# ---- block 1 ----
Fig. 1: block 1, metal 3
Scale: 8 px per um. Cells faint in the background.
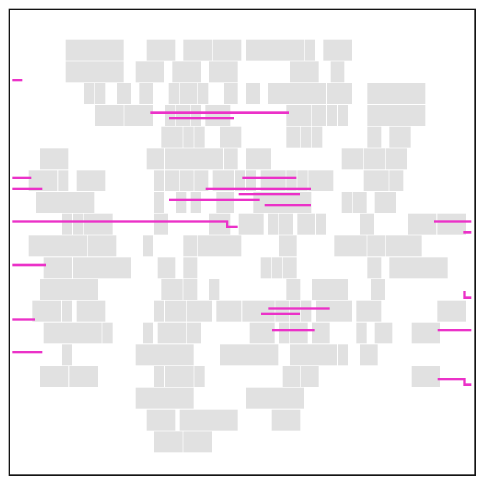

===== src/rtl/tick_timer.sv =====
// Programmable down-counting tick timer: counts a loaded number of divider ticks,
// then strobes expire for one cycle, in one-shot or auto-reload mode.
module tick_timer #(
    parameter int WIDTH = 8
) (
    input  logic             clk,
    input  logic             reset,
    input  logic             tick,
    input  logic             start,
    input  logic [WIDTH-1:0] load_val,
    input  logic             periodic,
    input  logic             stop,
    output logic             busy,
    output logic             expire,
    output logic [WIDTH-1:0] count
);

    localparam logic [0:0] ST_IDLE = 1'b0;
    localparam logic [0:0] ST_RUN  = 1'b1;

    localparam logic [WIDTH-1:0] ZERO = {WIDTH{1'b0}};
    localparam logic [WIDTH-1:0] ONE  = {{(WIDTH-1){1'b0}}, 1'b1};

    logic [0:0]       state_q,  state_d;
    logic [WIDTH-1:0] count_q,  count_d;
    logic [WIDTH-1:0] reload_q, reload_d;
    logic             mode_q,   mode_d;
    logic             expire_q, expire_d;

    // Next-state logic; priority is stop > start > tick, and a tick on a start edge is dropped.
    always_comb begin
        state_d  = state_q;
        count_d  = count_q;
        reload_d = reload_q;
        mode_d   = mode_q;
        expire_d = 1'b0;
        if (stop) begin
            state_d = ST_IDLE;
            count_d = ZERO;
        end else if (start) begin
            if (load_val != ZERO) begin
                state_d  = ST_RUN;
                count_d  = load_val;
                reload_d = load_val;
                mode_d   = periodic;
            end else begin
                state_d  = ST_IDLE;
                count_d  = ZERO;
                expire_d = 1'b1;
            end
        end else begin
            case (state_q)
                ST_RUN: begin
                    if (tick) begin
                        if (count_q > ONE) begin
                            count_d = count_q - ONE;
                        end else begin
                            // Terminal tick: reload is immediate so periodic expires stay N ticks apart.
                            expire_d = 1'b1;
                            if (mode_q) begin
                                count_d = reload_q;
                            end else begin
                                count_d = ZERO;
                                state_d = ST_IDLE;
                            end
                        end
                    end else begin
                        count_d = count_q;
                    end
                end
                ST_IDLE: begin
                    count_d = ZERO;
                end
                default: begin
                    state_d = ST_IDLE;
                    count_d = ZERO;
                end
            endcase
        end
    end

    // State registers with synchronous reset.
    always_ff @(posedge clk) begin
        if (reset) begin
            state_q  <= ST_IDLE;
            count_q  <= ZERO;
            reload_q <= ZERO;
            mode_q   <= 1'b0;
            expire_q <= 1'b0;
        end else begin
            state_q  <= state_d;
            count_q  <= count_d;
            reload_q <= reload_d;
            mode_q   <= mode_d;
            expire_q <= expire_d;
        end
    end

    assign busy   = (state_q == ST_RUN);
    assign expire = expire_q;
    assign count  = count_q;

endmodule


===== config.mk =====
export PLATFORM = sky130hd
export DESIGN_NAME = tick_timer
export DESIGN_NICKNAME = d
export VERILOG_FILES = /design/src/rtl/tick_timer.sv
export SDC_FILE = /design/constraint.sdc
export NUM_CORES = 1
export LEC_CHECK = 0
export ABC_CLOCK_PERIOD_IN_PS = 2400
export CAP_MARGIN = 20
export CORE_UTILIZATION = 35
export DETAILED_ROUTE_END_ITERATION = 12
export GPL_TIMING_DRIVEN = 0
export SLEW_MARGIN = 40
export SYNTH_ARGS = -nofsm -noshare
export SYNTH_HDL_FRONTEND = slang
export SYNTH_SLANG_ARGS = --single-unit

===== constraint.sdc =====
create_clock -name clk -period 2.4 [get_ports clk]
set_clock_uncertainty 0.1 [all_clocks]
set_input_delay 0.48 -clock clk [delete_from_list [all_inputs] [get_ports clk]]
set_output_delay 0.48 -clock clk [all_outputs]
set_load 0.005 [all_outputs]

# ---- block 2 ----
[src/rtl/apb_timer_arb.sv]
// Round-robin APB master: shares one APB slave port among NREQ single-command
// requesters and aborts any ACCESS phase that waits TIMEOUT cycles for pready.
module apb_timer_arb #(
    parameter int NREQ    = 2,
    parameter int AW      = 32,
    parameter int DW      = 32,
    parameter int TIMEOUT = 16
) (
    input  logic               pclk,
    input  logic               presetn,
    input  logic [NREQ-1:0]    req_valid,
    input  logic [NREQ-1:0]    req_write,
    input  logic [NREQ*AW-1:0] req_addr,
    input  logic [NREQ*DW-1:0] req_wdata,
    output logic [NREQ-1:0]    req_done,
    output logic               req_err,
    output logic [DW-1:0]      req_rdata,
    output logic               psel,
    output logic               penable,
    output logic [AW-1:0]      paddr,
    output logic               pwrite,
    output logic [DW-1:0]      pwdata,
    input  logic               pready,
    input  logic [DW-1:0]      prdata,
    output logic               busy
);
    localparam int IW = $clog2(NREQ);
    localparam int CW = $clog2(TIMEOUT);

    typedef enum logic [1:0] {IDLE, SETUP, ACCESS} state_e;

    state_e          state_q, state_d;
    logic [IW-1:0]   ptr_q, ptr_d;
    logic [CW-1:0]   cnt_q, cnt_d;
    logic            psel_q, psel_d;
    logic            penable_q, penable_d;
    logic            pwrite_q, pwrite_d;
    logic [AW-1:0]   paddr_q, paddr_d;
    logic [DW-1:0]   pwdata_q, pwdata_d;
    logic [DW-1:0]   rdata_q, rdata_d;
    logic [NREQ-1:0] done_q, done_d;
    logic            err_q, err_d;

    logic [AW-1:0]   addr_arr [NREQ];
    logic [DW-1:0]   wdata_arr [NREQ];
    logic [NREQ-1:0] eligible;
    logic            grant_found;
    logic [IW-1:0]   grant_idx, scan_idx;

    for (genvar g = 0; g < NREQ; g++) begin : g_unpack
        assign addr_arr[g]  = req_addr[g*AW +: AW];
        assign wdata_arr[g] = req_wdata[g*DW +: DW];
    end

    // The requester whose done is pulsing is releasing valid this cycle.
    assign eligible = req_valid & ~done_q;

    always_comb begin
        grant_found = 1'b0;
        grant_idx   = ptr_q;
        scan_idx    = ptr_q;
        for (int k = 1; k <= NREQ; k++) begin
            scan_idx = IW'((int'(ptr_q) + k) % NREQ);
            if (!grant_found && eligible[scan_idx]) begin
                grant_found = 1'b1;
                grant_idx   = scan_idx;
            end
        end
    end

    always_comb begin
        // NOTE: every _d gets a default before the case so no path leaves a latch.
        state_d   = state_q;
        ptr_d     = ptr_q;
        cnt_d     = cnt_q;
        psel_d    = psel_q;
        penable_d = penable_q;
        pwrite_d  = pwrite_q;
        paddr_d   = paddr_q;
        pwdata_d  = pwdata_q;
        rdata_d   = rdata_q;
        done_d    = '0;
        err_d     = 1'b0;
        case (state_q)
            IDLE: begin
                if (grant_found) begin
                    ptr_d     = grant_idx;
                    paddr_d   = addr_arr[grant_idx];
                    pwdata_d  = wdata_arr[grant_idx];
                    pwrite_d  = req_write[grant_idx];
                    psel_d    = 1'b1;
                    penable_d = 1'b0;
                    state_d   = SETUP;
                end
            end
            SETUP: begin
                penable_d = 1'b1;
                cnt_d     = '0;
                state_d   = ACCESS;
            end
            ACCESS: begin
                if (pready || cnt_q == CW'(TIMEOUT - 1)) begin
                    psel_d    = 1'b0;
                    penable_d = 1'b0;
                    done_d    = NREQ'(1) << ptr_q;
                    err_d     = !pready;
                    if (!pready)
                        rdata_d = '0;
                    else if (!pwrite_q)
                        rdata_d = prdata;
                    state_d   = IDLE;
                end else begin
                    cnt_d = cnt_q + 1'b1;
                end
            end
            default: state_d = IDLE;
        endcase
    end

    // NOTE: state flops use non-blocking assignment so every flop samples pre-edge values.
    always_ff @(posedge pclk or negedge presetn) begin
        if (!presetn) begin
            state_q   <= IDLE;
            ptr_q     <= IW'(NREQ - 1);
            cnt_q     <= '0;
            psel_q    <= 1'b0;
            penable_q <= 1'b0;
            pwrite_q  <= 1'b0;
            paddr_q   <= '0;
            pwdata_q  <= '0;
            rdata_q   <= '0;
            done_q    <= '0;
            err_q     <= 1'b0;
        end else begin
            state_q   <= state_d;
            ptr_q     <= ptr_d;
            cnt_q     <= cnt_d;
            psel_q    <= psel_d;
            penable_q <= penable_d;
            pwrite_q  <= pwrite_d;
            paddr_q   <= paddr_d;
            pwdata_q  <= pwdata_d;
            rdata_q   <= rdata_d;
            done_q    <= done_d;
            err_q     <= err_d;
        end
    end

    assign psel      = psel_q;
    assign penable   = penable_q;
    assign pwrite    = pwrite_q;
    assign paddr     = paddr_q;
    assign pwdata    = pwdata_q;
    assign req_rdata = rdata_q;
    assign req_done  = done_q;
    assign req_err   = err_q;
    assign busy      = (state_q != IDLE);

endmodule

[config.mk]
export PLATFORM = sky130hd
export DESIGN_NAME = apb_timer_arb
export DESIGN_NICKNAME = d
export VERILOG_FILES = /design/src/rtl/apb_timer_arb.sv
export SDC_FILE = /design/constraint.sdc
export NUM_CORES = 1
export LEC_CHECK = 0
export CAP_MARGIN = 20
export CORE_ASPECT_RATIO = 0.75
export CORE_MARGIN = 4
export CORE_UTILIZATION = 27
export CTS_CLUSTER_DIAMETER = 200
export DETAILED_ROUTE_END_ITERATION = 12
export PLACE_DENSITY_LB_ADDON = 0.15
export SETUP_SLACK_MARGIN = 0.4
export SYNTH_ARGS = -nofsm -noshare
export SYNTH_HDL_FRONTEND = slang
export SYNTH_SLANG_ARGS = --single-unit
[constraint.sdc]
create_clock -name pclk -period 1.5 [get_ports pclk]
set_input_delay 0.3 -clock pclk [delete_from_list [all_inputs] [get_ports pclk]]
set_output_delay 0.3 -clock pclk [all_outputs]
set_load 0.02 [all_outputs]
Fig. 2: block 1, routing congestion map
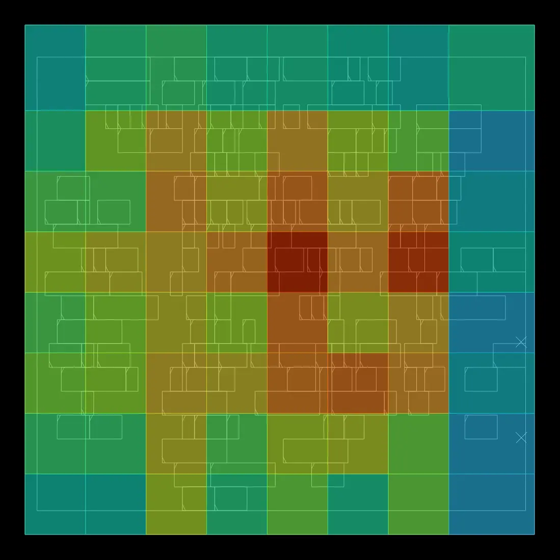
GRT Total Usage: 0.1850
global route hottest layer: met2
post-layout util: 0.4867
M1 GR Usage: 0.2600
met2 GRT Util: 0.2841

About Fig. 1:
share of all routed wire	5.0%
main direction	horizontal
wire length on this layer	145 um
nets with wire on the layer	21
met3 Usage GRT: 0.03125
via count: 1108

==> flow_metrics.py, block 1 <==
# Flow results
metrics = {
    "logic_synthesis": {
        "synth-edff-count": 0,
        "mux_share": 0.08191,
        "ys_top_cells_by_count": "dfxtp_1 (19), nor2_1 (17), nand2_1 (16), a21oi_1 (10), mux2i_1 (9)",
        "most_common_cell": "dfxtp_1",
    },
    "route": {
        "top_layer": "met4",
        "drt_first_pass_iters": 8,
        "drc": 2,
        "wl_met3_um": 144,
    },
    "flow_run": {
        "drv_cap": 0,
    },
    "critical_path": {
        "r2r_slack_ns": 0.35,
        "arrival_ns": 2.17,
        "r2r_start": "count[0]",
        "critPathMaxFanout": 8,
        "crit_type": "flop to flop",
    },
    "layout": {
        "seqCellArea_um2": 380.4,
        "most-common-layout-cells": "clkdlybuf4s50_1 (22), dfxtp_1 (19), nor2_1 (17), nand2_1 (16), a21oi_1 (10)",
        "comb_area_um2": 671.9,
    },
    "power": {
        "seq_power_share": 0.510,
        "total_power_mw": 0.6667,
        "p_clk_mw": 0.170,
    },
    "outcome": {
        "violations": "design-rule violations",
        "status": "finished with violations",
    },
    "placement": {
        "placed_cell_area_um2": 1373,
        "port_buffers": 22,
    },
    "worst_hold_path": {
        "whs_endpoint": "reload_q[1]",
        "holdCritPathClass": "flop to flop",
    },
    "cts": {
        "clk_pin_slew_ns": 0.12,
    },
    "floorplanning": {
        "fp-row-count": 19,
    },
}
-- block 1: worst max path at each step --
stage	start	endpoint	cells after the start
after floorplan	count[4]	count[6]	5
after global placement	load_val[0]	reload_q[3]	6
after detailed placement	load_val[0]	reload_q[4]	6
after CTS	count[2]	count[6]	4
after global routing	count[1]	count[7]	7
final	count[0]	count[7]	7
-- block 1: worst reg2reg max path: stages (launching register included) --
cell      delay [ns]
dfxtp_1         0.51
inv_1           0.12
ha_1            0.27
or2_0           0.23
clkbuf_1        0.17
nand3_1         0.20
a21oi_1         0.07
o32ai_1         0.30
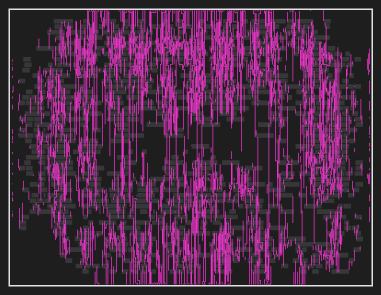
Fig. 3. Metal 2 (block 2).
Scale: 2 px per um. Cells faint in the background.
main direction	vertical
share of all routed wire	47%
WL final: 29210 um
via count: 6774
met2 GRT Util: 0.3153

==> flow_metrics.py, block 2 <==
# Flow results
metrics = {
    "timing": {
        "setup_violations": 61,
        "fin_ws_ns": -0.1530,
    },
    "layout": {
        "comb_area_um2": 4382,
        "nClkBuffers": 10,
        "nets": 1083,
    },
    "cts": {
        "ctsRootBufferMaster": "clkbuf_16",
        "cts.hold.buffers_added": 1,
        "cts_buffers": 9,
        "tritoncts": "done",
    },
    "outcome": {
        "status": "finished with violations",
        "violations": "negative setup slack",
    },
    "logic_synthesis": {
        "xor_share": 0,
        "yosysWarnings": 0,
    },
    "critical_path": {
        "critPathMaxFanout": 30,
        "crit_required_ns": 1.71,
        "endpoint": "paddr[22]",
        "r2r_slack_ns": -0.15,
    },
}
==> block 2: through the flow <==
step / instance area, um^2 / worst slack, ns / TNS [ns] / util / hold slack [ns]
after floorplan: 6686 / 0.01976 / 0 / - / 0.004409
after global routing: 12670 / -0.2072 / -8.333 / 0.5746 / 0.3828
final: 12670 / -0.1530 / -4.075 / 0.5746 / 0.3626
after global placement: 9777 / -0.4713 / -30.32 / 0.4433 / 0.1944
after CTS: 11060 / -0.1128 / -3.362 / 0.5017 / 0.3596
after detailed placement: 9777 / -0.5633 / -32.94 / 0.4433 / 0.2015

# ---- block 3 ----
Fig. 4: block 3, metal 2
Scale: 6 px per um. Cells faint in the background.
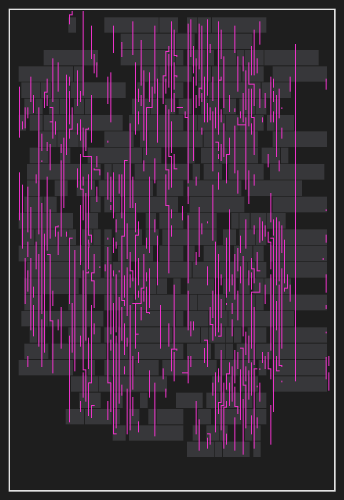

## config.mk

```make
export PLATFORM = sky130hd
export DESIGN_NAME = sum_display_driver
export DESIGN_NICKNAME = d
export VERILOG_FILES = /design/src/rtl/sum_display_driver.sv
export SDC_FILE = /design/constraint.sdc
export NUM_CORES = 1
export LEC_CHECK = 0
export CAP_MARGIN = 15
export CORE_ASPECT_RATIO = 1.5
export CORE_UTILIZATION = 65
export CTS_CLUSTER_SIZE = 16
export DETAILED_ROUTE_END_ITERATION = 6
export DONT_BUFFER_PORTS = 1
export PLACE_DENSITY = 0.89
export SYNTH_ARGS = -nofsm -noshare
export SYNTH_HDL_FRONTEND = slang
export SYNTH_SLANG_ARGS = --single-unit
```

## constraint.sdc

```tcl
create_clock -name clk -period 3.37 [get_ports clk]
set_input_delay 0.674 -clock clk [delete_from_list [all_inputs] [get_ports clk]]
set_output_delay 0.674 -clock clk [all_outputs]
set_load 0.1 [all_outputs]
```

## src/rtl/sum_display_driver.sv

```systemverilog
// rtl/sum_display_driver.sv - adder result to 2-digit multiplexed 7-segment display
//
// Captures a 5-bit adder result {cout, s[3:0]} on a valid strobe and converts
// it to two BCD digits with a sequential double-dabble FSM. It then drives a
// 2-digit multiplexed 7-segment display and blanks a leading zero in the tens
// digit.
//
// Ports:
//   clk       in   system clock
//   rst       in   asynchronous, active-high reset
//   sum_in    in   [4:0] adder result, bit4 = cout, bits3:0 = s
//   sum_valid in   single-cycle strobe; ignored while busy
//   busy      out  high while a conversion is in progress
//   seg       out  [6:0] segment lines, bit0 = a .. bit6 = g
//   dig       out  [1:0] digit enables, bit0 = ones, bit1 = tens

module sum_display_driver #(
  parameter int unsigned SCAN_DIV       = 13500,
  parameter bit          SEG_ACTIVE_LOW = 1'b1,
  parameter bit          DIG_ACTIVE_LOW = 1'b1
) (
  input  logic       clk,
  input  logic       rst,
  input  logic [4:0] sum_in,
  input  logic       sum_valid,
  output logic       busy,
  output logic [6:0] seg,
  output logic [1:0] dig
);

  localparam int SCAN_W = (SCAN_DIV > 1) ? $clog2(SCAN_DIV) : 1;
  localparam logic [SCAN_W-1:0] SCAN_LAST = SCAN_W'(SCAN_DIV - 1);

  localparam logic [6:0] SEG_POL = {7{SEG_ACTIVE_LOW}};
  localparam logic [1:0] DIG_POL = {2{DIG_ACTIVE_LOW}};

  // Reset shows a '0' on the ones digit.
  localparam logic [6:0] SEG_RST = 7'b0111111 ^ SEG_POL;
  localparam logic [1:0] DIG_RST = 2'b01 ^ DIG_POL;

  typedef enum logic [1:0] {
    IDLE = 2'd0,
    CONV = 2'd1,
    LOAD = 2'd2
  } state_t;

  state_t            state_q, state_d;
  logic [4:0]        shift_q, shift_d;
  logic [7:0]        bcd_q, bcd_d;
  logic [2:0]        cnt_q, cnt_d;
  logic [3:0]        disp_tens_q, disp_tens_d;
  logic [3:0]        disp_ones_q, disp_ones_d;
  logic [SCAN_W-1:0] scan_q, scan_d;
  logic              sel_q, sel_d;
  logic [6:0]        seg_q, seg_d;
  logic [1:0]        dig_q, dig_d;

  logic [7:0]        adj;

  function automatic logic [6:0] encode(input logic [3:0] d);
    logic [6:0] s;
    case (d)
      4'd0:    s = 7'b0111111;
      4'd1:    s = 7'b0000110;
      4'd2:    s = 7'b1011011;
      4'd3:    s = 7'b1001111;
      4'd4:    s = 7'b1100110;
      4'd5:    s = 7'b1101101;
      4'd6:    s = 7'b1111101;
      4'd7:    s = 7'b0000111;
      4'd8:    s = 7'b1111111;
      4'd9:    s = 7'b1101111;
      default: s = 7'b0000000;
    endcase
    return s;
  endfunction

  always_ff @(posedge clk or posedge rst) begin
    if (rst) begin
      state_q     <= IDLE;
      shift_q     <= '0;
      bcd_q       <= '0;
      cnt_q       <= '0;
      disp_tens_q <= '0;
      disp_ones_q <= '0;
      scan_q      <= '0;
      sel_q       <= 1'b0;
      seg_q       <= SEG_RST;
      dig_q       <= DIG_RST;
    end else begin
      state_q     <= state_d;
      shift_q     <= shift_d;
      bcd_q       <= bcd_d;
      cnt_q       <= cnt_d;
      disp_tens_q <= disp_tens_d;
      disp_ones_q <= disp_ones_d;
      scan_q      <= scan_d;
      sel_q       <= sel_d;
      seg_q       <= seg_d;
      dig_q       <= dig_d;
    end
  end

  // Conversion FSM
  always_comb begin
    state_d     = state_q;
    shift_d     = shift_q;
    bcd_d       = bcd_q;
    cnt_d       = cnt_q;
    disp_tens_d = disp_tens_q;
    disp_ones_d = disp_ones_q;

    // Add-3 correction so each nibble stays decimal after the next shift.
    adj[3:0] = (bcd_q[3:0] >= 4'd5) ? bcd_q[3:0] + 4'd3 : bcd_q[3:0];
    adj[7:4] = (bcd_q[7:4] >= 4'd5) ? bcd_q[7:4] + 4'd3 : bcd_q[7:4];

    case (state_q)
      IDLE: begin
        if (sum_valid) begin
          shift_d = sum_in;
          bcd_d   = '0;
          cnt_d   = '0;
          state_d = CONV;
        end
      end
      CONV: begin
        {bcd_d, shift_d} = {adj, shift_q} << 1;
        cnt_d = cnt_q + 3'd1;
        // cnt_q == 4 means this edge performs the fifth and final shift.
        if (cnt_q == 3'd4) begin
          state_d = LOAD;
        end
      end
      LOAD: begin
        disp_tens_d = bcd_q[7:4];
        disp_ones_d = bcd_q[3:0];
        state_d     = IDLE;
      end
      default: state_d = IDLE;
    endcase
  end

  // Digit scan and registered display outputs
  always_comb begin
    scan_d = scan_q + SCAN_W'(1);
    sel_d  = sel_q;
    if (scan_q == SCAN_LAST) begin
      scan_d = '0;
      sel_d  = ~sel_q;
    end

    seg_d = encode(disp_ones_q) ^ SEG_POL;
    dig_d = 2'b01 ^ DIG_POL;
    if (sel_q) begin
      if (disp_tens_q != 4'd0) begin
        seg_d = encode(disp_tens_q) ^ SEG_POL;
        dig_d = 2'b10 ^ DIG_POL;
      end else begin
        // Leading-zero blank: nothing lit, no digit selected.
        seg_d = SEG_POL;
        dig_d = DIG_POL;
      end
    end
  end

  assign busy = (state_q != IDLE);
  assign seg  = seg_q;
  assign dig  = dig_q;

endmodule

```

# ---- block 4 ----
$ cat src/rtl/seg_scroll_seq_if.sv
// Control and display bundle for seg_scroll_seq: switch/button inputs, sequence write port, 7-seg outputs.
// master drives the controls and sequence writes; slave is the scroller.
interface seg_scroll_seq_if #(
  parameter int ADDR_W     = 4,
  parameter int NUM_DIGITS = 4
);
  logic [1:0]              sw;
  logic                    dir;
  logic                    hold;
  logic [ADDR_W-1:0]       len;
  logic                    wr_en;
  logic [ADDR_W-1:0]       wr_addr;
  logic [3:0]              wr_data;
  logic [7*NUM_DIGITS-1:0] seg;
  logic [ADDR_W-1:0]       ptr;
  logic                    tick;

  modport master (
    output sw, dir, hold, len, wr_en, wr_addr, wr_data,
    input  seg, ptr, tick
  );

  modport slave (
    input  sw, dir, hold, len, wr_en, wr_addr, wr_data,
    output seg, ptr, tick
  );
endinterface

$ cat src/rtl/seg_scroll_seq.sv
// Scrolls a NUM_DIGITS window over a writable digit sequence at one of three prescaled rates; BLINK_EN blinks on hold.
// Latency: seg registered, 1 cycle after ptr/mem change; tick is combinational from the prescaler.
// Backpressure: none; writes are accepted every cycle, out-of-range addresses are dropped.
module seg_scroll_seq #(
  parameter int DIV_BITS   = 26,
  parameter int NUM_DIGITS = 4,
  parameter int MAX_LEN    = 10,
  parameter int ADDR_W     = 4
) (
  input  logic             clk,
  input  logic             rst,
  seg_scroll_seq_if.slave  bus
);
  localparam int LW = ADDR_W + 1;
  localparam int IW = ADDR_W + $clog2(NUM_DIGITS) + 1;

  logic [DIV_BITS-1:0]     p;
  logic [ADDR_W-1:0]       ptr_q;
  logic [ADDR_W-1:0]       ptr_nxt;
  logic [3:0]              mem [MAX_LEN];
  logic [7*NUM_DIGITS-1:0] seg_q;
  logic [7*NUM_DIGITS-1:0] seg_nxt;
  logic [LW-1:0]           eff_len;
  logic [IW-1:0]           idx  [NUM_DIGITS];
  logic [3:0]              code [NUM_DIGITS];
  logic                    tick;
  logic                    blank;

  function automatic logic [6:0] dec(input logic [3:0] c);
    case (c)
      4'd0:    dec = 7'b1000000;
      4'd1:    dec = 7'b1111001;
      4'd2:    dec = 7'b0100100;
      4'd3:    dec = 7'b0110000;
      4'd4:    dec = 7'b0011001;
      4'd5:    dec = 7'b0010010;
      4'd6:    dec = 7'b0000010;
      4'd7:    dec = 7'b1111000;
      4'd8:    dec = 7'b0000000;
      4'd9:    dec = 7'b0010000;
      4'd15:   dec = 7'b0111111;
      default: dec = 7'b1111111;
    endcase
  endfunction

  always_comb begin
    case (bus.sw)
      2'b00:   tick = &p;
      2'b10:   tick = &p[DIV_BITS-2:0];
      default: tick = &p[DIV_BITS-3:0];
    endcase
  end

  assign eff_len = (bus.len == '0 || LW'(bus.len) > LW'(MAX_LEN)) ? LW'(MAX_LEN) : LW'(bus.len);

`ifdef BLINK_EN
  assign blank = bus.hold & p[DIV_BITS-1];
`else
  assign blank = 1'b0;
`endif

  // ptr may sit beyond a freshly shrunk length; both directions fold it back in range.
  always_comb begin
    ptr_nxt = ptr_q;
    if (tick && !bus.hold) begin
      if (bus.dir)
        ptr_nxt = (LW'(ptr_q) >= eff_len - LW'(1)) ? '0 : ptr_q + ADDR_W'(1);
      else
        ptr_nxt = (ptr_q == '0 || LW'(ptr_q) >= eff_len) ? ADDR_W'(eff_len - LW'(1))
                                                         : ptr_q - ADDR_W'(1);
    end
  end

  always_comb begin
    seg_nxt = '1;
    for (int k = 0; k < NUM_DIGITS; k++) begin
      idx[k]  = (IW'(ptr_q) + IW'(k)) % IW'(eff_len);
      code[k] = 4'd0;
      for (int i = 0; i < MAX_LEN; i++) begin
        if (idx[k] == IW'(i)) code[k] = mem[i];
      end
      if (!blank) seg_nxt[7*k +: 7] = dec(code[k]);
    end
  end

  always_ff @(posedge clk or negedge rst) begin
    if (!rst) begin
      p     <= '0;
      ptr_q <= '0;
      seg_q <= '1;
      for (int i = 0; i < MAX_LEN; i++) mem[i] <= 4'(i % 10);
    end else begin
      p     <= p + DIV_BITS'(1);
      ptr_q <= ptr_nxt;
      seg_q <= seg_nxt;
      if (bus.wr_en && LW'(bus.wr_addr) < LW'(MAX_LEN)) mem[bus.wr_addr] <= bus.wr_data;
    end
  end

  assign bus.seg  = seg_q;
  assign bus.ptr  = ptr_q;
  assign bus.tick = tick;
endmodule
$ cat src/flat_wrapper.sv
// flat-port wrapper written by rule: the top's interface ports become plain ports
module seg_scroll_seq_flat 
#(
  parameter int DIV_BITS   = 26,
  parameter int NUM_DIGITS = 4,
  parameter int MAX_LEN    = 10,
  parameter int ADDR_W     = 4
)
  (clk, rst, bus_sw, bus_dir, bus_hold, bus_len, bus_wr_en, bus_wr_addr, bus_wr_data, bus_seg, bus_ptr, bus_tick);
  seg_scroll_seq_if #(.ADDR_W(ADDR_W), .NUM_DIGITS(NUM_DIGITS)) bus_i ();
  input  logic clk;
  input  logic rst;
  input wire logic [$bits(bus_i.sw)-1:0] bus_sw;
  input wire logic [$bits(bus_i.dir)-1:0] bus_dir;
  input wire logic [$bits(bus_i.hold)-1:0] bus_hold;
  input wire logic [$bits(bus_i.len)-1:0] bus_len;
  input wire logic [$bits(bus_i.wr_en)-1:0] bus_wr_en;
  input wire logic [$bits(bus_i.wr_addr)-1:0] bus_wr_addr;
  input wire logic [$bits(bus_i.wr_data)-1:0] bus_wr_data;
  output wire logic [$bits(bus_i.seg)-1:0] bus_seg;
  output wire logic [$bits(bus_i.ptr)-1:0] bus_ptr;
  output wire logic [$bits(bus_i.tick)-1:0] bus_tick;
  assign bus_i.sw = bus_sw;
  assign bus_i.dir = bus_dir;
  assign bus_i.hold = bus_hold;
  assign bus_i.len = bus_len;
  assign bus_i.wr_en = bus_wr_en;
  assign bus_i.wr_addr = bus_wr_addr;
  assign bus_i.wr_data = bus_wr_data;
  assign bus_seg = bus_i.seg;
  assign bus_ptr = bus_i.ptr;
  assign bus_tick = bus_i.tick;
  seg_scroll_seq #(.DIV_BITS(DIV_BITS), .NUM_DIGITS(NUM_DIGITS), .MAX_LEN(MAX_LEN), .ADDR_W(ADDR_W)) u_core (.clk(clk), .rst(rst), .bus(bus_i));
endmodule
$ cat config.mk
export PLATFORM = sky130hd
export DESIGN_NAME = seg_scroll_seq_flat
export DESIGN_NICKNAME = d
export VERILOG_FILES = /design/src/rtl/seg_scroll_seq_if.sv /design/src/rtl/seg_scroll_seq.sv /design/src/flat_wrapper.sv
export SDC_FILE = /design/constraint.sdc
export NUM_CORES = 1
export LEC_CHECK = 0
export CORE_AREA = 4 4 212 214
export CTS_BUF_LIST = sky130_fd_sc_hd__clkbuf_8
export DETAILED_ROUTE_END_ITERATION = 8
export DIE_AREA = 0 0 216 218
export PLACE_DENSITY = 0.55
export SYNTH_ARGS = -nofsm -noshare
export SYNTH_HDL_FRONTEND = slang
export SYNTH_SLANG_ARGS = --single-unit
$ cat constraint.sdc
create_clock -name clk -period 21.6 [get_ports clk]
set_input_delay 2.16 -clock clk [delete_from_list [all_inputs] [get_ports clk]]
set_output_delay 2.16 -clock clk [all_outputs]
set_load 0.005 [all_outputs]
Fig. 5: block 3, pin map
Scale: 6 px per um. Pins as bars across the die edge, other pins in grey.
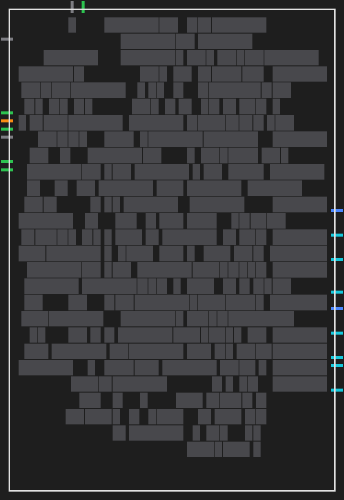
port	colour	pins	direction	edge
seg	cyan	7	output	right
sum_in	green	5	input	4 left, 1 top
busy	orange	1	output	left
dig	blue	2	output	right
all pins by edge	9 right, 7 left, 2 top

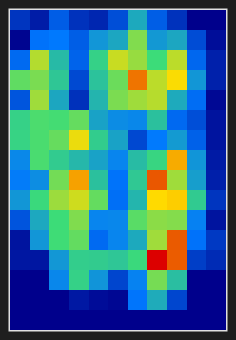
Fig. 6. Wire density map (block 3).
Scale: 4 px per um. The die is cut into 11 by 16 equal tiles; dark blue is low, red is high, scaled to the fullest tile. Values are wire area over tile area, all layers added.
mean over tiles	0.15
fullest tile	0.47
tiles over half the peak	24%
densest ninth of the die	left middle
via count: 1768
GRT Total Usage: 0.2240
WL final: 4155 um
Routed WL per cell: 13.80 um

## Picture notes: Fig. 4
share of all routed wire	51%
wire length on this layer	2120 um
nets with wire on the layer	226
met2 GRT Util: 0.3716

==> flow_metrics.py, block 3 <==
# Flow results
metrics = {
    "outcome": {
        "status": "completed",
    },
    "logic_synthesis": {
        "synth_top_area_share": 0.4554,
        "synth_nets": 284,
        "syn_inst": 259,
        "ys_ff": 50,
        "synth-main-ff-cell": "dfrtp_1",
        "synth_cell_type_count": 43,
        "ys_cells": 259,
        "top_area_cell": "dfrtp_1",
        "xor_share": 0.05598,
        "synth-edff-count": 0,
        "netlist_area_um2": 2638,
    },
    "route": {
        "wl_met1_um": 1800,
        "top_layer": "met4",
        "wl_met3_um": 134,
        "drt_iter0_markers": 37,
    },
    "timing": {
        "hold_viol_final": 0,
        "setup_violations": 0,
        "fin_ws_ns": 1.264,
        "fmax_mhz": 474.8,
        "finalHoldWorstSlack_ns": 0.4645,
    },
    "layout": {
        "drive_above_1_share": 0.1016,
        "postLayoutCoreUtil": 0.7006,
        "n_sequential_cell": 50,
        "num_antenna_cells": 0,
        "seq_share": 0.4561,
        "syn_to_final_growth_pct": 4.222,
        "most-common-layout-cells": "dfrtp_1 (48), nand2_1 (23), nor2_1 (22), o21ai_0 (18), ha_1 (17)",
        "comb_area_um2": 1262,
        "logic_gates": 182,
        "fin_area_um2": 2749,
        "inverters": 17,
        "seqCellArea_um2": 1254,
        "fillers": 277,
    },
    "flow_run": {
        "drv_cap": 0,
    },
    "critical_path": {
        "endpoint_kind": "output pin",
        "arrival_ns": 1.43,
        "r2r_cells": 4,
        "crit_family": "flip-flops",
        "crit_buf_inv": 0,
        "crit_type": "flop to output pin",
    },
    "cts": {
        "cts_buffers": 5,
        "htree_levels": 2,
        "clock-sinks": 50,
        "post_cts_buffers": 0,
        "postCtsResizedCells": 0,
        "clk_pin_slew_ns": 0.08,
        "cts.hold.buffers_added": 0,
    },
    "power": {
        "total_power_mw": 2.382,
        "pwr_density_cell_nw_per_um2": 866.6,
        "power_leakage_nw": 1.246,
        "seq_power_share": 0.495,
        "share_comb_of_total_power": 0.327,
        "intPower_mw": 1.349,
    },
    "floorplanning": {
        "core_um2": 3924,
        "fp.dieH_um": 80.02,
        "io_pins": 18,
    },
    "global_routing": {
        "grt.overflow.total": 0,
    },
    "placement": {
        "placed_cell_area_um2": 2636,
        "port_buffers": 0,
    },
}
block 3: state kept, by name (all words and copies together) (netlist names):
| signal | flops |
|---|---|
| state_q | 2 |
| bcd_q | 8 |
| scan_q | 14 |
| disp_tens_q | 4 |
| shift_q | 5 |
| disp_ones_q | 4 |
| seg | 7 |
| sel_q | 1 |
| dig | 2 |
| cnt_q | 3 |
block 3: metal layers:
layer	up-vias	global-route usage
li1	877	-
met1	845	0.2627
met2	37	0.3716
met3	9	0.05333
met4	0	0.1051
met5	-	0
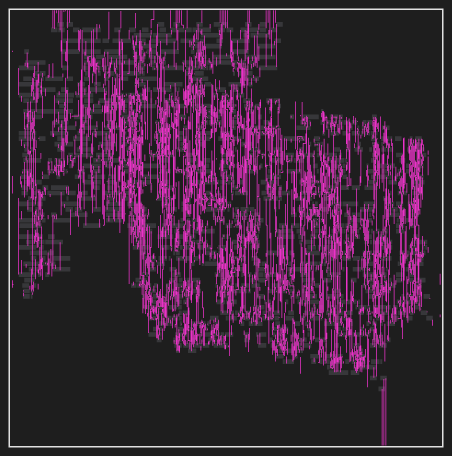
Fig. 7. Metal 2 (block 4).
Scale: 2 px per um. Cells faint in the background.
longest straight run	50.7 um
nets with wire on the layer	1427
share of all routed wire	46%
wire length on this layer	17800 um
met2 GRT Util: 0.2687
WL final: 38510 um
via count: 11780

==> flow_metrics.py, block 4 <==
# Flow results
metrics = {
    "outcome": {
        "status": "completed",
    },
    "logic_synthesis": {
        "mux_share": 0.1054,
        "yosysWarnings": 0,
        "async_flop_share": 1.000,
        "synth_top_area_share": 0.1075,
        "aoi_share": 0.2793,
        "synth.area.top_cells": "dfrtp_1 (11%), ha_1 (11%), dfstp_2 (8.8%)",
        "ys_ff": 98,
        "ys_chip_area_um2": 12800,
    },
    "critical_path": {
        "endpoint": "u_core.bus.seg[20]",
        "path_depth": 49,
        "r2r_start": "u_core.bus.ptr[1]",
        "crit_start": "bus_len[2]",
        "r2r_slack_ns": 8.16,
        "endpoint_kind": "flop",
        "critPathMaxFanout": 12,
        "start_kind": "primary input",
    },
    "layout": {
        "num_antenna_cells": 0,
        "num-nonclk-buffers": 60,
        "fillers": 4503,
        "nets": 1675,
        "clock_cell_area_share": 0.01343,
        "drive_above_1_share": 0.1520,
        "seqCellArea_um2": 2506,
        "nClkBuffers": 9,
        "logic_gates": 1288,
    },
    "timing": {
        "fmax_mhz": 65.04,
        "rsz0062_at_grt": "no",
        "worst_slew_pin_slew_ns": 1.186,
        "hold_viol_final": 0,
        "finalHoldWorstSlack_ns": 0.4728,
        "tns_ns": 0,
    },
    "global_routing": {
        "grt_usage": 0.1594,
        "gr-usage-met3": 0.01477,
        "antenna_found_initial": 0,
        "grt_max_degree": 70,
    },
    "placement": {
        "hpwl_um": 29870,
        "port_buffers": 51,
    },
    "floorplanning": {
        "core_um2": 42890,
        "chip_area_um2": 47090,
        "fp.dieH_um": 218,
    },
    "route": {
        "drt_first_pass_iters": 5,
        "wl_per_cell_um": 18.07,
    },
    "power": {
        "seq_power_share": 0.136,
        "top_power_group": "combinational cells",
        "intPower_mw": 0.9787,
        "pwr_density_cell_nw_per_um2": 150.3,
        "switching_share": 0.5372,
    },
    "cts": {
        "ctsRootBufferMaster": "clkbuf_8",
        "tritoncts": "done",
        "clock-sinks": 98,
        "cts.hold.buffers_added": 0,
    },
    "worst_hold_path": {
        "holdCritPathClass": "flop to flop",
    },
    "flow_run": {
        "drv_cap": 0,
    },
}
-- block 4: state kept, by name (all words and copies together) (netlist names) --
name and count:
u_core.bus.ptr 4, u_core.bus.seg 28, u_core.mem 40, u_core.p 26
-- block 4: per-layer routing --
layer | vias to the layer above | wire, um | share of wire
li1 | 5759 | - | -
met1 | 5689 | 18560 | 0.48
met4 | 0 | 546 | 0.014
met5 | - | 0 | 0
met2 | 283 | 17840 | 0.46
met3 | 48 | 1559 | 0.040

==> gallery <==
Metal 3.
Plate I
Scale: 2 px per um. Cells faint in the background.
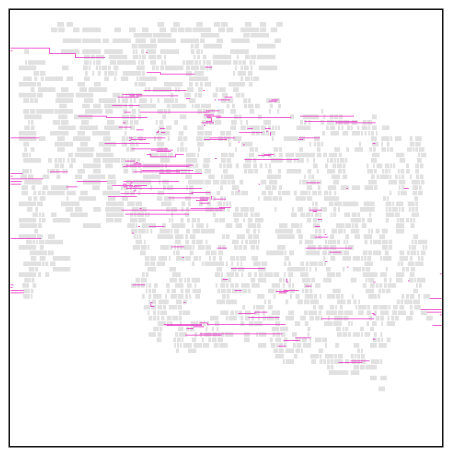
Plate II
Scale: 6 px per um. Cells faint in the background.
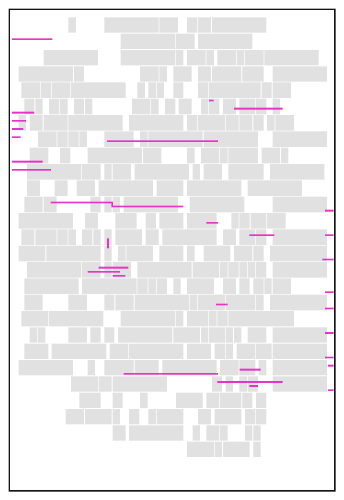
| from | picture |
|---|---|
| block 3 | Plate II |
| block 4 | Plate I |
The one with the largest die is Plate I.


# ---- block 5 ----
Fig. 8: block 5, metal 3
Scale: 4 px per um. Cells faint in the background.
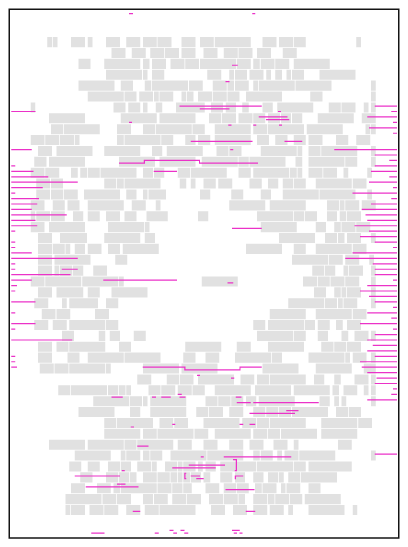

`config.mk`:
```
export PLATFORM = sky130hd
export DESIGN_NAME = stage_wb
export DESIGN_NICKNAME = d
export VERILOG_FILES = /design/src/rtl/cpu_types_pkg.sv /design/src/rtl/stage_wb_if.sv /design/src/rtl/retire_counter.sv /design/src/rtl/stage_wb.sv
export SDC_FILE = /design/constraint.sdc
export NUM_CORES = 1
export LEC_CHECK = 0
export CAP_MARGIN = 20
export CORE_ASPECT_RATIO = 1.4
export CORE_MARGIN = 5
export CORE_UTILIZATION = 44
export CTS_CLUSTER_DIAMETER = 60
export DETAILED_ROUTE_END_ITERATION = 8
export PLACE_DENSITY = 0.86
export SETUP_SLACK_MARGIN = 0.15
export SYNTH_ARGS = -nofsm -noshare
export SYNTH_HDL_FRONTEND = slang
export SYNTH_SLANG_ARGS = --single-unit
```
`constraint.sdc`:
```
create_clock -name CLK -period 3.5 [get_ports CLK]
set_input_delay 0.35 -clock CLK [delete_from_list [all_inputs] [get_ports CLK]]
set_output_delay 0.35 -clock CLK [all_outputs]
set_load 0.02 [all_outputs]
```
`src/rtl/cpu_types_pkg.sv`:
```
// Shared datapath types for the pipeline stages, including the writeback select
// encoding and the MEM/WB register layout.
package cpu_types_pkg;

    localparam int WORD_W = 32;
    localparam int REG_W  = 5;

    typedef logic [WORD_W-1:0] word_t;
    typedef logic [REG_W-1:0]  regbits_t;

    typedef enum logic [1:0] {
        WB_ALU = 2'd0,
        WB_MEM = 2'd1,
        WB_NPC = 2'd2
    } wbsel_t;

    // Contents of the MEM/WB pipeline register; all-zero is a bubble.
    typedef struct packed {
        logic     valid;
        logic     reg_write;
        logic     halt;
        wbsel_t   sel;
        regbits_t reg_sel;
        word_t    npc;
        word_t    alu_out;
        word_t    dmemload;
    } mem_wb_t;

    // The link path (jal) takes priority over load data.
    function automatic wbsel_t wb_select(input logic jal, input logic memto_reg);
        if (jal)
            return WB_NPC;
        else if (memto_reg)
            return WB_MEM;
        else
            return WB_ALU;
    endfunction

    function automatic word_t wb_mux(input wbsel_t sel, input word_t alu_out,
                                     input word_t dmemload, input word_t npc);
        case (sel)
            WB_NPC:  return npc;
            WB_MEM:  return dmemload;
            default: return alu_out;
        endcase
    endfunction

endpackage

```
`src/rtl/stage_wb_if.sv`:
```
// Port bundle between the MEM/WB stage and the rest of the datapath.
interface stage_wb_if;
    import cpu_types_pkg::*;

    logic     en;
    logic     flush;
    logic     valid_in;
    logic     regWrite_in;
    logic     memtoReg_in;
    logic     jal_in;
    regbits_t regSel_in;
    logic     halt_in;
    word_t    npc_in;
    word_t    aluOut_in;
    word_t    dmemload_in;

    logic     wen;
    regbits_t wsel;
    word_t    wdat;
    logic     halt;
    logic     fwd_valid;

    modport wb (
        input  en, flush, valid_in, regWrite_in, memtoReg_in, jal_in,
               regSel_in, halt_in, npc_in, aluOut_in, dmemload_in,
        output wen, wsel, wdat, halt, fwd_valid
    );

    modport dp (
        output en, flush, valid_in, regWrite_in, memtoReg_in, jal_in,
               regSel_in, halt_in, npc_in, aluOut_in, dmemload_in,
        input  wen, wsel, wdat, halt, fwd_valid
    );

endinterface

```
`src/rtl/retire_counter.sv`:
```
// Wrapping retired-instruction counter; stops counting while frozen.
module retire_counter #(
    parameter int CNT_W = 32
) (
    input  logic             CLK,
    input  logic             RST,
    input  logic             inc,
    input  logic             freeze,
    output logic [CNT_W-1:0] count
);

    // NOTE: sequential state uses non-blocking assignments so every flop samples
    // pre-edge values, independent of process ordering.
    always_ff @(posedge CLK or posedge RST) begin
        if (RST)
            count <= '0;
        else if (inc && !freeze)
            count <= count + CNT_W'(1);
    end

endmodule

```
`src/rtl/stage_wb.sv`:
```
// MEM/WB pipeline register and writeback stage with sticky halt.
// Build option: define WB_RETIRE_CNT_EN to add the retired-instruction counter.
module stage_wb
    import cpu_types_pkg::*;
#(
    parameter int CNT_W = 32
) (
    input  logic             CLK,
    input  logic             RST,
    input  logic             en,
    input  logic             flush,
    input  logic             valid_in,
    input  logic             regWrite_in,
    input  logic             memtoReg_in,
    input  logic             jal_in,
    input  logic [4:0]       regSel_in,
    input  logic             halt_in,
    input  logic [31:0]      npc_in,
    input  logic [31:0]      aluOut_in,
    input  logic [31:0]      dmemload_in,
    output logic             wen,
    output logic [4:0]       wsel,
    output logic [31:0]      wdat,
    output logic             halt,
    output logic             fwd_valid,
    output logic [CNT_W-1:0] retired
);

    stage_wb_if bus ();

    assign bus.en          = en;
    assign bus.flush       = flush;
    assign bus.valid_in    = valid_in;
    assign bus.regWrite_in = regWrite_in;
    assign bus.memtoReg_in = memtoReg_in;
    assign bus.jal_in      = jal_in;
    assign bus.regSel_in   = regSel_in;
    assign bus.halt_in     = halt_in;
    assign bus.npc_in      = npc_in;
    assign bus.aluOut_in   = aluOut_in;
    assign bus.dmemload_in = dmemload_in;

    mem_wb_t q;
    mem_wb_t d;

    // NOTE: d gets a full default before any branch, so no path leaves it
    // unassigned and no latch is inferred.
    always_comb begin
        d = q;
        if (q.halt) begin
            d = q;
        end else if (bus.flush) begin
            d = '0;
        end else if (bus.en) begin
            d.valid     = bus.valid_in;
            d.reg_write = bus.regWrite_in;
            d.halt      = bus.valid_in & bus.halt_in;
            d.sel       = wb_select(bus.jal_in, bus.memtoReg_in);
            d.reg_sel   = bus.regSel_in;
            d.npc       = bus.npc_in;
            d.alu_out   = bus.aluOut_in;
            d.dmemload  = bus.dmemload_in;
        end
    end

    always_ff @(posedge CLK or posedge RST) begin
        if (RST)
            q <= '0;
        else
            q <= d;
    end

    // A latched halt never writes, even if it carried regWrite.
    assign bus.wen       = q.valid & q.reg_write & ~q.halt & (q.reg_sel != '0);
    assign bus.wsel      = q.reg_sel;
    assign bus.wdat      = wb_mux(q.sel, q.alu_out, q.dmemload, q.npc);
    assign bus.halt      = q.halt;
    assign bus.fwd_valid = bus.wen;

    assign wen       = bus.wen;
    assign wsel      = bus.wsel;
    assign wdat      = bus.wdat;
    assign halt      = bus.halt;
    assign fwd_valid = bus.fwd_valid;

`ifdef WB_RETIRE_CNT_EN
    logic retire_inc;

    assign retire_inc = en & ~flush & ~q.halt & valid_in;

    retire_counter #(
        .CNT_W (CNT_W)
    ) u_retire_counter (
        .CLK    (CLK),
        .RST    (RST),
        .inc    (retire_inc),
        .freeze (q.halt),
        .count  (retired)
    );
`else
    assign retired = '0;
`endif

endmodule

```
# ---- block 6 ----
## src/rtl/inst_fetch_if.sv

```systemverilog
// Fetch-stage bus bundle: instruction-memory request/response, branch redirect
// and the valid/ready instruction handoff to decode.
//   master : the fetch stage (drives imem requests and the decode-side payload)
//   slave  : the environment (instruction memory, branch unit, decode)
interface inst_fetch_if #(
    parameter int unsigned XLEN = 64
);
    logic            imem_req_valid;
    logic            imem_req_ready;
    logic [XLEN-1:0] imem_req_addr;
    logic            imem_rsp_valid;
    logic [31:0]     imem_rsp_data;
    logic            redirect_valid;
    logic [XLEN-1:0] redirect_pc;
    logic            if_valid;
    logic            if_ready;
    logic [31:0]     if_instr;
    logic [XLEN-1:0] if_pc;
    logic [6:0]      if_opcode;

    modport master (
        output imem_req_valid, imem_req_addr,
        input  imem_req_ready,
        input  imem_rsp_valid, imem_rsp_data,
        input  redirect_valid, redirect_pc,
        output if_valid, if_instr, if_pc, if_opcode,
        input  if_ready
    );

    modport slave (
        input  imem_req_valid, imem_req_addr,
        output imem_req_ready,
        output imem_rsp_valid, imem_rsp_data,
        output redirect_valid, redirect_pc,
        input  if_valid, if_instr, if_pc, if_opcode,
        output if_ready
    );
endinterface

```

## src/rtl/inst_fetch.sv

```systemverilog
// Instruction fetch stage: owns the PC, issues word-aligned requests to
// instruction memory, buffers in-order responses in a small shift queue and
// hands {instr, pc, opcode} to decode over valid/ready. A redirect flushes the
// queue and turns every in-flight request into a stale one that is dropped.
// Ports:
//   clk, rst_n : clock (rising edge), asynchronous active-low reset
//   bus        : inst_fetch_if.master (imem req/rsp, redirect, decode handoff)
module inst_fetch #(
    parameter int unsigned     XLEN     = 64,
    parameter logic [XLEN-1:0] RESET_PC = '0,
    parameter int unsigned     FQ_DEPTH = 2
) (
    input  logic         clk,
    input  logic         rst_n,
    inst_fetch_if.master bus
);

    localparam int unsigned CW = $clog2(FQ_DEPTH + 1);
    localparam int unsigned SW = CW + 2;
    localparam logic [XLEN-1:0] INSN_BYTES = XLEN'(4);

    typedef struct packed {
        logic [31:0]     instr;
        logic [XLEN-1:0] pc;
    } fq_entry_t;

    fq_entry_t         q_q   [FQ_DEPTH];
    fq_entry_t         q_d   [FQ_DEPTH];
    logic [FQ_DEPTH-1:0] vld_q, vld_d;
    logic [CW-1:0]     cnt_q, cnt_d;
    logic [CW-1:0]     out_q, out_d;
    logic [CW-1:0]     drop_q, drop_d;
    logic [XLEN-1:0]   pc_q, pc_d;
    logic [XLEN-1:0]   rsp_pc_q, rsp_pc_d;
    logic              run_q;

    logic [SW-1:0]     occ_c;
    logic              req_valid_c;
    logic              fire_c;
    logic              pop_c;
    logic              push_c;
    logic [CW-1:0]     wr_idx_c;
    logic [XLEN-1:0]   redir_pc_c;
    logic              unused_redir_lsb;

    assign unused_redir_lsb = ^bus.redirect_pc[1:0];
    assign redir_pc_c       = {bus.redirect_pc[XLEN-1:2], 2'b00};

    // Every live request owns a queue slot; stale ones still occupy memory.
    assign occ_c       = SW'(out_q) + SW'(drop_q) + SW'(cnt_q);
    assign req_valid_c = run_q && !bus.redirect_valid && (occ_c < SW'(FQ_DEPTH));
    assign fire_c      = req_valid_c && bus.imem_req_ready;
    assign pop_c       = vld_q[0] && bus.if_ready;
    assign push_c      = bus.imem_rsp_valid && (drop_q == '0) && !bus.redirect_valid;

    assign bus.imem_req_valid = req_valid_c;
    assign bus.imem_req_addr  = pc_q;

    // Head entry is always slot 0; empty slots are held at zero.
    assign bus.if_valid  = vld_q[0];
    assign bus.if_instr  = q_q[0].instr;
    assign bus.if_pc     = q_q[0].pc;
    assign bus.if_opcode = q_q[0].instr[6:0];

    // Queue next state: shift on pop, write behind the surviving entries.
    always_comb begin : queue_next
        q_d      = q_q;
        vld_d    = vld_q;
        wr_idx_c = cnt_q - CW'(pop_c);
        cnt_d    = cnt_q + CW'(push_c) - CW'(pop_c);
        if (pop_c) begin
            for (int i = 0; i < int'(FQ_DEPTH) - 1; i++) begin
                q_d[i]   = q_q[i+1];
                vld_d[i] = vld_q[i+1];
            end
            q_d[FQ_DEPTH-1]   = '0;
            vld_d[FQ_DEPTH-1] = 1'b0;
        end
        if (push_c) begin
            for (int i = 0; i < int'(FQ_DEPTH); i++) begin
                if (CW'(i) == wr_idx_c) begin
                    q_d[i].instr = bus.imem_rsp_data;
                    q_d[i].pc    = rsp_pc_q;
                    vld_d[i]     = 1'b1;
                end
            end
        end
        if (bus.redirect_valid) begin
            for (int i = 0; i < int'(FQ_DEPTH); i++) begin
                q_d[i] = '0;
            end
            vld_d = '0;
            cnt_d = '0;
        end
    end

    // PC, response-PC tracker and live/stale request accounting.
    always_comb begin : ctrl_next
        pc_d     = pc_q;
        rsp_pc_d = rsp_pc_q;
        out_d    = out_q;
        drop_d   = drop_q;
        if (bus.redirect_valid) begin
            pc_d     = redir_pc_c;
            rsp_pc_d = redir_pc_c;
            drop_d   = drop_q + out_q - CW'(bus.imem_rsp_valid);
            out_d    = '0;
        end else begin
            if (fire_c) begin
                pc_d = pc_q + INSN_BYTES;
            end
            if (bus.imem_rsp_valid && (drop_q != '0)) begin
                drop_d = drop_q - CW'(1);
            end
            if (push_c) begin
                rsp_pc_d = rsp_pc_q + INSN_BYTES;
            end
            out_d = out_q + CW'(fire_c) - CW'(push_c);
        end
    end

    // State registers.
    always_ff @(posedge clk or negedge rst_n) begin
        if (!rst_n) begin
            for (int i = 0; i < int'(FQ_DEPTH); i++) begin
                q_q[i] <= '0;
            end
            vld_q    <= '0;
            cnt_q    <= '0;
            out_q    <= '0;
            drop_q   <= '0;
            pc_q     <= RESET_PC;
            rsp_pc_q <= RESET_PC;
            run_q    <= 1'b0;
        end else begin
            q_q      <= q_d;
            vld_q    <= vld_d;
            cnt_q    <= cnt_d;
            out_q    <= out_d;
            drop_q   <= drop_d;
            pc_q     <= pc_d;
            rsp_pc_q <= rsp_pc_d;
            run_q    <= 1'b1;
        end
    end

endmodule

```

## src/flat_wrapper.sv

```systemverilog
// flat-port wrapper written by rule: the top's interface ports become plain ports
module inst_fetch_flat 
#(
    parameter int unsigned     XLEN     = 64,
    parameter logic [XLEN-1:0] RESET_PC = '0,
    parameter int unsigned     FQ_DEPTH = 2
)
  (clk, rst_n, bus_imem_req_valid, bus_imem_req_addr, bus_imem_req_ready, bus_imem_rsp_valid, bus_imem_rsp_data, bus_redirect_valid, bus_redirect_pc, bus_if_valid, bus_if_instr, bus_if_pc, bus_if_opcode, bus_if_ready);
  inst_fetch_if #(.XLEN(XLEN)) bus_i ();
  input  logic clk;
  input  logic rst_n;
  output wire logic [$bits(bus_i.imem_req_valid)-1:0] bus_imem_req_valid;
  output wire logic [$bits(bus_i.imem_req_addr)-1:0] bus_imem_req_addr;
  input wire logic [$bits(bus_i.imem_req_ready)-1:0] bus_imem_req_ready;
  input wire logic [$bits(bus_i.imem_rsp_valid)-1:0] bus_imem_rsp_valid;
  input wire logic [$bits(bus_i.imem_rsp_data)-1:0] bus_imem_rsp_data;
  input wire logic [$bits(bus_i.redirect_valid)-1:0] bus_redirect_valid;
  input wire logic [$bits(bus_i.redirect_pc)-1:0] bus_redirect_pc;
  output wire logic [$bits(bus_i.if_valid)-1:0] bus_if_valid;
  output wire logic [$bits(bus_i.if_instr)-1:0] bus_if_instr;
  output wire logic [$bits(bus_i.if_pc)-1:0] bus_if_pc;
  output wire logic [$bits(bus_i.if_opcode)-1:0] bus_if_opcode;
  input wire logic [$bits(bus_i.if_ready)-1:0] bus_if_ready;
  assign bus_imem_req_valid = bus_i.imem_req_valid;
  assign bus_imem_req_addr = bus_i.imem_req_addr;
  assign bus_i.imem_req_ready = bus_imem_req_ready;
  assign bus_i.imem_rsp_valid = bus_imem_rsp_valid;
  assign bus_i.imem_rsp_data = bus_imem_rsp_data;
  assign bus_i.redirect_valid = bus_redirect_valid;
  assign bus_i.redirect_pc = bus_redirect_pc;
  assign bus_if_valid = bus_i.if_valid;
  assign bus_if_instr = bus_i.if_instr;
  assign bus_if_pc = bus_i.if_pc;
  assign bus_if_opcode = bus_i.if_opcode;
  assign bus_i.if_ready = bus_if_ready;
  inst_fetch #(.XLEN(XLEN), .RESET_PC(RESET_PC), .FQ_DEPTH(FQ_DEPTH)) u_core (.clk(clk), .rst_n(rst_n), .bus(bus_i));
endmodule
```

## config.mk

```make
export PLATFORM = sky130hd
export DESIGN_NAME = inst_fetch_flat
export DESIGN_NICKNAME = d
export VERILOG_FILES = /design/src/rtl/inst_fetch_if.sv /design/src/rtl/inst_fetch.sv /design/src/flat_wrapper.sv
export SDC_FILE = /design/constraint.sdc
export NUM_CORES = 1
export LEC_CHECK = 0
export CAP_MARGIN = 10
export CORE_ASPECT_RATIO = 0.5
export CORE_MARGIN = 3
export CORE_UTILIZATION = 55
export DETAILED_ROUTE_END_ITERATION = 10
export PLACE_DENSITY_LB_ADDON = 0.1
export SYNTH_ARGS = -nofsm -noshare
export SYNTH_HDL_FRONTEND = slang
export SYNTH_SLANG_ARGS = --single-unit
```

## constraint.sdc

```tcl
create_clock -name clk -period 4.5 [get_ports clk]
set_input_delay 0.675 -clock clk [delete_from_list [all_inputs] [get_ports clk]]
set_output_delay 0.675 -clock clk [all_outputs]
set_load 0.1 [all_outputs]
```

Fig. 9: block 6, pin map
Scale: 2 px per um. Pins as bars across the die edge, other pins in grey.
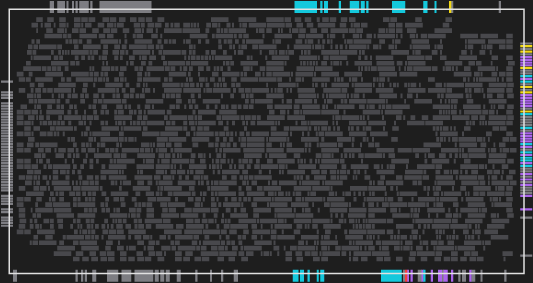
port	colour	pins	direction	edge
bus_imem_rsp_data	purple	32	input	22 right, 10 bottom
bus_if_opcode	yellow	7	output	6 right, 1 top
bus_if_ready	red	1	input	bottom
bus_if_pc	cyan	64	output	34 top, 21 bottom, 9 right
all pins by edge	84 bottom, 80 top, 60 right, 47 left

==> flow_metrics.py, block 6 <==
# Flow results
metrics = {
    "outcome": {
        "status": "completed",
    },
    "layout": {
        "syn_to_final_growth_pct": 18.05,
        "postLayoutCoreUtil": 0.6659,
        "fillers": 2546,
        "most-common-layout-cells": "dfrtp_1 (325), nand2_1 (303), clkdlybuf4s50_1 (263), nor2_1 (169), nand3_1 (104)",
        "layout.cells.most_common": "dfrtp_1",
    },
    "route": {
        "vias": 15170,
        "drt_iter0_markers": 1911,
    },
    "logic_synthesis": {
        "async_flop_share": 1.000,
        "most_common_cell": "dfrtp_1",
        "syn_avg_cell_area_um2": 9.060,
        "synth-main-ff-cell": "dfrtp_1",
        "ys_top_cells_by_count": "dfrtp_1 (325), nand2_1 (304), nor2_1 (170), clkbuf_1 (112), nand3_1 (106)",
        "ys_chip_area_um2": 17280,
        "xor_share": 0.02332,
        "synth.area.top_cells": "dfrtp_1 (47%), nand2_1 (6.6%), a311oi_1 (4.9%)",
    },
    "timing": {
        "finalMaxSlewViolations": 0,
        "fin_skew_ns": 0.01028,
        "hold_viol_final": 0,
        "fin_crit_ns": 4.012,
        "tns_ns": 0,
    },
    "placement": {
        "placed_cell_area_um2": 19470,
        "port_buffers": 266,
        "dp.cells": 2386,
    },
    "power": {
        "p_clk_frac": 0.255,
    },
    "global_routing": {
        "gr-usage-met1": 0.4805,
    },
    "cts": {
        "cts.hold.buffers_added": 0,
        "clock-sinks": 325,
        "cts_buffer_depth": 3,
        "post_cts_buffers": 0,
    },
    "floorplanning": {
        "initCoreUtil": 0.5641,
        "die_w_um": 256.6,
        "core_um2": 30630,
    },
    "critical_path": {
        "r2r_cells": 10,
        "r2r_slack_ns": 0.78,
    },
    "worst_hold_path": {
        "holdCritPathClass": "primary input to async pin",
    },
}
-- block 6: cell type report --
type                       instances  share of cell area
inverter                          29            0.005460
clock inverter                    15            0.006012
clock buffer                      40             0.03914
timing repair buffer             295              0.1440
tap                              423             0.02595
antenna                            1           0.0001227
sequential                       325              0.3987
multi-input combinational       1314              0.3806
-- block 6: flip-flops by register name, summed over array words and instances (netlist names) --
register and cells:
u_core.rsp_pc_q 62, u_core.run_q 1, u_core.vld_q 2, u_core.drop_q 2
u_core.bus.imem_req_addr 62, u_core.out_q 2, u_core.q_q 96, u_core.bus.if_instr 32
u_core.cnt_q 2, u_core.bus.if_pc 64
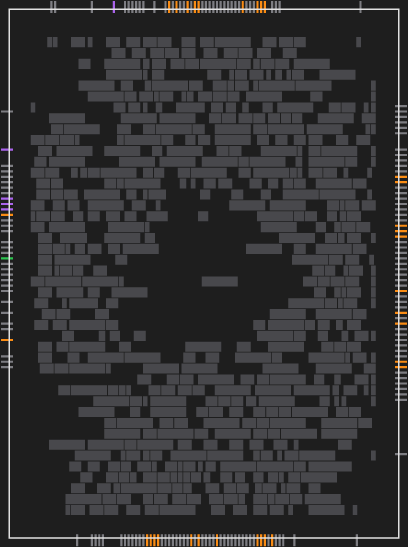
Fig. 10. Pin map (block 5).
Scale: 4 px per um. Pins as bars across the die edge, other pins in grey.
port	colour	pins	direction	edge
regSel_in	purple	5	input	4 left, 1 top
wdat	orange	32	output	11 bottom, 10 right, 9 top, 2 left
jal_in	green	1	input	left
Die X-Extent: 97.00 um
IO Port Bufs: 149

Notes on Fig. 8 above:
nets with wire on the layer	124
longest straight run	20.2 um
wire length on this layer	779 um
share of all routed wire	6.2%
main direction	horizontal
met3 Usage GRT: 0.04500
WL final: 12580 um
via count: 3753

==> flow_metrics.py, block 5 <==
# Flow results
metrics = {
    "outcome": {
        "status": "completed",
    },
    "route": {
        "vias_per_cell": 5.635,
        "top_layer": "met4",
    },
    "layout": {
        "comb_area_share": 0.2620,
        "largest_register": "q",
        "num-nonclk-buffers": 156,
        "nClkBuffers": 9,
        "largest_cell_class": "sequential cells",
        "logic_gates": 245,
        "nets": 635,
        "n_sequential_cell": 106,
        "num_antenna_cells": 0,
        "most-common-layout-cells": "clkdlybuf4s50_1 (149), dfrtp_1 (106), a22o_1 (103), nand2_1 (34)",
    },
    "critical_path": {
        "critPathMaxStageDelay_ns": 0.64,
        "crit_required_ns": 3.15,
        "crit_type": "flop to output pin",
        "endpoint_kind": "output pin",
        "start_kind": "flop",
        "endpoint": "wdat[4]",
    },
    "floorplanning": {
        "chip_area_um2": 12780,
        "fp-row-count": 44,
    },
    "timing": {
        "setup_violations": 0,
        "finalHoldWorstSlack_ns": 0.4681,
        "tns_ns": 0,
    },
    "power": {
        "pwr_density_cell_nw_per_um2": 658.2,
        "ir_worst_vdd_mv": 0.3173,
        "p_clk_frac": 0.240,
        "intPower_mw": 2.857,
        "power_leakage_nw": 2.770,
    },
    "placement": {
        "gp_congestion": 0.8669,
        "dp.cells": 650,
    },
    "global_routing": {
        "grt_usage": 0.1920,
        "top_usage_layer": "met2",
    },
    "cts": {
        "postCtsResizedCells": 0,
        "cts_buffers": 9,
        "clock-sinks": 106,
        "tritoncts": "done",
    },
    "logic_synthesis": {
        "synth_cell_type_count": 21,
        "ys_chip_area_um2": 4662,
        "syn_inst": 398,
        "yosysWarnings": 0,
    },
    "worst_hold_path": {
        "holdCritPathClass": "primary input to async pin",
    },
    "flow_run": {
        "openroad.warnings": 29,
        "drv_cap": 0,
    },
}
[block 5: kinds of logic (layout without fill, tap and decap cells)]
logic type                 count (synthesis)  in the layout  synth area share
DFF                                      106            106            0.5690
adders and majority gates                  2              2          0.005367
buffers and inverters                     78            177            0.1012
other                                      1             32         0.0008044
AOI/OAI and AO/OA                        172            172            0.2882
and+or+nand+nor                           39             39           0.03542
[block 5: power groups by stage]
stage                     sequential, mW  clock, mW  combinational (mW)
after floorplan                     1.75          0               0.884
after CTS                           1.81       1.03                1.40
after global placement              1.81          0                1.35
final                               1.81       1.01                1.38
after global routing                1.85       1.10                1.50
after detailed placement            1.82          0                1.40

==> gallery <==
Wire density map.
shot_01.png
Scale: 2 px per um. The die is cut into 26 by 13 equal tiles; dark blue is low, red is high, scaled to the fullest tile. Values are wire area over tile area, all layers added.
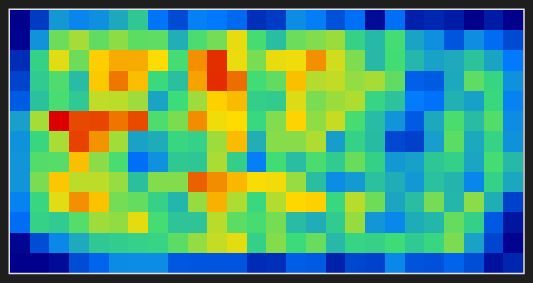
shot_02.png
Scale: 3 px per um. The die is cut into 19 by 26 equal tiles; dark blue is low, red is high, scaled to the fullest tile. Values are wire area over tile area, all layers added.
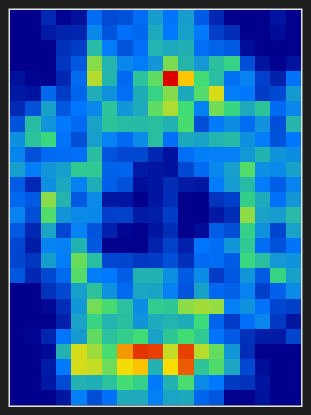
- largest die: shot_01.png
| picture | from |
|---|---|
| shot_02.png | block 5 |
| shot_01.png | block 6 |

Key to shot_01.png:
fullest tile	0.55
tiles over half the peak	43%
mean over tiles	0.25
nearly empty tiles	2.4%


# ---- block 7 ----
==> src/rtl/fetch_pkg.sv <==
// Shared types and constants for the instruction fetch stage.
package fetch_pkg;

    typedef enum logic [1:0] {
        StIdle,
        StRun,
        StHalt
    } fetch_state_e;

    localparam logic [31:0] NOP_INSTR = 32'h0000_0000;
    localparam int unsigned CNT_WIDTH = 16;

endpackage

==> src/rtl/if_id_reg.sv <==
// IF/ID pipeline register: captures instruction and PC when enabled, flush clears only valid.
module if_id_reg
    import fetch_pkg::*;
#(
    parameter int unsigned WIDTH = 8
) (
    input  logic             clk,
    input  logic             rst_n,
    input  logic             en_i,
    input  logic             flush_i,
    input  logic [31:0]      instr_i,
    input  logic [WIDTH-1:0] pc_i,
    output logic [31:0]      instr_o,
    output logic [WIDTH-1:0] pc_o,
    output logic [WIDTH-1:0] pc_plus1_o,
    output logic             valid_o
);

    logic [31:0]      instr_q;
    logic [WIDTH-1:0] pc_q;
    logic             valid_q;

    always_ff @(posedge clk or negedge rst_n) begin
        if (!rst_n) begin
            instr_q <= NOP_INSTR;
            pc_q    <= '0;
            valid_q <= 1'b0;
        end else if (flush_i) begin
            // Wrong-path or halted: keep the old word visible but mark it as a bubble.
            valid_q <= 1'b0;
        end else if (en_i) begin
            instr_q <= instr_i;
            pc_q    <= pc_i;
            valid_q <= 1'b1;
        end
    end

    assign instr_o    = instr_q;
    assign pc_o       = pc_q;
    assign pc_plus1_o = pc_q + {{(WIDTH-1){1'b0}}, 1'b1};
    assign valid_o    = valid_q;

endmodule

==> src/rtl/instr_fetch.sv <==
// Fetch stage: PC, start/stall/redirect control and IF/ID register.
// Optional end-of-program halt is enabled by defining FETCH_HALT_EN.
module instr_fetch
    import fetch_pkg::*;
#(
    parameter int unsigned WIDTH     = 8,
    parameter int unsigned LAST_ADDR = 2**WIDTH-1,
    parameter int unsigned RESET_PC  = 0
) (
    input  logic                 clk,
    input  logic                 rst_n,
    input  logic                 start_i,
    input  logic                 stall_i,
    input  logic                 redirect_i,
    input  logic [WIDTH-1:0]     redirect_addr_i,
    output logic [WIDTH-1:0]     imem_addr_o,
    input  logic [31:0]          imem_rd_i,
    output logic [31:0]          instr_o,
    output logic [WIDTH-1:0]     pc_o,
    output logic [WIDTH-1:0]     pc_plus1_o,
    output logic                 valid_o,
    output logic                 halted_o,
    output logic [CNT_WIDTH-1:0] fetch_count_o
);

    fetch_state_e         state_q;
    logic [WIDTH-1:0]     pc_q;
    logic [CNT_WIDTH-1:0] count_q;
    logic                 capture;
    logic                 flush;

    assign capture = (state_q == StRun) && !redirect_i && !stall_i;
    // Redirect flushes in RUN/HALT; HALT also retires the last word on any unstalled edge.
    assign flush   = ((state_q != StIdle) && redirect_i) || ((state_q == StHalt) && !stall_i);

`ifdef FETCH_HALT_EN
    logic halted_q;
    logic at_last;

    assign at_last = (pc_q == LAST_ADDR[WIDTH-1:0]);

    always_ff @(posedge clk or negedge rst_n) begin
        if (!rst_n) begin
            state_q  <= StIdle;
            pc_q     <= RESET_PC[WIDTH-1:0];
            count_q  <= '0;
            halted_q <= 1'b0;
        end else begin
            unique case (state_q)
                StIdle: if (start_i) state_q <= StRun;
                StRun: begin
                    if (redirect_i) begin
                        pc_q <= redirect_addr_i;
                    end else if (!stall_i) begin
                        if (count_q != '1) count_q <= count_q + {{(CNT_WIDTH-1){1'b0}}, 1'b1};
                        if (at_last) begin
                            state_q  <= StHalt;
                            halted_q <= 1'b1;
                        end else begin
                            pc_q <= pc_q + {{(WIDTH-1){1'b0}}, 1'b1};
                        end
                    end
                end
                StHalt: begin
                    if (redirect_i) begin
                        state_q  <= StRun;
                        pc_q     <= redirect_addr_i;
                        halted_q <= 1'b0;
                    end
                end
                default: state_q <= StIdle;
            endcase
        end
    end

    assign halted_o = halted_q;
`else
    logic unused_last_addr;

    assign unused_last_addr = ^LAST_ADDR;

    always_ff @(posedge clk or negedge rst_n) begin
        if (!rst_n) begin
            state_q <= StIdle;
            pc_q    <= RESET_PC[WIDTH-1:0];
            count_q <= '0;
        end else begin
            unique case (state_q)
                StIdle: if (start_i) state_q <= StRun;
                StRun: begin
                    if (redirect_i) begin
                        pc_q <= redirect_addr_i;
                    end else if (!stall_i) begin
                        if (count_q != '1) count_q <= count_q + {{(CNT_WIDTH-1){1'b0}}, 1'b1};
                        pc_q <= pc_q + {{(WIDTH-1){1'b0}}, 1'b1};
                    end
                end
                default: state_q <= StIdle;
            endcase
        end
    end

    assign halted_o = 1'b0;
`endif

    assign imem_addr_o   = pc_q;
    assign fetch_count_o = count_q;

    if_id_reg #(
        .WIDTH(WIDTH)
    ) u_if_id_reg (
        .clk       (clk),
        .rst_n     (rst_n),
        .en_i      (capture),
        .flush_i   (flush),
        .instr_i   (imem_rd_i),
        .pc_i      (pc_q),
        .instr_o   (instr_o),
        .pc_o      (pc_o),
        .pc_plus1_o(pc_plus1_o),
        .valid_o   (valid_o)
    );

endmodule

==> config.mk <==
export PLATFORM = sky130hd
export DESIGN_NAME = instr_fetch
export DESIGN_NICKNAME = d
export VERILOG_FILES = /design/src/rtl/fetch_pkg.sv /design/src/rtl/if_id_reg.sv /design/src/rtl/instr_fetch.sv
export SDC_FILE = /design/constraint.sdc
export NUM_CORES = 1
export LEC_CHECK = 0
export CORE_MARGIN = 2
export CORE_UTILIZATION = 47
export CTS_CLUSTER_DIAMETER = 100
export DETAILED_ROUTE_END_ITERATION = 10
export PLACE_DENSITY = 0.86
export SYNTH_ARGS = -nofsm -noshare
export SYNTH_HDL_FRONTEND = slang
export SYNTH_SLANG_ARGS = --single-unit
export TNS_END_PERCENT = 30
==> constraint.sdc <==
create_clock -name clk -period 4.3 [get_ports clk]
set_input_delay 0.86 -clock clk [delete_from_list [all_inputs] [get_ports clk]]
set_output_delay 0.86 -clock clk [all_outputs]
set_load 0.01 [all_outputs]
# ---- block 8 ----
`src/rtl/win_lbuf_pkg.sv`:
```
// -----------------------------------------------------------------------------
// win_lbuf_pkg
//   Shared types and default parameter values for the win_lbuf sliding-window
//   generator.
//   - win_lbuf_state_e : frame-control FSM state (also driven out of the top
//                        on wl_state_o for observation).
//   - WL_DEF_*         : default values of the top-level parameters.
// -----------------------------------------------------------------------------
package win_lbuf_pkg;

  typedef enum logic [1:0] {
    IDLE = 2'd0,  // waiting for a start of frame
    FILL = 2'd1,  // first K-1 rows are loading into the line buffer
    RUN  = 2'd2,  // window positions are being produced
    DONE = 2'd3   // last pixel of the frame accepted
  } win_lbuf_state_e;

  localparam int WL_DEF_DATA_WIDTH = 32;
  localparam int WL_DEF_IMG_W      = 32;
  localparam int WL_DEF_IMG_H      = 32;
  localparam int WL_DEF_KSIZE      = 5;
  localparam int WL_DEF_NUM_CH     = 1;

endpackage

```
`src/rtl/win_lbuf_lbuf_row.sv`:
```
// -----------------------------------------------------------------------------
// lbuf_row
//   One image-row delay line: DEPTH entries of DATA_WIDTH bits that shift by
//   one position on every enabled cycle. The tap is the oldest entry, i.e. the
//   pixel accepted DEPTH enables ago (same column, previous row when
//   DEPTH = image width). Storage is deliberately not reset.
//   Ports:
//     clk  in   clock (rising edge)
//     en   in   shift enable (one accepted pixel)
//     din  in   pixel entering the line
//     tap  out  pixel leaving the line
// -----------------------------------------------------------------------------
module lbuf_row #(
  parameter int DATA_WIDTH = 32,
  parameter int DEPTH      = 32
) (
  input  logic                  clk,
  input  logic                  en,
  input  logic [DATA_WIDTH-1:0] din,
  output logic [DATA_WIDTH-1:0] tap
);

  logic [DATA_WIDTH-1:0] mem [DEPTH];

  always_ff @(posedge clk) begin
    if (en) begin
      mem[0] <= din;
      for (int i = 1; i < DEPTH; i++) begin
        mem[i] <= mem[i-1];
      end
    end
  end

  assign tap = mem[DEPTH-1];

endmodule

```
`src/rtl/win_lbuf.sv`:
```
// -----------------------------------------------------------------------------
// win_lbuf
//   Multi-channel line buffer and KSIZE x KSIZE sliding-window generator.
//   A row-major pixel stream per channel is accepted; KSIZE-1 previous rows
//   are held in lbuf_row delay lines and a full window per channel is
//   presented, with its top-left output coordinate, one cycle after the pixel
//   that completes it.
//
//   Handshake: wl_en is a valid with no ready. Every cycle with wl_en high
//   carries one pixel; it is accepted if a frame is open (FILL/RUN) or if
//   wl_sof_i is high, otherwise it is dropped with no side effect.
//
//   Ports:
//     wl_clk        in   clock (rising edge)
//     wl_rst_b      in   asynchronous active-low reset
//     wl_en         in   pixel valid
//     wl_sof_i      in   start of frame, this pixel is (0,0)
//     wl_data_i     in   [NUM_CH][DATA_WIDTH] pixel per channel
//     wl_win_o      out  [NUM_CH][KSIZE][KSIZE][DATA_WIDTH] window, [0][0] oldest
//     wl_win_vld_o  out  one-cycle pulse per window
//     wl_orow_o     out  window top row
//     wl_ocol_o     out  window left column
//     wl_eof_o      out  last window of the frame (with wl_win_vld_o)
//     wl_state_o    out  current FSM state
//
//   Build option: define WIN_LBUF_STRIDE2_EN to emit only windows whose
//   output row and column are both even (stride 2). Buffering is unchanged.
// -----------------------------------------------------------------------------
module win_lbuf
  import win_lbuf_pkg::*;
#(
  parameter int DATA_WIDTH = WL_DEF_DATA_WIDTH,
  parameter int IMG_W      = WL_DEF_IMG_W,
  parameter int IMG_H      = WL_DEF_IMG_H,
  parameter int KSIZE      = WL_DEF_KSIZE,
  parameter int NUM_CH     = WL_DEF_NUM_CH
) (
  input  logic                                                  wl_clk,
  input  logic                                                  wl_rst_b,
  input  logic                                                  wl_en,
  input  logic                                                  wl_sof_i,
  input  logic [NUM_CH-1:0][DATA_WIDTH-1:0]                     wl_data_i,
  output logic [NUM_CH-1:0][KSIZE-1:0][KSIZE-1:0][DATA_WIDTH-1:0] wl_win_o,
  output logic                                                  wl_win_vld_o,
  output logic [$clog2(IMG_H)-1:0]                              wl_orow_o,
  output logic [$clog2(IMG_W)-1:0]                              wl_ocol_o,
  output logic                                                  wl_eof_o,
  output win_lbuf_state_e                                       wl_state_o
);

  localparam int RW = $clog2(IMG_H);
  localparam int CW = $clog2(IMG_W);
  localparam int NL = KSIZE - 1;

  localparam logic [RW-1:0] ROW_LAST = RW'(IMG_H - 1);
  localparam logic [CW-1:0] COL_LAST = CW'(IMG_W - 1);
  localparam logic [RW-1:0] ROW_KM1  = RW'(KSIZE - 1);
  localparam logic [CW-1:0] COL_KM1  = CW'(KSIZE - 1);

`ifdef WIN_LBUF_STRIDE2_EN
  // Last emitted window sits at the largest even coordinate.
  localparam logic [RW-1:0] EOF_OROW = RW'(((IMG_H - KSIZE) / 2) * 2);
  localparam logic [CW-1:0] EOF_OCOL = CW'(((IMG_W - KSIZE) / 2) * 2);
`else
  localparam logic [RW-1:0] EOF_OROW = RW'(IMG_H - KSIZE);
  localparam logic [CW-1:0] EOF_OCOL = CW'(IMG_W - KSIZE);
`endif

  win_lbuf_state_e state_q;
  logic [RW-1:0]   row_q;
  logic [CW-1:0]   col_q;

  logic            vld_q;
  logic [RW-1:0]   orow_q;
  logic [CW-1:0]   ocol_q;
  logic            eof_q;

  logic [NUM_CH-1:0][KSIZE-1:0][KSIZE-1:0][DATA_WIDTH-1:0] win_q;

  // ---------------------------------------------------------------------------
  // Accept and coordinate of the current pixel. A start of frame forces the
  // pixel to (0,0) whatever the counters hold, which is how a mid-frame sof
  // abandons the old frame.
  // ---------------------------------------------------------------------------
  logic          accept;
  logic [RW-1:0] cur_r;
  logic [CW-1:0] cur_c;
  logic          col_last;
  logic          row_last;
  logic [RW-1:0] orow_n;
  logic [CW-1:0] ocol_n;
  logic          win_ok;
  logic          eof_n;

  always_comb begin
    accept   = wl_en && (wl_sof_i || (state_q == FILL) || (state_q == RUN));
    cur_r    = wl_sof_i ? '0 : row_q;
    cur_c    = wl_sof_i ? '0 : col_q;
    col_last = (cur_c == COL_LAST);
    row_last = (cur_r == ROW_LAST);
    orow_n   = cur_r - ROW_KM1;
    ocol_n   = cur_c - COL_KM1;
    // A window is complete once K-1 rows of this frame are in the line
    // buffer and K columns of the current row are in the window registers,
    // so no stale-frame pixel can be inside it.
    win_ok   = accept && (cur_r >= ROW_KM1) && (cur_c >= COL_KM1);
`ifdef WIN_LBUF_STRIDE2_EN
    win_ok   = win_ok && !orow_n[0] && !ocol_n[0];
`endif
    eof_n    = win_ok && (orow_n == EOF_OROW) && (ocol_n == EOF_OCOL);
  end

  // ---------------------------------------------------------------------------
  // Frame FSM, pixel counters and registered window-status outputs.
  // ---------------------------------------------------------------------------
  always_ff @(posedge wl_clk or negedge wl_rst_b) begin
    if (!wl_rst_b) begin
      state_q <= IDLE;
      row_q   <= '0;
      col_q   <= '0;
      vld_q   <= 1'b0;
      orow_q  <= '0;
      ocol_q  <= '0;
      eof_q   <= 1'b0;
    end else begin
      vld_q <= win_ok;
      eof_q <= eof_n;
      if (win_ok) begin
        orow_q <= orow_n;
        ocol_q <= ocol_n;
      end

      if (accept) begin
        if (col_last) begin
          col_q <= '0;
          row_q <= row_last ? '0 : cur_r + 1'b1;
        end else begin
          col_q <= cur_c + 1'b1;
          row_q <= cur_r;
        end

        if (wl_sof_i) begin
          state_q <= FILL;
        end else begin
          case (state_q)
            FILL: if ((cur_r == ROW_KM1) && (cur_c == '0)) state_q <= RUN;
            RUN:  if (row_last && col_last)                 state_q <= DONE;
            default: state_q <= state_q;
          endcase
        end
      end
    end
  end

  // ---------------------------------------------------------------------------
  // Line buffer: NL chained delay lines per channel. Line 0 is fed by the
  // input pixel, line l by the tap of line l-1, so line l's tap is the pixel
  // l+1 rows above the current one.
  // ---------------------------------------------------------------------------
  logic [DATA_WIDTH-1:0] line_in  [NUM_CH][NL];
  logic [DATA_WIDTH-1:0] line_tap [NUM_CH][NL];

  for (genvar ch = 0; ch < NUM_CH; ch++) begin : g_ch
    for (genvar l = 0; l < NL; l++) begin : g_line
      if (l == 0) begin : g_head
        assign line_in[ch][l] = wl_data_i[ch];
      end else begin : g_chain
        assign line_in[ch][l] = line_tap[ch][l-1];
      end

      lbuf_row #(
        .DATA_WIDTH (DATA_WIDTH),
        .DEPTH      (IMG_W)
      ) u_lbuf_row (
        .clk (wl_clk),
        .en  (accept),
        .din (line_in[ch][l]),
        .tap (line_tap[ch][l])
      );
    end
  end

  // ---------------------------------------------------------------------------
  // Window registers: shift left one column per accepted pixel; the right
  // column takes the line taps (oldest row at the top) and the new pixel.
  // ---------------------------------------------------------------------------
  always_ff @(posedge wl_clk or negedge wl_rst_b) begin
    if (!wl_rst_b) begin
      win_q <= '0;
    end else if (accept) begin
      for (int ch = 0; ch < NUM_CH; ch++) begin
        for (int r = 0; r < KSIZE; r++) begin
          for (int c = 0; c < KSIZE - 1; c++) begin
            win_q[ch][r][c] <= win_q[ch][r][c+1];
          end
        end
        for (int r = 0; r < KSIZE - 1; r++) begin
          win_q[ch][r][KSIZE-1] <= line_tap[ch][KSIZE-2-r];
        end
        win_q[ch][KSIZE-1][KSIZE-1] <= wl_data_i[ch];
      end
    end
  end

  assign wl_win_o     = win_q;
  assign wl_win_vld_o = vld_q;
  assign wl_orow_o    = orow_q;
  assign wl_ocol_o    = ocol_q;
  assign wl_eof_o     = eof_q;
  assign wl_state_o   = state_q;

endmodule

```
`config.mk`:
```
export PLATFORM = sky130hd
export DESIGN_NAME = win_lbuf
export DESIGN_NICKNAME = d
export VERILOG_FILES = /design/src/rtl/win_lbuf_pkg.sv /design/src/rtl/win_lbuf_lbuf_row.sv /design/src/rtl/win_lbuf.sv
export SDC_FILE = /design/constraint.sdc
export NUM_CORES = 2
export LEC_CHECK = 0
export ABC_AREA = 1
export CORE_MARGIN = 10
export CORE_UTILIZATION = 40
export CTS_CLUSTER_DIAMETER = 60
export CTS_CLUSTER_SIZE = 28
export DETAILED_ROUTE_END_ITERATION = 10
export PLACE_DENSITY = 0.66
export SETUP_SLACK_MARGIN = 0.15
export SYNTH_ARGS = -nofsm -noshare
export SYNTH_HDL_FRONTEND = slang
export SYNTH_SLANG_ARGS = --single-unit
export TNS_END_PERCENT = 20
```
`constraint.sdc`:
```
create_clock -name wl_clk -period 45.7 [get_ports wl_clk]
set_clock_uncertainty 0.1 [all_clocks]
set_input_delay 9.14 -clock wl_clk [delete_from_list [all_inputs] [get_ports wl_clk]]
set_output_delay 9.14 -clock wl_clk [all_outputs]
set_load 0.02 [all_outputs]
```
# ---- block 9 ----
### src/rtl/button_event_ctrl_if.sv
// button_event_ctrl_if: switch level in, gesture pulses and busy flag out.
interface button_event_ctrl_if;
   logic i_switch;
   logic o_short;
   logic o_long;
   logic o_double;
   logic o_busy;
   modport master (input i_switch, output o_short, o_long, o_double, o_busy);
   modport slave  (output i_switch, input o_short, o_long, o_double, o_busy);
endinterface

### src/rtl/button_event_ctrl.sv
// button_event_ctrl: classifies a debounced switch into short/long/double press pulses.
// Define AUTO_REPEAT_EN to re-pulse o_long every REPEAT_LIMIT cycles while a long press is held.
module button_event_ctrl #(
   parameter int LONG_LIMIT   = 25000000,
   parameter int DOUBLE_LIMIT = 7500000,
   parameter int REPEAT_LIMIT = 5000000
) (
   input  logic i_clk,
   input  logic i_rst,
   button_event_ctrl_if.master bus
);
   localparam int MAX_LIMIT = LONG_LIMIT > DOUBLE_LIMIT ? LONG_LIMIT : DOUBLE_LIMIT;
   localparam int CW = $clog2(MAX_LIMIT);

   if (LONG_LIMIT < 2 || DOUBLE_LIMIT < 2 || REPEAT_LIMIT < 2) begin : g_bad_limit
      $error("button_event_ctrl: all limits must be at least 2");
   end

   typedef enum logic [2:0] {IDLE, PRESS1, WAIT_GAP, PRESS2, LONG_HOLD} state_t;

   state_t r_state, w_next;
   logic [CW-1:0] r_count;
   logic r_switch, r_short, r_long, r_double, r_busy;
   logic w_press, w_long_lim, w_gap_lim, w_rep_lim, w_short, w_long, w_double;

   assign w_press    = bus.i_switch && !r_switch;
   assign w_long_lim = r_count == CW'(LONG_LIMIT - 1);
   assign w_gap_lim  = r_count == CW'(DOUBLE_LIMIT - 1);

`ifdef AUTO_REPEAT_EN
   localparam int RW = $clog2(REPEAT_LIMIT);
   logic [RW-1:0] r_rep;
   assign w_rep_lim = r_rep == RW'(REPEAT_LIMIT - 1);
   always_ff @(posedge i_clk or posedge i_rst)
      if (i_rst) r_rep <= '0;
      else r_rep <= (r_state != LONG_HOLD || w_next != LONG_HOLD || w_rep_lim) ? '0 : r_rep + RW'(1);
`else
   assign w_rep_lim = 1'b0;
`endif

   // Release beats the long limit and a second press beats the gap limit.
   always_comb begin
      w_next   = r_state;
      w_short  = 1'b0;
      w_long   = 1'b0;
      w_double = 1'b0;
      case (r_state)
         IDLE:      if (w_press) w_next = PRESS1;
         PRESS1:    if (!bus.i_switch) w_next = WAIT_GAP;
                    else if (w_long_lim) begin
                       w_next = LONG_HOLD;
                       w_long = 1'b1;
                    end
         WAIT_GAP:  if (bus.i_switch) w_next = PRESS2;
                    else if (w_gap_lim) begin
                       w_next  = IDLE;
                       w_short = 1'b1;
                    end
         PRESS2:    if (!bus.i_switch) begin
                       w_next   = IDLE;
                       w_double = 1'b1;
                    end
         LONG_HOLD: if (!bus.i_switch) w_next = IDLE;
                    else w_long = w_rep_lim;
         default:   w_next = IDLE;
      endcase
   end

   always_ff @(posedge i_clk or posedge i_rst)
      if (i_rst) begin
         r_state  <= IDLE;
         r_count  <= '0;
         r_switch <= 1'b1;
         r_short  <= 1'b0;
         r_long   <= 1'b0;
         r_double <= 1'b0;
         r_busy   <= 1'b0;
      end else begin
         r_state  <= w_next;
         r_count  <= (w_next != r_state || !(r_state inside {PRESS1, WAIT_GAP})) ? '0 : r_count + CW'(1);
         r_switch <= bus.i_switch;
         r_short  <= w_short;
         r_long   <= w_long;
         r_double <= w_double;
         r_busy   <= w_next != IDLE;
      end

   assign bus.o_short  = r_short;
   assign bus.o_long   = r_long;
   assign bus.o_double = r_double;
   assign bus.o_busy   = r_busy;
endmodule

### src/flat_wrapper.sv
// flat-port wrapper written by rule: the top's interface ports become plain ports
module button_event_ctrl_flat 
#(
   parameter int LONG_LIMIT   = 25000000,
   parameter int DOUBLE_LIMIT = 7500000,
   parameter int REPEAT_LIMIT = 5000000
)
  (i_clk, i_rst, bus_i_switch, bus_o_short, bus_o_long, bus_o_double, bus_o_busy);
  button_event_ctrl_if bus_i ();
  input  logic i_clk;
  input  logic i_rst;
  input wire logic [$bits(bus_i.i_switch)-1:0] bus_i_switch;
  output wire logic [$bits(bus_i.o_short)-1:0] bus_o_short;
  output wire logic [$bits(bus_i.o_long)-1:0] bus_o_long;
  output wire logic [$bits(bus_i.o_double)-1:0] bus_o_double;
  output wire logic [$bits(bus_i.o_busy)-1:0] bus_o_busy;
  assign bus_i.i_switch = bus_i_switch;
  assign bus_o_short = bus_i.o_short;
  assign bus_o_long = bus_i.o_long;
  assign bus_o_double = bus_i.o_double;
  assign bus_o_busy = bus_i.o_busy;
  button_event_ctrl #(.LONG_LIMIT(LONG_LIMIT), .DOUBLE_LIMIT(DOUBLE_LIMIT), .REPEAT_LIMIT(REPEAT_LIMIT)) u_core (.i_clk(i_clk), .i_rst(i_rst), .bus(bus_i));
endmodule
### config.mk
export PLATFORM = sky130hd
export DESIGN_NAME = button_event_ctrl_flat
export DESIGN_NICKNAME = d
export VERILOG_FILES = /design/src/rtl/button_event_ctrl_if.sv /design/src/rtl/button_event_ctrl.sv /design/src/flat_wrapper.sv
export SDC_FILE = /design/constraint.sdc
export NUM_CORES = 1
export LEC_CHECK = 0
export CAP_MARGIN = 20
export CELL_PAD_IN_SITES_DETAIL_PLACEMENT = 1
export CELL_PAD_IN_SITES_GLOBAL_PLACEMENT = 1
export CORE_UTILIZATION = 45
export CTS_BUF_LIST = sky130_fd_sc_hd__clkbuf_16
export DETAILED_ROUTE_END_ITERATION = 7
export GPL_ROUTABILITY_DRIVEN = 0
export PLACE_DENSITY = 0.74
export SLEW_MARGIN = 15
export SYNTH_ARGS = -nofsm -noshare
export SYNTH_HDL_FRONTEND = slang
export SYNTH_SLANG_ARGS = --single-unit
### constraint.sdc
create_clock -name i_clk -period 3.2 [get_ports i_clk]
set_input_delay 0.96 -clock i_clk [delete_from_list [all_inputs] [get_ports i_clk]]
set_output_delay 0.96 -clock i_clk [all_outputs]
set_load 0.05 [all_outputs]
# ---- block 10 ----
<file path="src/rtl/uart_rx_fifo.sv">
// Byte FIFO behind the UART receiver: captures data_ready strobes, presents a
// first-word fall-through valid/ready stream, and tracks overflow drops.
module uart_rx_fifo #(
  parameter int DEPTH_LOG2 = 4,
  parameter int AF_LEVEL   = 12
) (
  input  logic                  clk,
  input  logic                  rst_n,
  input  logic [7:0]            rx_data,
  input  logic                  rx_valid,
  output logic [7:0]            m_data,
  output logic                  m_valid,
  input  logic                  m_ready,
  output logic [DEPTH_LOG2:0]   level,
  output logic                  empty,
  output logic                  full,
  output logic                  almost_full,
  output logic                  overflow,
  output logic [7:0]            drop_count,
  input  logic                  ovf_clear
);

  localparam int PW = DEPTH_LOG2 + 1;
  localparam int DEPTH = 1 << DEPTH_LOG2;

  logic [7:0]    mem_q [DEPTH];
  logic [PW-1:0] wr_ptr_q, wr_ptr_d;
  logic [PW-1:0] rd_ptr_q, rd_ptr_d;
  logic          overflow_q, overflow_d;
  logic [7:0]    drop_cnt_q, drop_cnt_d;

  logic push, pop, drop;

  // The extra pointer MSB distinguishes a full buffer from an empty one.
  assign level       = wr_ptr_q - rd_ptr_q;
  assign empty       = (level == '0);
  assign full        = (level == PW'(DEPTH));
  assign almost_full = (level >= PW'(AF_LEVEL));
  assign m_valid     = ~empty;
  assign m_data      = mem_q[rd_ptr_q[DEPTH_LOG2-1:0]];
  assign overflow    = overflow_q;
  assign drop_count  = drop_cnt_q;

  // A pop in the same cycle frees the slot, so a push into a full FIFO is accepted.
  assign pop  = m_valid & m_ready;
  assign push = rx_valid & (~full | pop);
  assign drop = rx_valid & full & ~pop;

  // NOTE: every always_comb output gets a default first so no latch is inferred.
  always_comb begin
    wr_ptr_d   = wr_ptr_q;
    rd_ptr_d   = rd_ptr_q;
    overflow_d = overflow_q;
    drop_cnt_d = drop_cnt_q;
    if (push) wr_ptr_d = wr_ptr_q + PW'(1);
    if (pop)  rd_ptr_d = rd_ptr_q + PW'(1);
    if (drop) begin
      // A drop coincident with a clear restarts the count at one.
      overflow_d = 1'b1;
      if (ovf_clear)                drop_cnt_d = 8'd1;
      else if (drop_cnt_q != 8'hFF) drop_cnt_d = drop_cnt_q + 8'd1;
    end else if (ovf_clear) begin
      overflow_d = 1'b0;
      drop_cnt_d = 8'd0;
    end
  end

  // NOTE: sequential state uses non-blocking assignments so all registers
  // sample the same pre-edge values.
  always_ff @(posedge clk or negedge rst_n) begin
    if (!rst_n) begin
      wr_ptr_q   <= '0;
      rd_ptr_q   <= '0;
      overflow_q <= 1'b0;
      drop_cnt_q <= 8'd0;
    end else begin
      wr_ptr_q   <= wr_ptr_d;
      rd_ptr_q   <= rd_ptr_d;
      overflow_q <= overflow_d;
      drop_cnt_q <= drop_cnt_d;
    end
  end

  // NOTE: the storage array has no reset; contents are meaningless until
  // written, and leaving it unreset lets it map onto plain RAM.
  always_ff @(posedge clk) begin
    if (push) mem_q[wr_ptr_q[DEPTH_LOG2-1:0]] <= rx_data;
  end

endmodule

</file>
<file path="config.mk">
export PLATFORM = sky130hd
export DESIGN_NAME = uart_rx_fifo
export DESIGN_NICKNAME = d
export VERILOG_FILES = /design/src/rtl/uart_rx_fifo.sv
export SDC_FILE = /design/constraint.sdc
export NUM_CORES = 1
export LEC_CHECK = 0
export CORE_MARGIN = 2
export CORE_UTILIZATION = 45
export DETAILED_ROUTE_END_ITERATION = 12
export DONT_BUFFER_PORTS = 1
export PLACE_DENSITY = 0.61
export SYNTH_ARGS = -nofsm -noshare
export SYNTH_HDL_FRONTEND = slang
export SYNTH_SLANG_ARGS = --single-unit
</file>
<file path="constraint.sdc">
create_clock -name clk -period 4.58 [get_ports clk]
set_input_delay 1.374 -clock clk [delete_from_list [all_inputs] [get_ports clk]]
set_output_delay 1.374 -clock clk [all_outputs]
set_load 0.02 [all_outputs]
</file>

==> notes/layouts.md <==
Pictures saved along the way, in no particular order.

Pin map.
(a)
Scale: 6 px per um. Pins as bars across the die edge, other pins in grey.
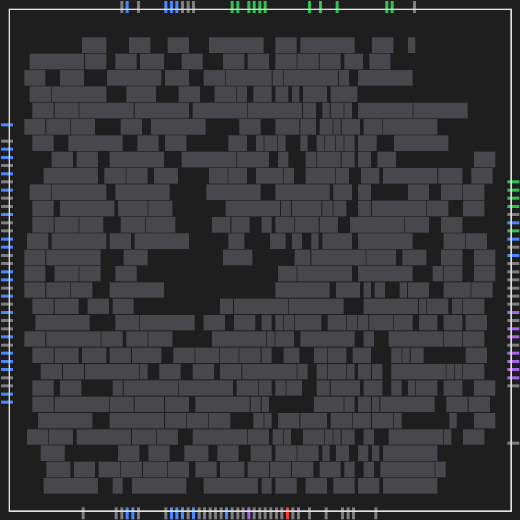
(b)
Pins as bars across the die edge, other pins in grey.
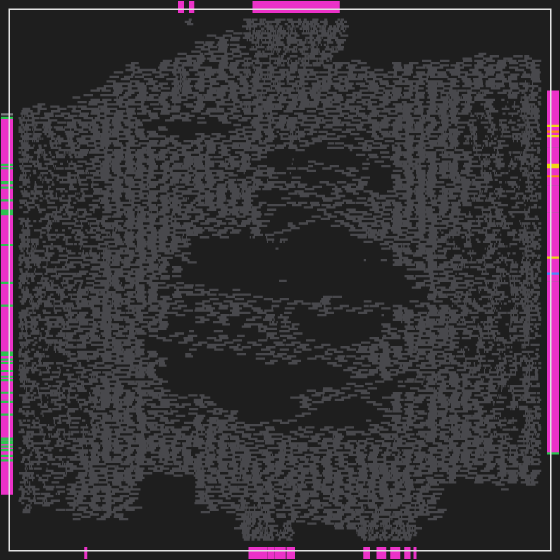
(c)
Scale: 4 px per um. Pins as bars across the die edge, other pins in grey.
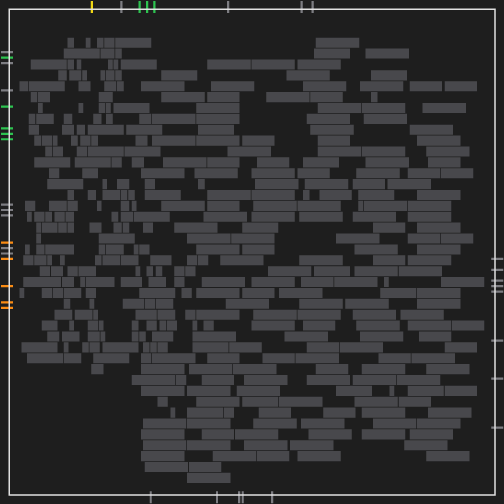
The one with the smallest die is (a).
The one with the largest die is (b).
For block 8, see (b).
For block 10, see (c).
For block 7, see (a).

Fig. 11: block 7, metal 3
Scale: 6 px per um. Cells faint in the background.
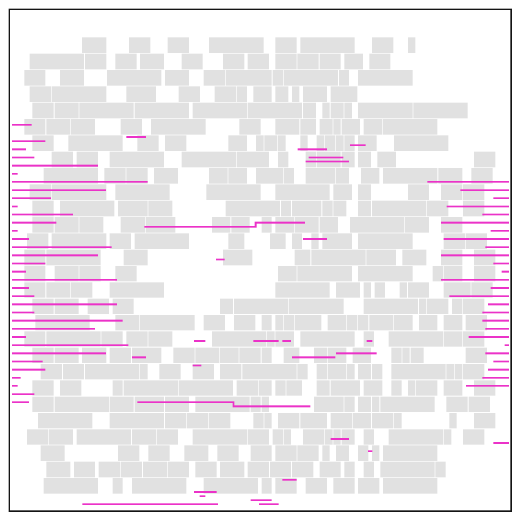
longest straight run	22.3 um
wire length on this layer	554 um
main direction	horizontal
via count: 2396
met3 Usage GRT: 0.07952

==> flow_metrics.py, block 7 <==
# Flow results
metrics = {
    "outcome": {
        "status": "completed",
    },
    "critical_path": {
        "endpoint_kind": "flop",
        "critPathMaxFanout": 44,
        "path_depth": 5,
        "arrival_ns": 3.09,
        "crit_required_ns": 4.52,
        "r2r_end": "fetch_count_o[1]",
        "r2r_cells": 4,
        "crit_chain": "clkdlybuf4s50_1 > nor3b_2 > buf_4 > and2_4 > mux2_4",
        "crit_start": "redirect_i",
        "endpoint": "fetch_count_o[1]",
        "critPathMaxStageDelay_ns": 0.79,
    },
    "placement": {
        "dp.cells": 428,
        "port_buffers": 117,
        "hpwl_um": 4997,
        "place_ws_ns": 1.074,
    },
    "logic_synthesis": {
        "ys_chip_area_um2": 2963,
        "aoi_share": 0.05954,
        "synth-edff-count": 0,
        "ys_cells": 245,
        "top_area_cell": "dfrtp_1",
        "ys_top_cells_by_count": "dfrtp_1 (66), mux2_2 (38), nand2_1 (16), nand3_1 (13), o21ai_0 (13)",
        "ys_ff": 66,
        "synth_cell_type_count": 43,
        "synth_top_area_share": 0.5574,
        "mux_share": 0.1529,
        "yosysWarnings": 0,
    },
    "timing": {
        "hold_viol_final": 0,
        "period_used_share": 0.6676,
        "rsz0062_at_grt": "no",
        "fin_ws_ns": 1.429,
        "setup_violations": 0,
        "finalHoldWorstSlack_ns": 0.5081,
    },
    "flow_run": {
        "drv_cap": 0,
        "openroad.warnings": 26,
    },
    "cts": {
        "cts.hold.buffers_added": 0,
        "cts_buffers": 9,
        "cts_buffer_depth": 2,
        "tritoncts": "done",
        "clock-sinks": 66,
    },
    "power": {
        "total_power_mw": 1.847,
        "power_leakage_nw": 1.823,
        "p_sw_mw": 0.5368,
        "seq-power_mw": 0.826,
        "seq_power_share": 0.447,
        "ir_worst_vdd_mv": 0.2679,
    },
    "floorplanning": {
        "initCoreUtil": 0.4946,
        "fp.dieH_um": 83.40,
        "chip_area_um2": 6955,
    },
    "layout": {
        "drive_above_1_share": 0.1734,
        "instances_no_fill": 444,
        "fin_area_um2": 4372,
        "largest_reg_flops": 32,
    },
    "route": {
        "drc": 0,
        "vias_per_cell": 5.396,
        "top_layer": "met4",
        "wl_met1_um": 2843,
    },
    "worst_hold_path": {
        "whs_endpoint": "u_if_id_reg.instr_o[22]",
    },
}
block 7: cell usage in the layout, fill, tap and decap left out, drive strengths merged, types with 7 or more instances in the layout:
cell type,n
nand4,8
o21ai,13
nand3,13
mux2,39
nor2,7
xor2,7
inv,7
nand2,16
clkbuf,14
clkdlybuf4s50,116
dfrtp,66
xnor2,12
block 7: area by class of cell:
cell class              instances  area, um^2  area share
repair buffers                119        1181      0.2702
inverters                       7       26.28    0.006010
clock inverters                 2       10.01    0.002290
well taps                      75       93.84     0.02147
clock buffers                  14       172.7     0.03950
multi-input cells             161        1236      0.2828
flip-flops and latches         66        1652      0.3778
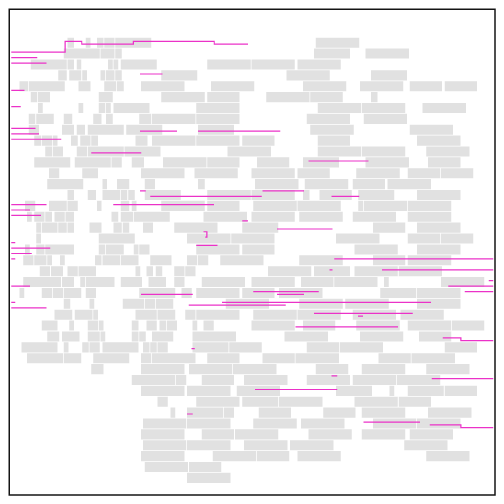
Fig. 12. Metal 3 (block 10).
Scale: 4 px per um. Cells faint in the background.
wire length on this layer	640 um
nets with wire on the layer	36
main direction	horizontal
WL final: 12460 um
met3 Usage GRT: 0.05592
via count: 3095

==> flow_metrics.py, block 10 <==
# Flow results
metrics = {
    "global_routing": {
        "grt_pass1_vias": 3300,
        "top_usage_layer": "met2",
        "grt_max_degree": 36,
        "antenna_found_initial": 0,
    },
    "route": {
        "drt_iter0_markers": 293,
        "wl_per_cell_um": 22.73,
        "wl_met1_um": 5152,
        "vias_per_cell": 5.648,
        "ant_nets": 0,
        "drt_first_pass_iters": 4,
    },
    "critical_path": {
        "cpMostUsedCell": "inv_1",
        "endpoint_kind": "output pin",
        "arrival_ns": 2.83,
        "start_kind": "flop",
        "endpoint": "full",
        "r2r_start": "wr_ptr_q[0]",
        "critPathMaxStageDelay_ns": 0.43,
        "crit_start": "wr_ptr_q[0]",
        "crit_family": "buffers and inverters",
        "path_depth": 10,
    },
    "timing": {
        "fin_ws_ns": 0.3797,
        "finalMaxSlewViolations": 0,
        "tns_ns": 0,
        "slew_headroom": 0.5144,
        "fin_crit_ns": 4.200,
    },
    "logic_synthesis": {
        "most_common_cell": "edfxtp_1",
        "netlist_area_um2": 6166,
        "postSynthSeqShare": 0.7005,
        "synth_cell_type_count": 41,
        "ys_top_cells_by_count": "edfxtp_1 (128), mux4_2 (40), dfrtp_1 (19), inv_1 (14), nand2_1 (11)",
        "ys_ff": 147,
        "adder_share": 0.02354,
        "xor_share": 0.01563,
        "synth-main-ff-cell": "edfxtp_1",
        "synth-edff-count": 128,
        "syn_avg_cell_area_um2": 18.68,
    },
    "power": {
        "pwr_density_cell_nw_per_um2": 670.6,
        "power_leakage_nw": 2.395,
        "total_power_mw": 4.787,
    },
    "layout": {
        "drive_above_1_share": 0.2823,
        "num_antenna_cells": 0,
        "syn_to_final_growth_pct": 15.77,
        "largest_reg_flops": 128,
        "postLayoutCoreUtil": 0.5369,
    },
    "floorplanning": {
        "initCoreUtil": 0.4638,
        "io_pins": 39,
        "die_w_um": 121.1,
        "core_um2": 13300,
    },
    "flow_run": {
        "openroad.warnings": 29,
    },
    "placement": {
        "placed_cell_area_um2": 6565,
        "dp.cells": 516,
        "gp_congestion": 0.7902,
    },
    "outcome": {
        "status": "completed",
    },
    "cts": {
        "post_cts_buffers": 0,
        "clock-sinks": 147,
        "htree_levels": 4,
        "cts_buffer_depth": 2,
        "ctsRootBufferMaster": "clkbuf_16",
        "worstSkewPairLatency_ns": 0.42,
    },
    "worst_hold_path": {
        "whs_endpoint": "wr_ptr_q[4]",
        "hp-start": "wr_ptr_q[4]",
    },
}
block 10: layout make-up:
class	count	area [um^2]
Clock buffer	18	429.2
Clock inverter	14	143.9
Fill cell	1059	6157
Inverter	15	56.30
Multi-Input combinational cell	154	1788
Sequential cell	147	4320
Tap cell	176	220.2
Timing Repair Buffer	24	180.2
block 10: report_power, final:
part / total [mW] / switching (mW) / internal, mW / leakage, nW
clock network: 1.34 / 0.497 / 0.840 / 0.277
registers: 1.74 / 0.113 / 1.63 / 1.40
logic: 1.71 / 1.00 / 0.704 / 0.719
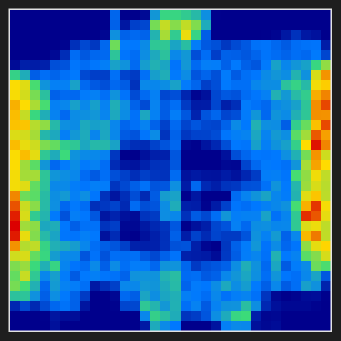
Fig. 13. Wire density map (block 8).
Scale: 0.5 px per um. The die is cut into 32 by 32 equal tiles; dark blue is low, red is high, scaled to the fullest tile. Values are wire area over tile area, all layers added.
emptiest ninth of the die	middle
tiles over half the peak	13%
fullest tile	0.43
WL final: 281700 um
GRT Total Usage: 0.1324
via count: 64530
Routed WL per cell: 20.02 um

==> flow_metrics.py, block 8 <==
# Flow results
metrics = {
    "critical_path": {
        "critPathMaxStageDelay_ns": 0.98,
        "endpoint": "g_ch[0].g_line[0].u_lbuf_row.mem[0][224]",
        "crit_required_ns": 46.12,
        "path_depth": 12,
        "r2r_end": "g_ch[0].g_line[0].u_lbuf_row.mem[0][224]",
        "critPathMaxFanout": 192,
        "r2r_cells": 12,
        "crit_start": "wl_sof_i",
        "r2r_start": "wl_state_o[0]",
    },
    "layout": {
        "syn_to_final_growth_pct": 17.79,
        "clock_cell_area_share": 0.07133,
        "largest_reg_flops": 4096,
        "buf_share": 0.05034,
        "instances_no_fill": 14070,
    },
    "logic_synthesis": {
        "synthTopLogicFamily": "simple AND/OR/NAND/NOR gates",
        "syn_inst": 7621,
        "syn_avg_cell_area_um2": 20.25,
        "postSynthSeqShare": 0.9308,
        "async_flop_share": 0.1675,
        "yosysWarnings": 0,
        "ys_cells": 7621,
        "synth_top_area_share": 0.7972,
    },
    "timing": {
        "worst_slew_pin_slew_ns": 1.371,
        "fmax_mhz": 57.00,
        "setup_violations": 0,
        "fin_ws_ns": 28.16,
        "fin_crit_ns": 17.54,
        "slew_headroom": 0.08632,
    },
    "route": {
        "wl_met2_um": 136100,
        "wl_met1_um": 112900,
    },
    "cts": {
        "post_cts_buffers": 0,
        "postCtsResizedCells": 0,
        "clk_pin_slew_ns": 0.09,
        "ctsRootBufferMaster": "clkbuf_16",
    },
    "placement": {
        "dp.cells": 13410,
        "placed_cell_area_um2": 168800,
    },
    "floorplanning": {
        "io_pins": 850,
        "fp.dieH_um": 641.1,
    },
    "worst_hold_path": {
        "hp-start": "g_ch[0].g_line[2].u_lbuf_row.mem[0][408]",
    },
    "power": {
        "p_clk_frac": 0.280,
        "total_power_mw": 12.11,
        "ir_worst_vdd_mv": 0.04736,
    },
    "global_routing": {
        "gr-usage-met3": 0.03902,
        "use_met2": 0.2169,
    },
    "outcome": {
        "status": "completed",
    },
}
block 8: cells in the final DEF (no fill, tap or decap), drive strengths merged:
cell / n
nand3b: 1
xor2: 2
dfrtp: 824
clkinv: 103
ha: 5
clkinvlp: 16
nor3: 1
bufinv: 14
xnor2: 1
nor2: 16
nand3: 18
o21ai: 64
clkdlybuf4s50: 848
o31ai: 1
buf: 67
o22ai: 1
nand2: 2358
edfxtp: 4096
inv: 195
diode: 3
clkbuf: 378
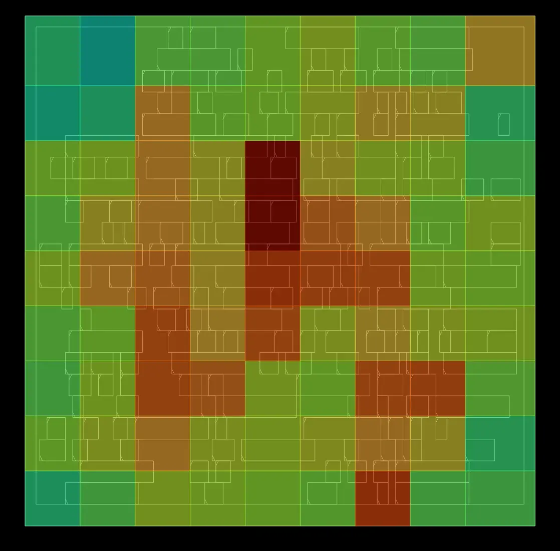
Fig. 14. Routing congestion map (block 9).
Routed WL per cell: 19.20 um
GRT Total Usage: 0.2480
met3 Usage GRT: 0.05000
global route hottest layer: met2
M1 GR Usage: 0.3044

==> flow_metrics.py, block 9 <==
# Flow results
metrics = {
    "logic_synthesis": {
        "most_common_cell": "dfrtp_1",
        "syn_avg_cell_area_um2": 9.867,
        "syn_inst": 175,
        "ys_ff": 33,
        "ys_top_cells_by_count": "dfrtp_1 (32), a21oi_1 (16), a22oi_1 (11)",
        "xor_share": 0.06087,
    },
    "critical_path": {
        "crit_buf_inv": 0,
        "start_kind": "flop",
        "path_depth": 4,
        "critPathMaxStageDelay_ns": 0.91,
        "crit_start": "u_core.r_count[8]",
    },
    "route": {
        "drt_iter0_markers": 107,
        "vias_per_cell": 6.257,
    },
    "layout": {
        "fin_area_um2": 1951,
        "seq_share": 0.4240,
        "logic_gates": 127,
    },
    "floorplanning": {
        "chip_area_um2": 4089,
        "io_pins": 7,
    },
    "timing": {
        "finalHoldWorstSlack_ns": 0.4980,
        "fmax_mhz": 333.7,
    },
    "power": {
        "total_power_mw": 1.023,
        "power_leakage_nw": 0.7409,
    },
    "outcome": {
        "status": "completed",
    },
    "cts": {
        "cts.hold.buffers_added": 0,
    },
    "placement": {
        "place_ws_ns": 0.2661,
    },
}
==> block 9: power by group through the flow <==
stage / sequential, mW / combinational [mW] / clock (mW)
global route: 0.456 / 0.125 / 0.473
global placement: 0.458 / 0.110 / 0
CTS: 0.453 / 0.116 / 0.455
finish: 0.453 / 0.116 / 0.455
detailed placement: 0.460 / 0.115 / 0
floorplan: 0.477 / 0.0634 / 0
==> block 9: flip-flops by register name, indices dropped and copies added, names as in the netlist <==
register,cells
u_core.r_switch,1
u_core.r_count,25
u_core.r_state,3
u_core.bus.o_busy,1
u_core.bus.o_short,1
u_core.bus.o_double,1
u_core.bus.o_long,1


==> screenshots <==
Wire density map.
panel A
Scale: 4 px per um. The die is cut into 17 by 17 equal tiles; dark blue is low, red is high, scaled to the fullest tile. Values are wire area over tile area, all layers added.
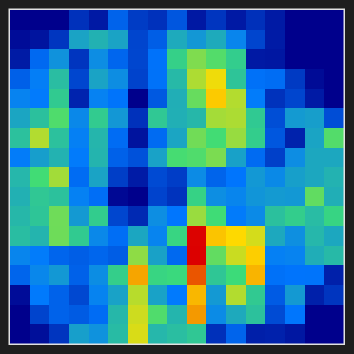
panel B
Scale: 6 px per um. The die is cut into 12 by 12 equal tiles; dark blue is low, red is high, scaled to the fullest tile. Values are wire area over tile area, all layers added.
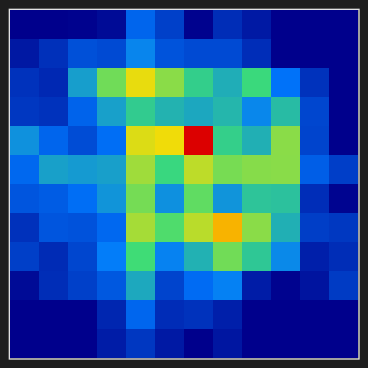
panel C
Scale: 6 px per um. The die is cut into 13 by 13 equal tiles; dark blue is low, red is high, scaled to the fullest tile. Values are wire area over tile area, all layers added.
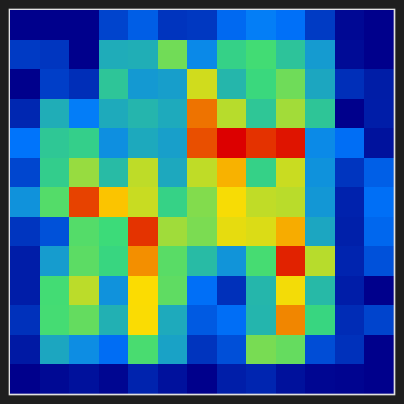
panel D
Scale: 3 px per um. The die is cut into 24 by 24 equal tiles; dark blue is low, red is high, scaled to the fullest tile. Values are wire area over tile area, all layers added.
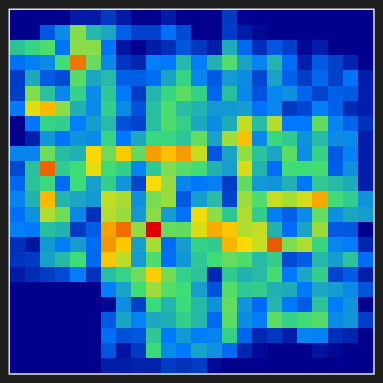
panel E
Scale: 1.5 px per um. The die is cut into 22 by 22 equal tiles; dark blue is low, red is high, scaled to the fullest tile. Values are wire area over tile area, all layers added.
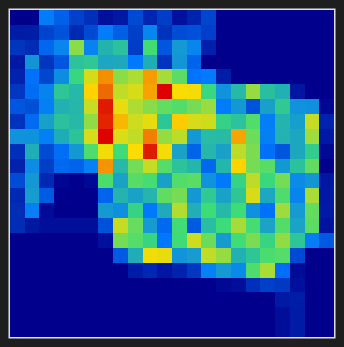
panel F
Scale: 2 px per um. The die is cut into 36 by 28 equal tiles; dark blue is low, red is high, scaled to the fullest tile. Values are wire area over tile area, all layers added.
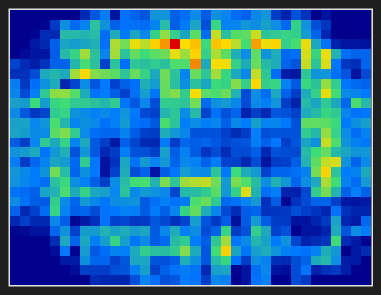
The one with the smallest die is panel B.
Block 7 is panel A.
Block 4 is panel E.
Block 10 is panel D.
Block 9 is panel C.
Block 2 is panel F.
Block 1 is panel B.


==> gallery <==
Metal 2.
image #1
Scale: 4 px per um. Cells faint in the background.
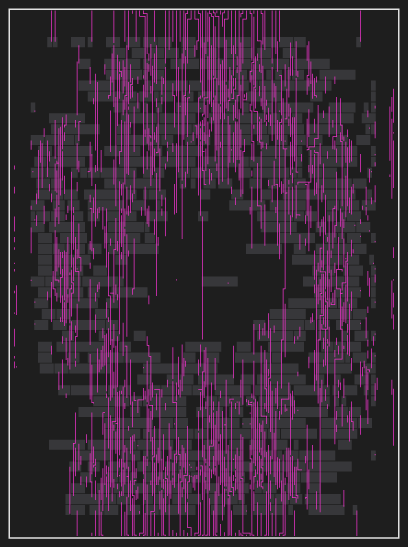
image #2
Scale: 6 px per um. Cells faint in the background.
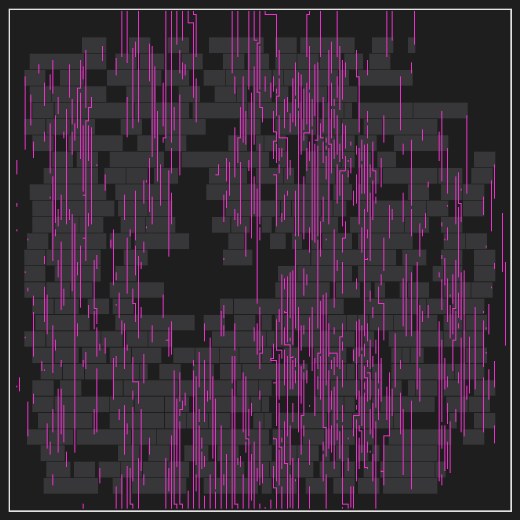
image #3
Scale: 8 px per um. Cells faint in the background.
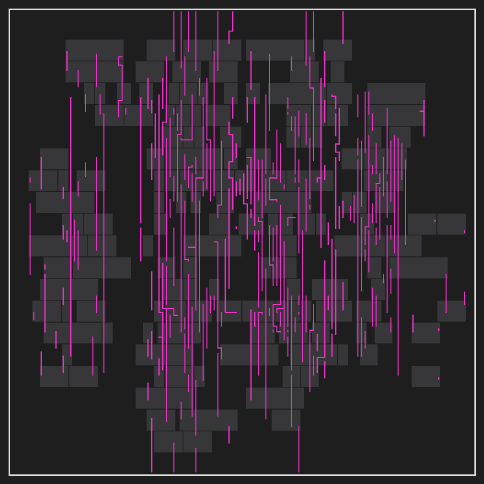
image #4
Scale: 4 px per um. Cells faint in the background.
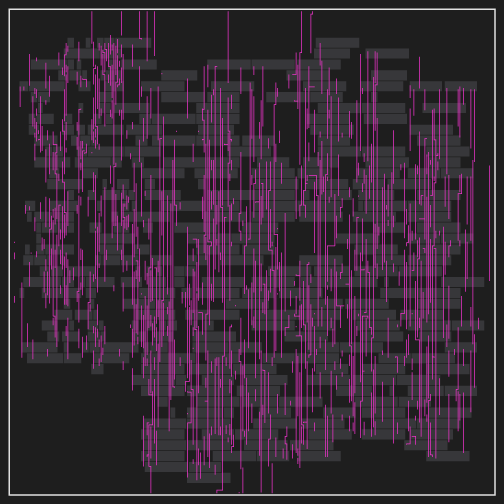
image #5
Scale: 8 px per um. Cells faint in the background.
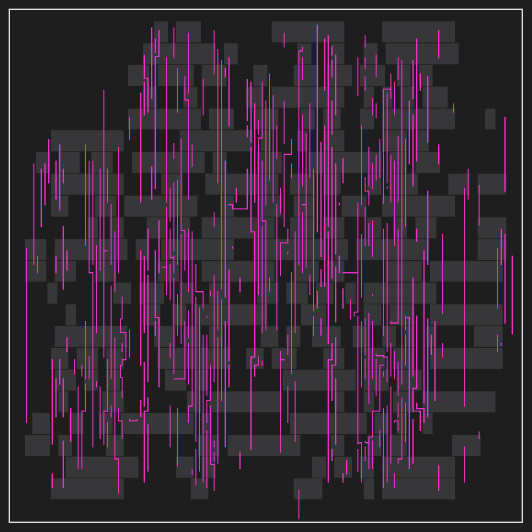
image #6
Scale: 2 px per um. Cells faint in the background.
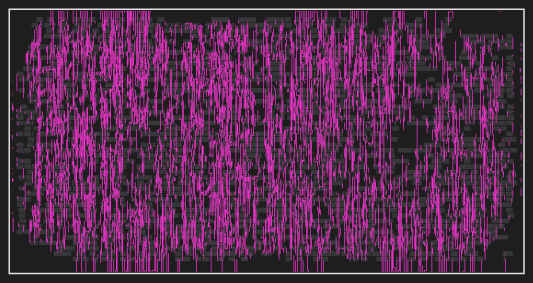
image #3 -> block 1
image #4 -> block 10
image #6 -> block 6
image #2 -> block 7
image #5 -> block 9
image #1 -> block 5
Of these, smallest die: image #3
Of these, largest die: image #6

Power is estimated from default activity; no workload was simulated.
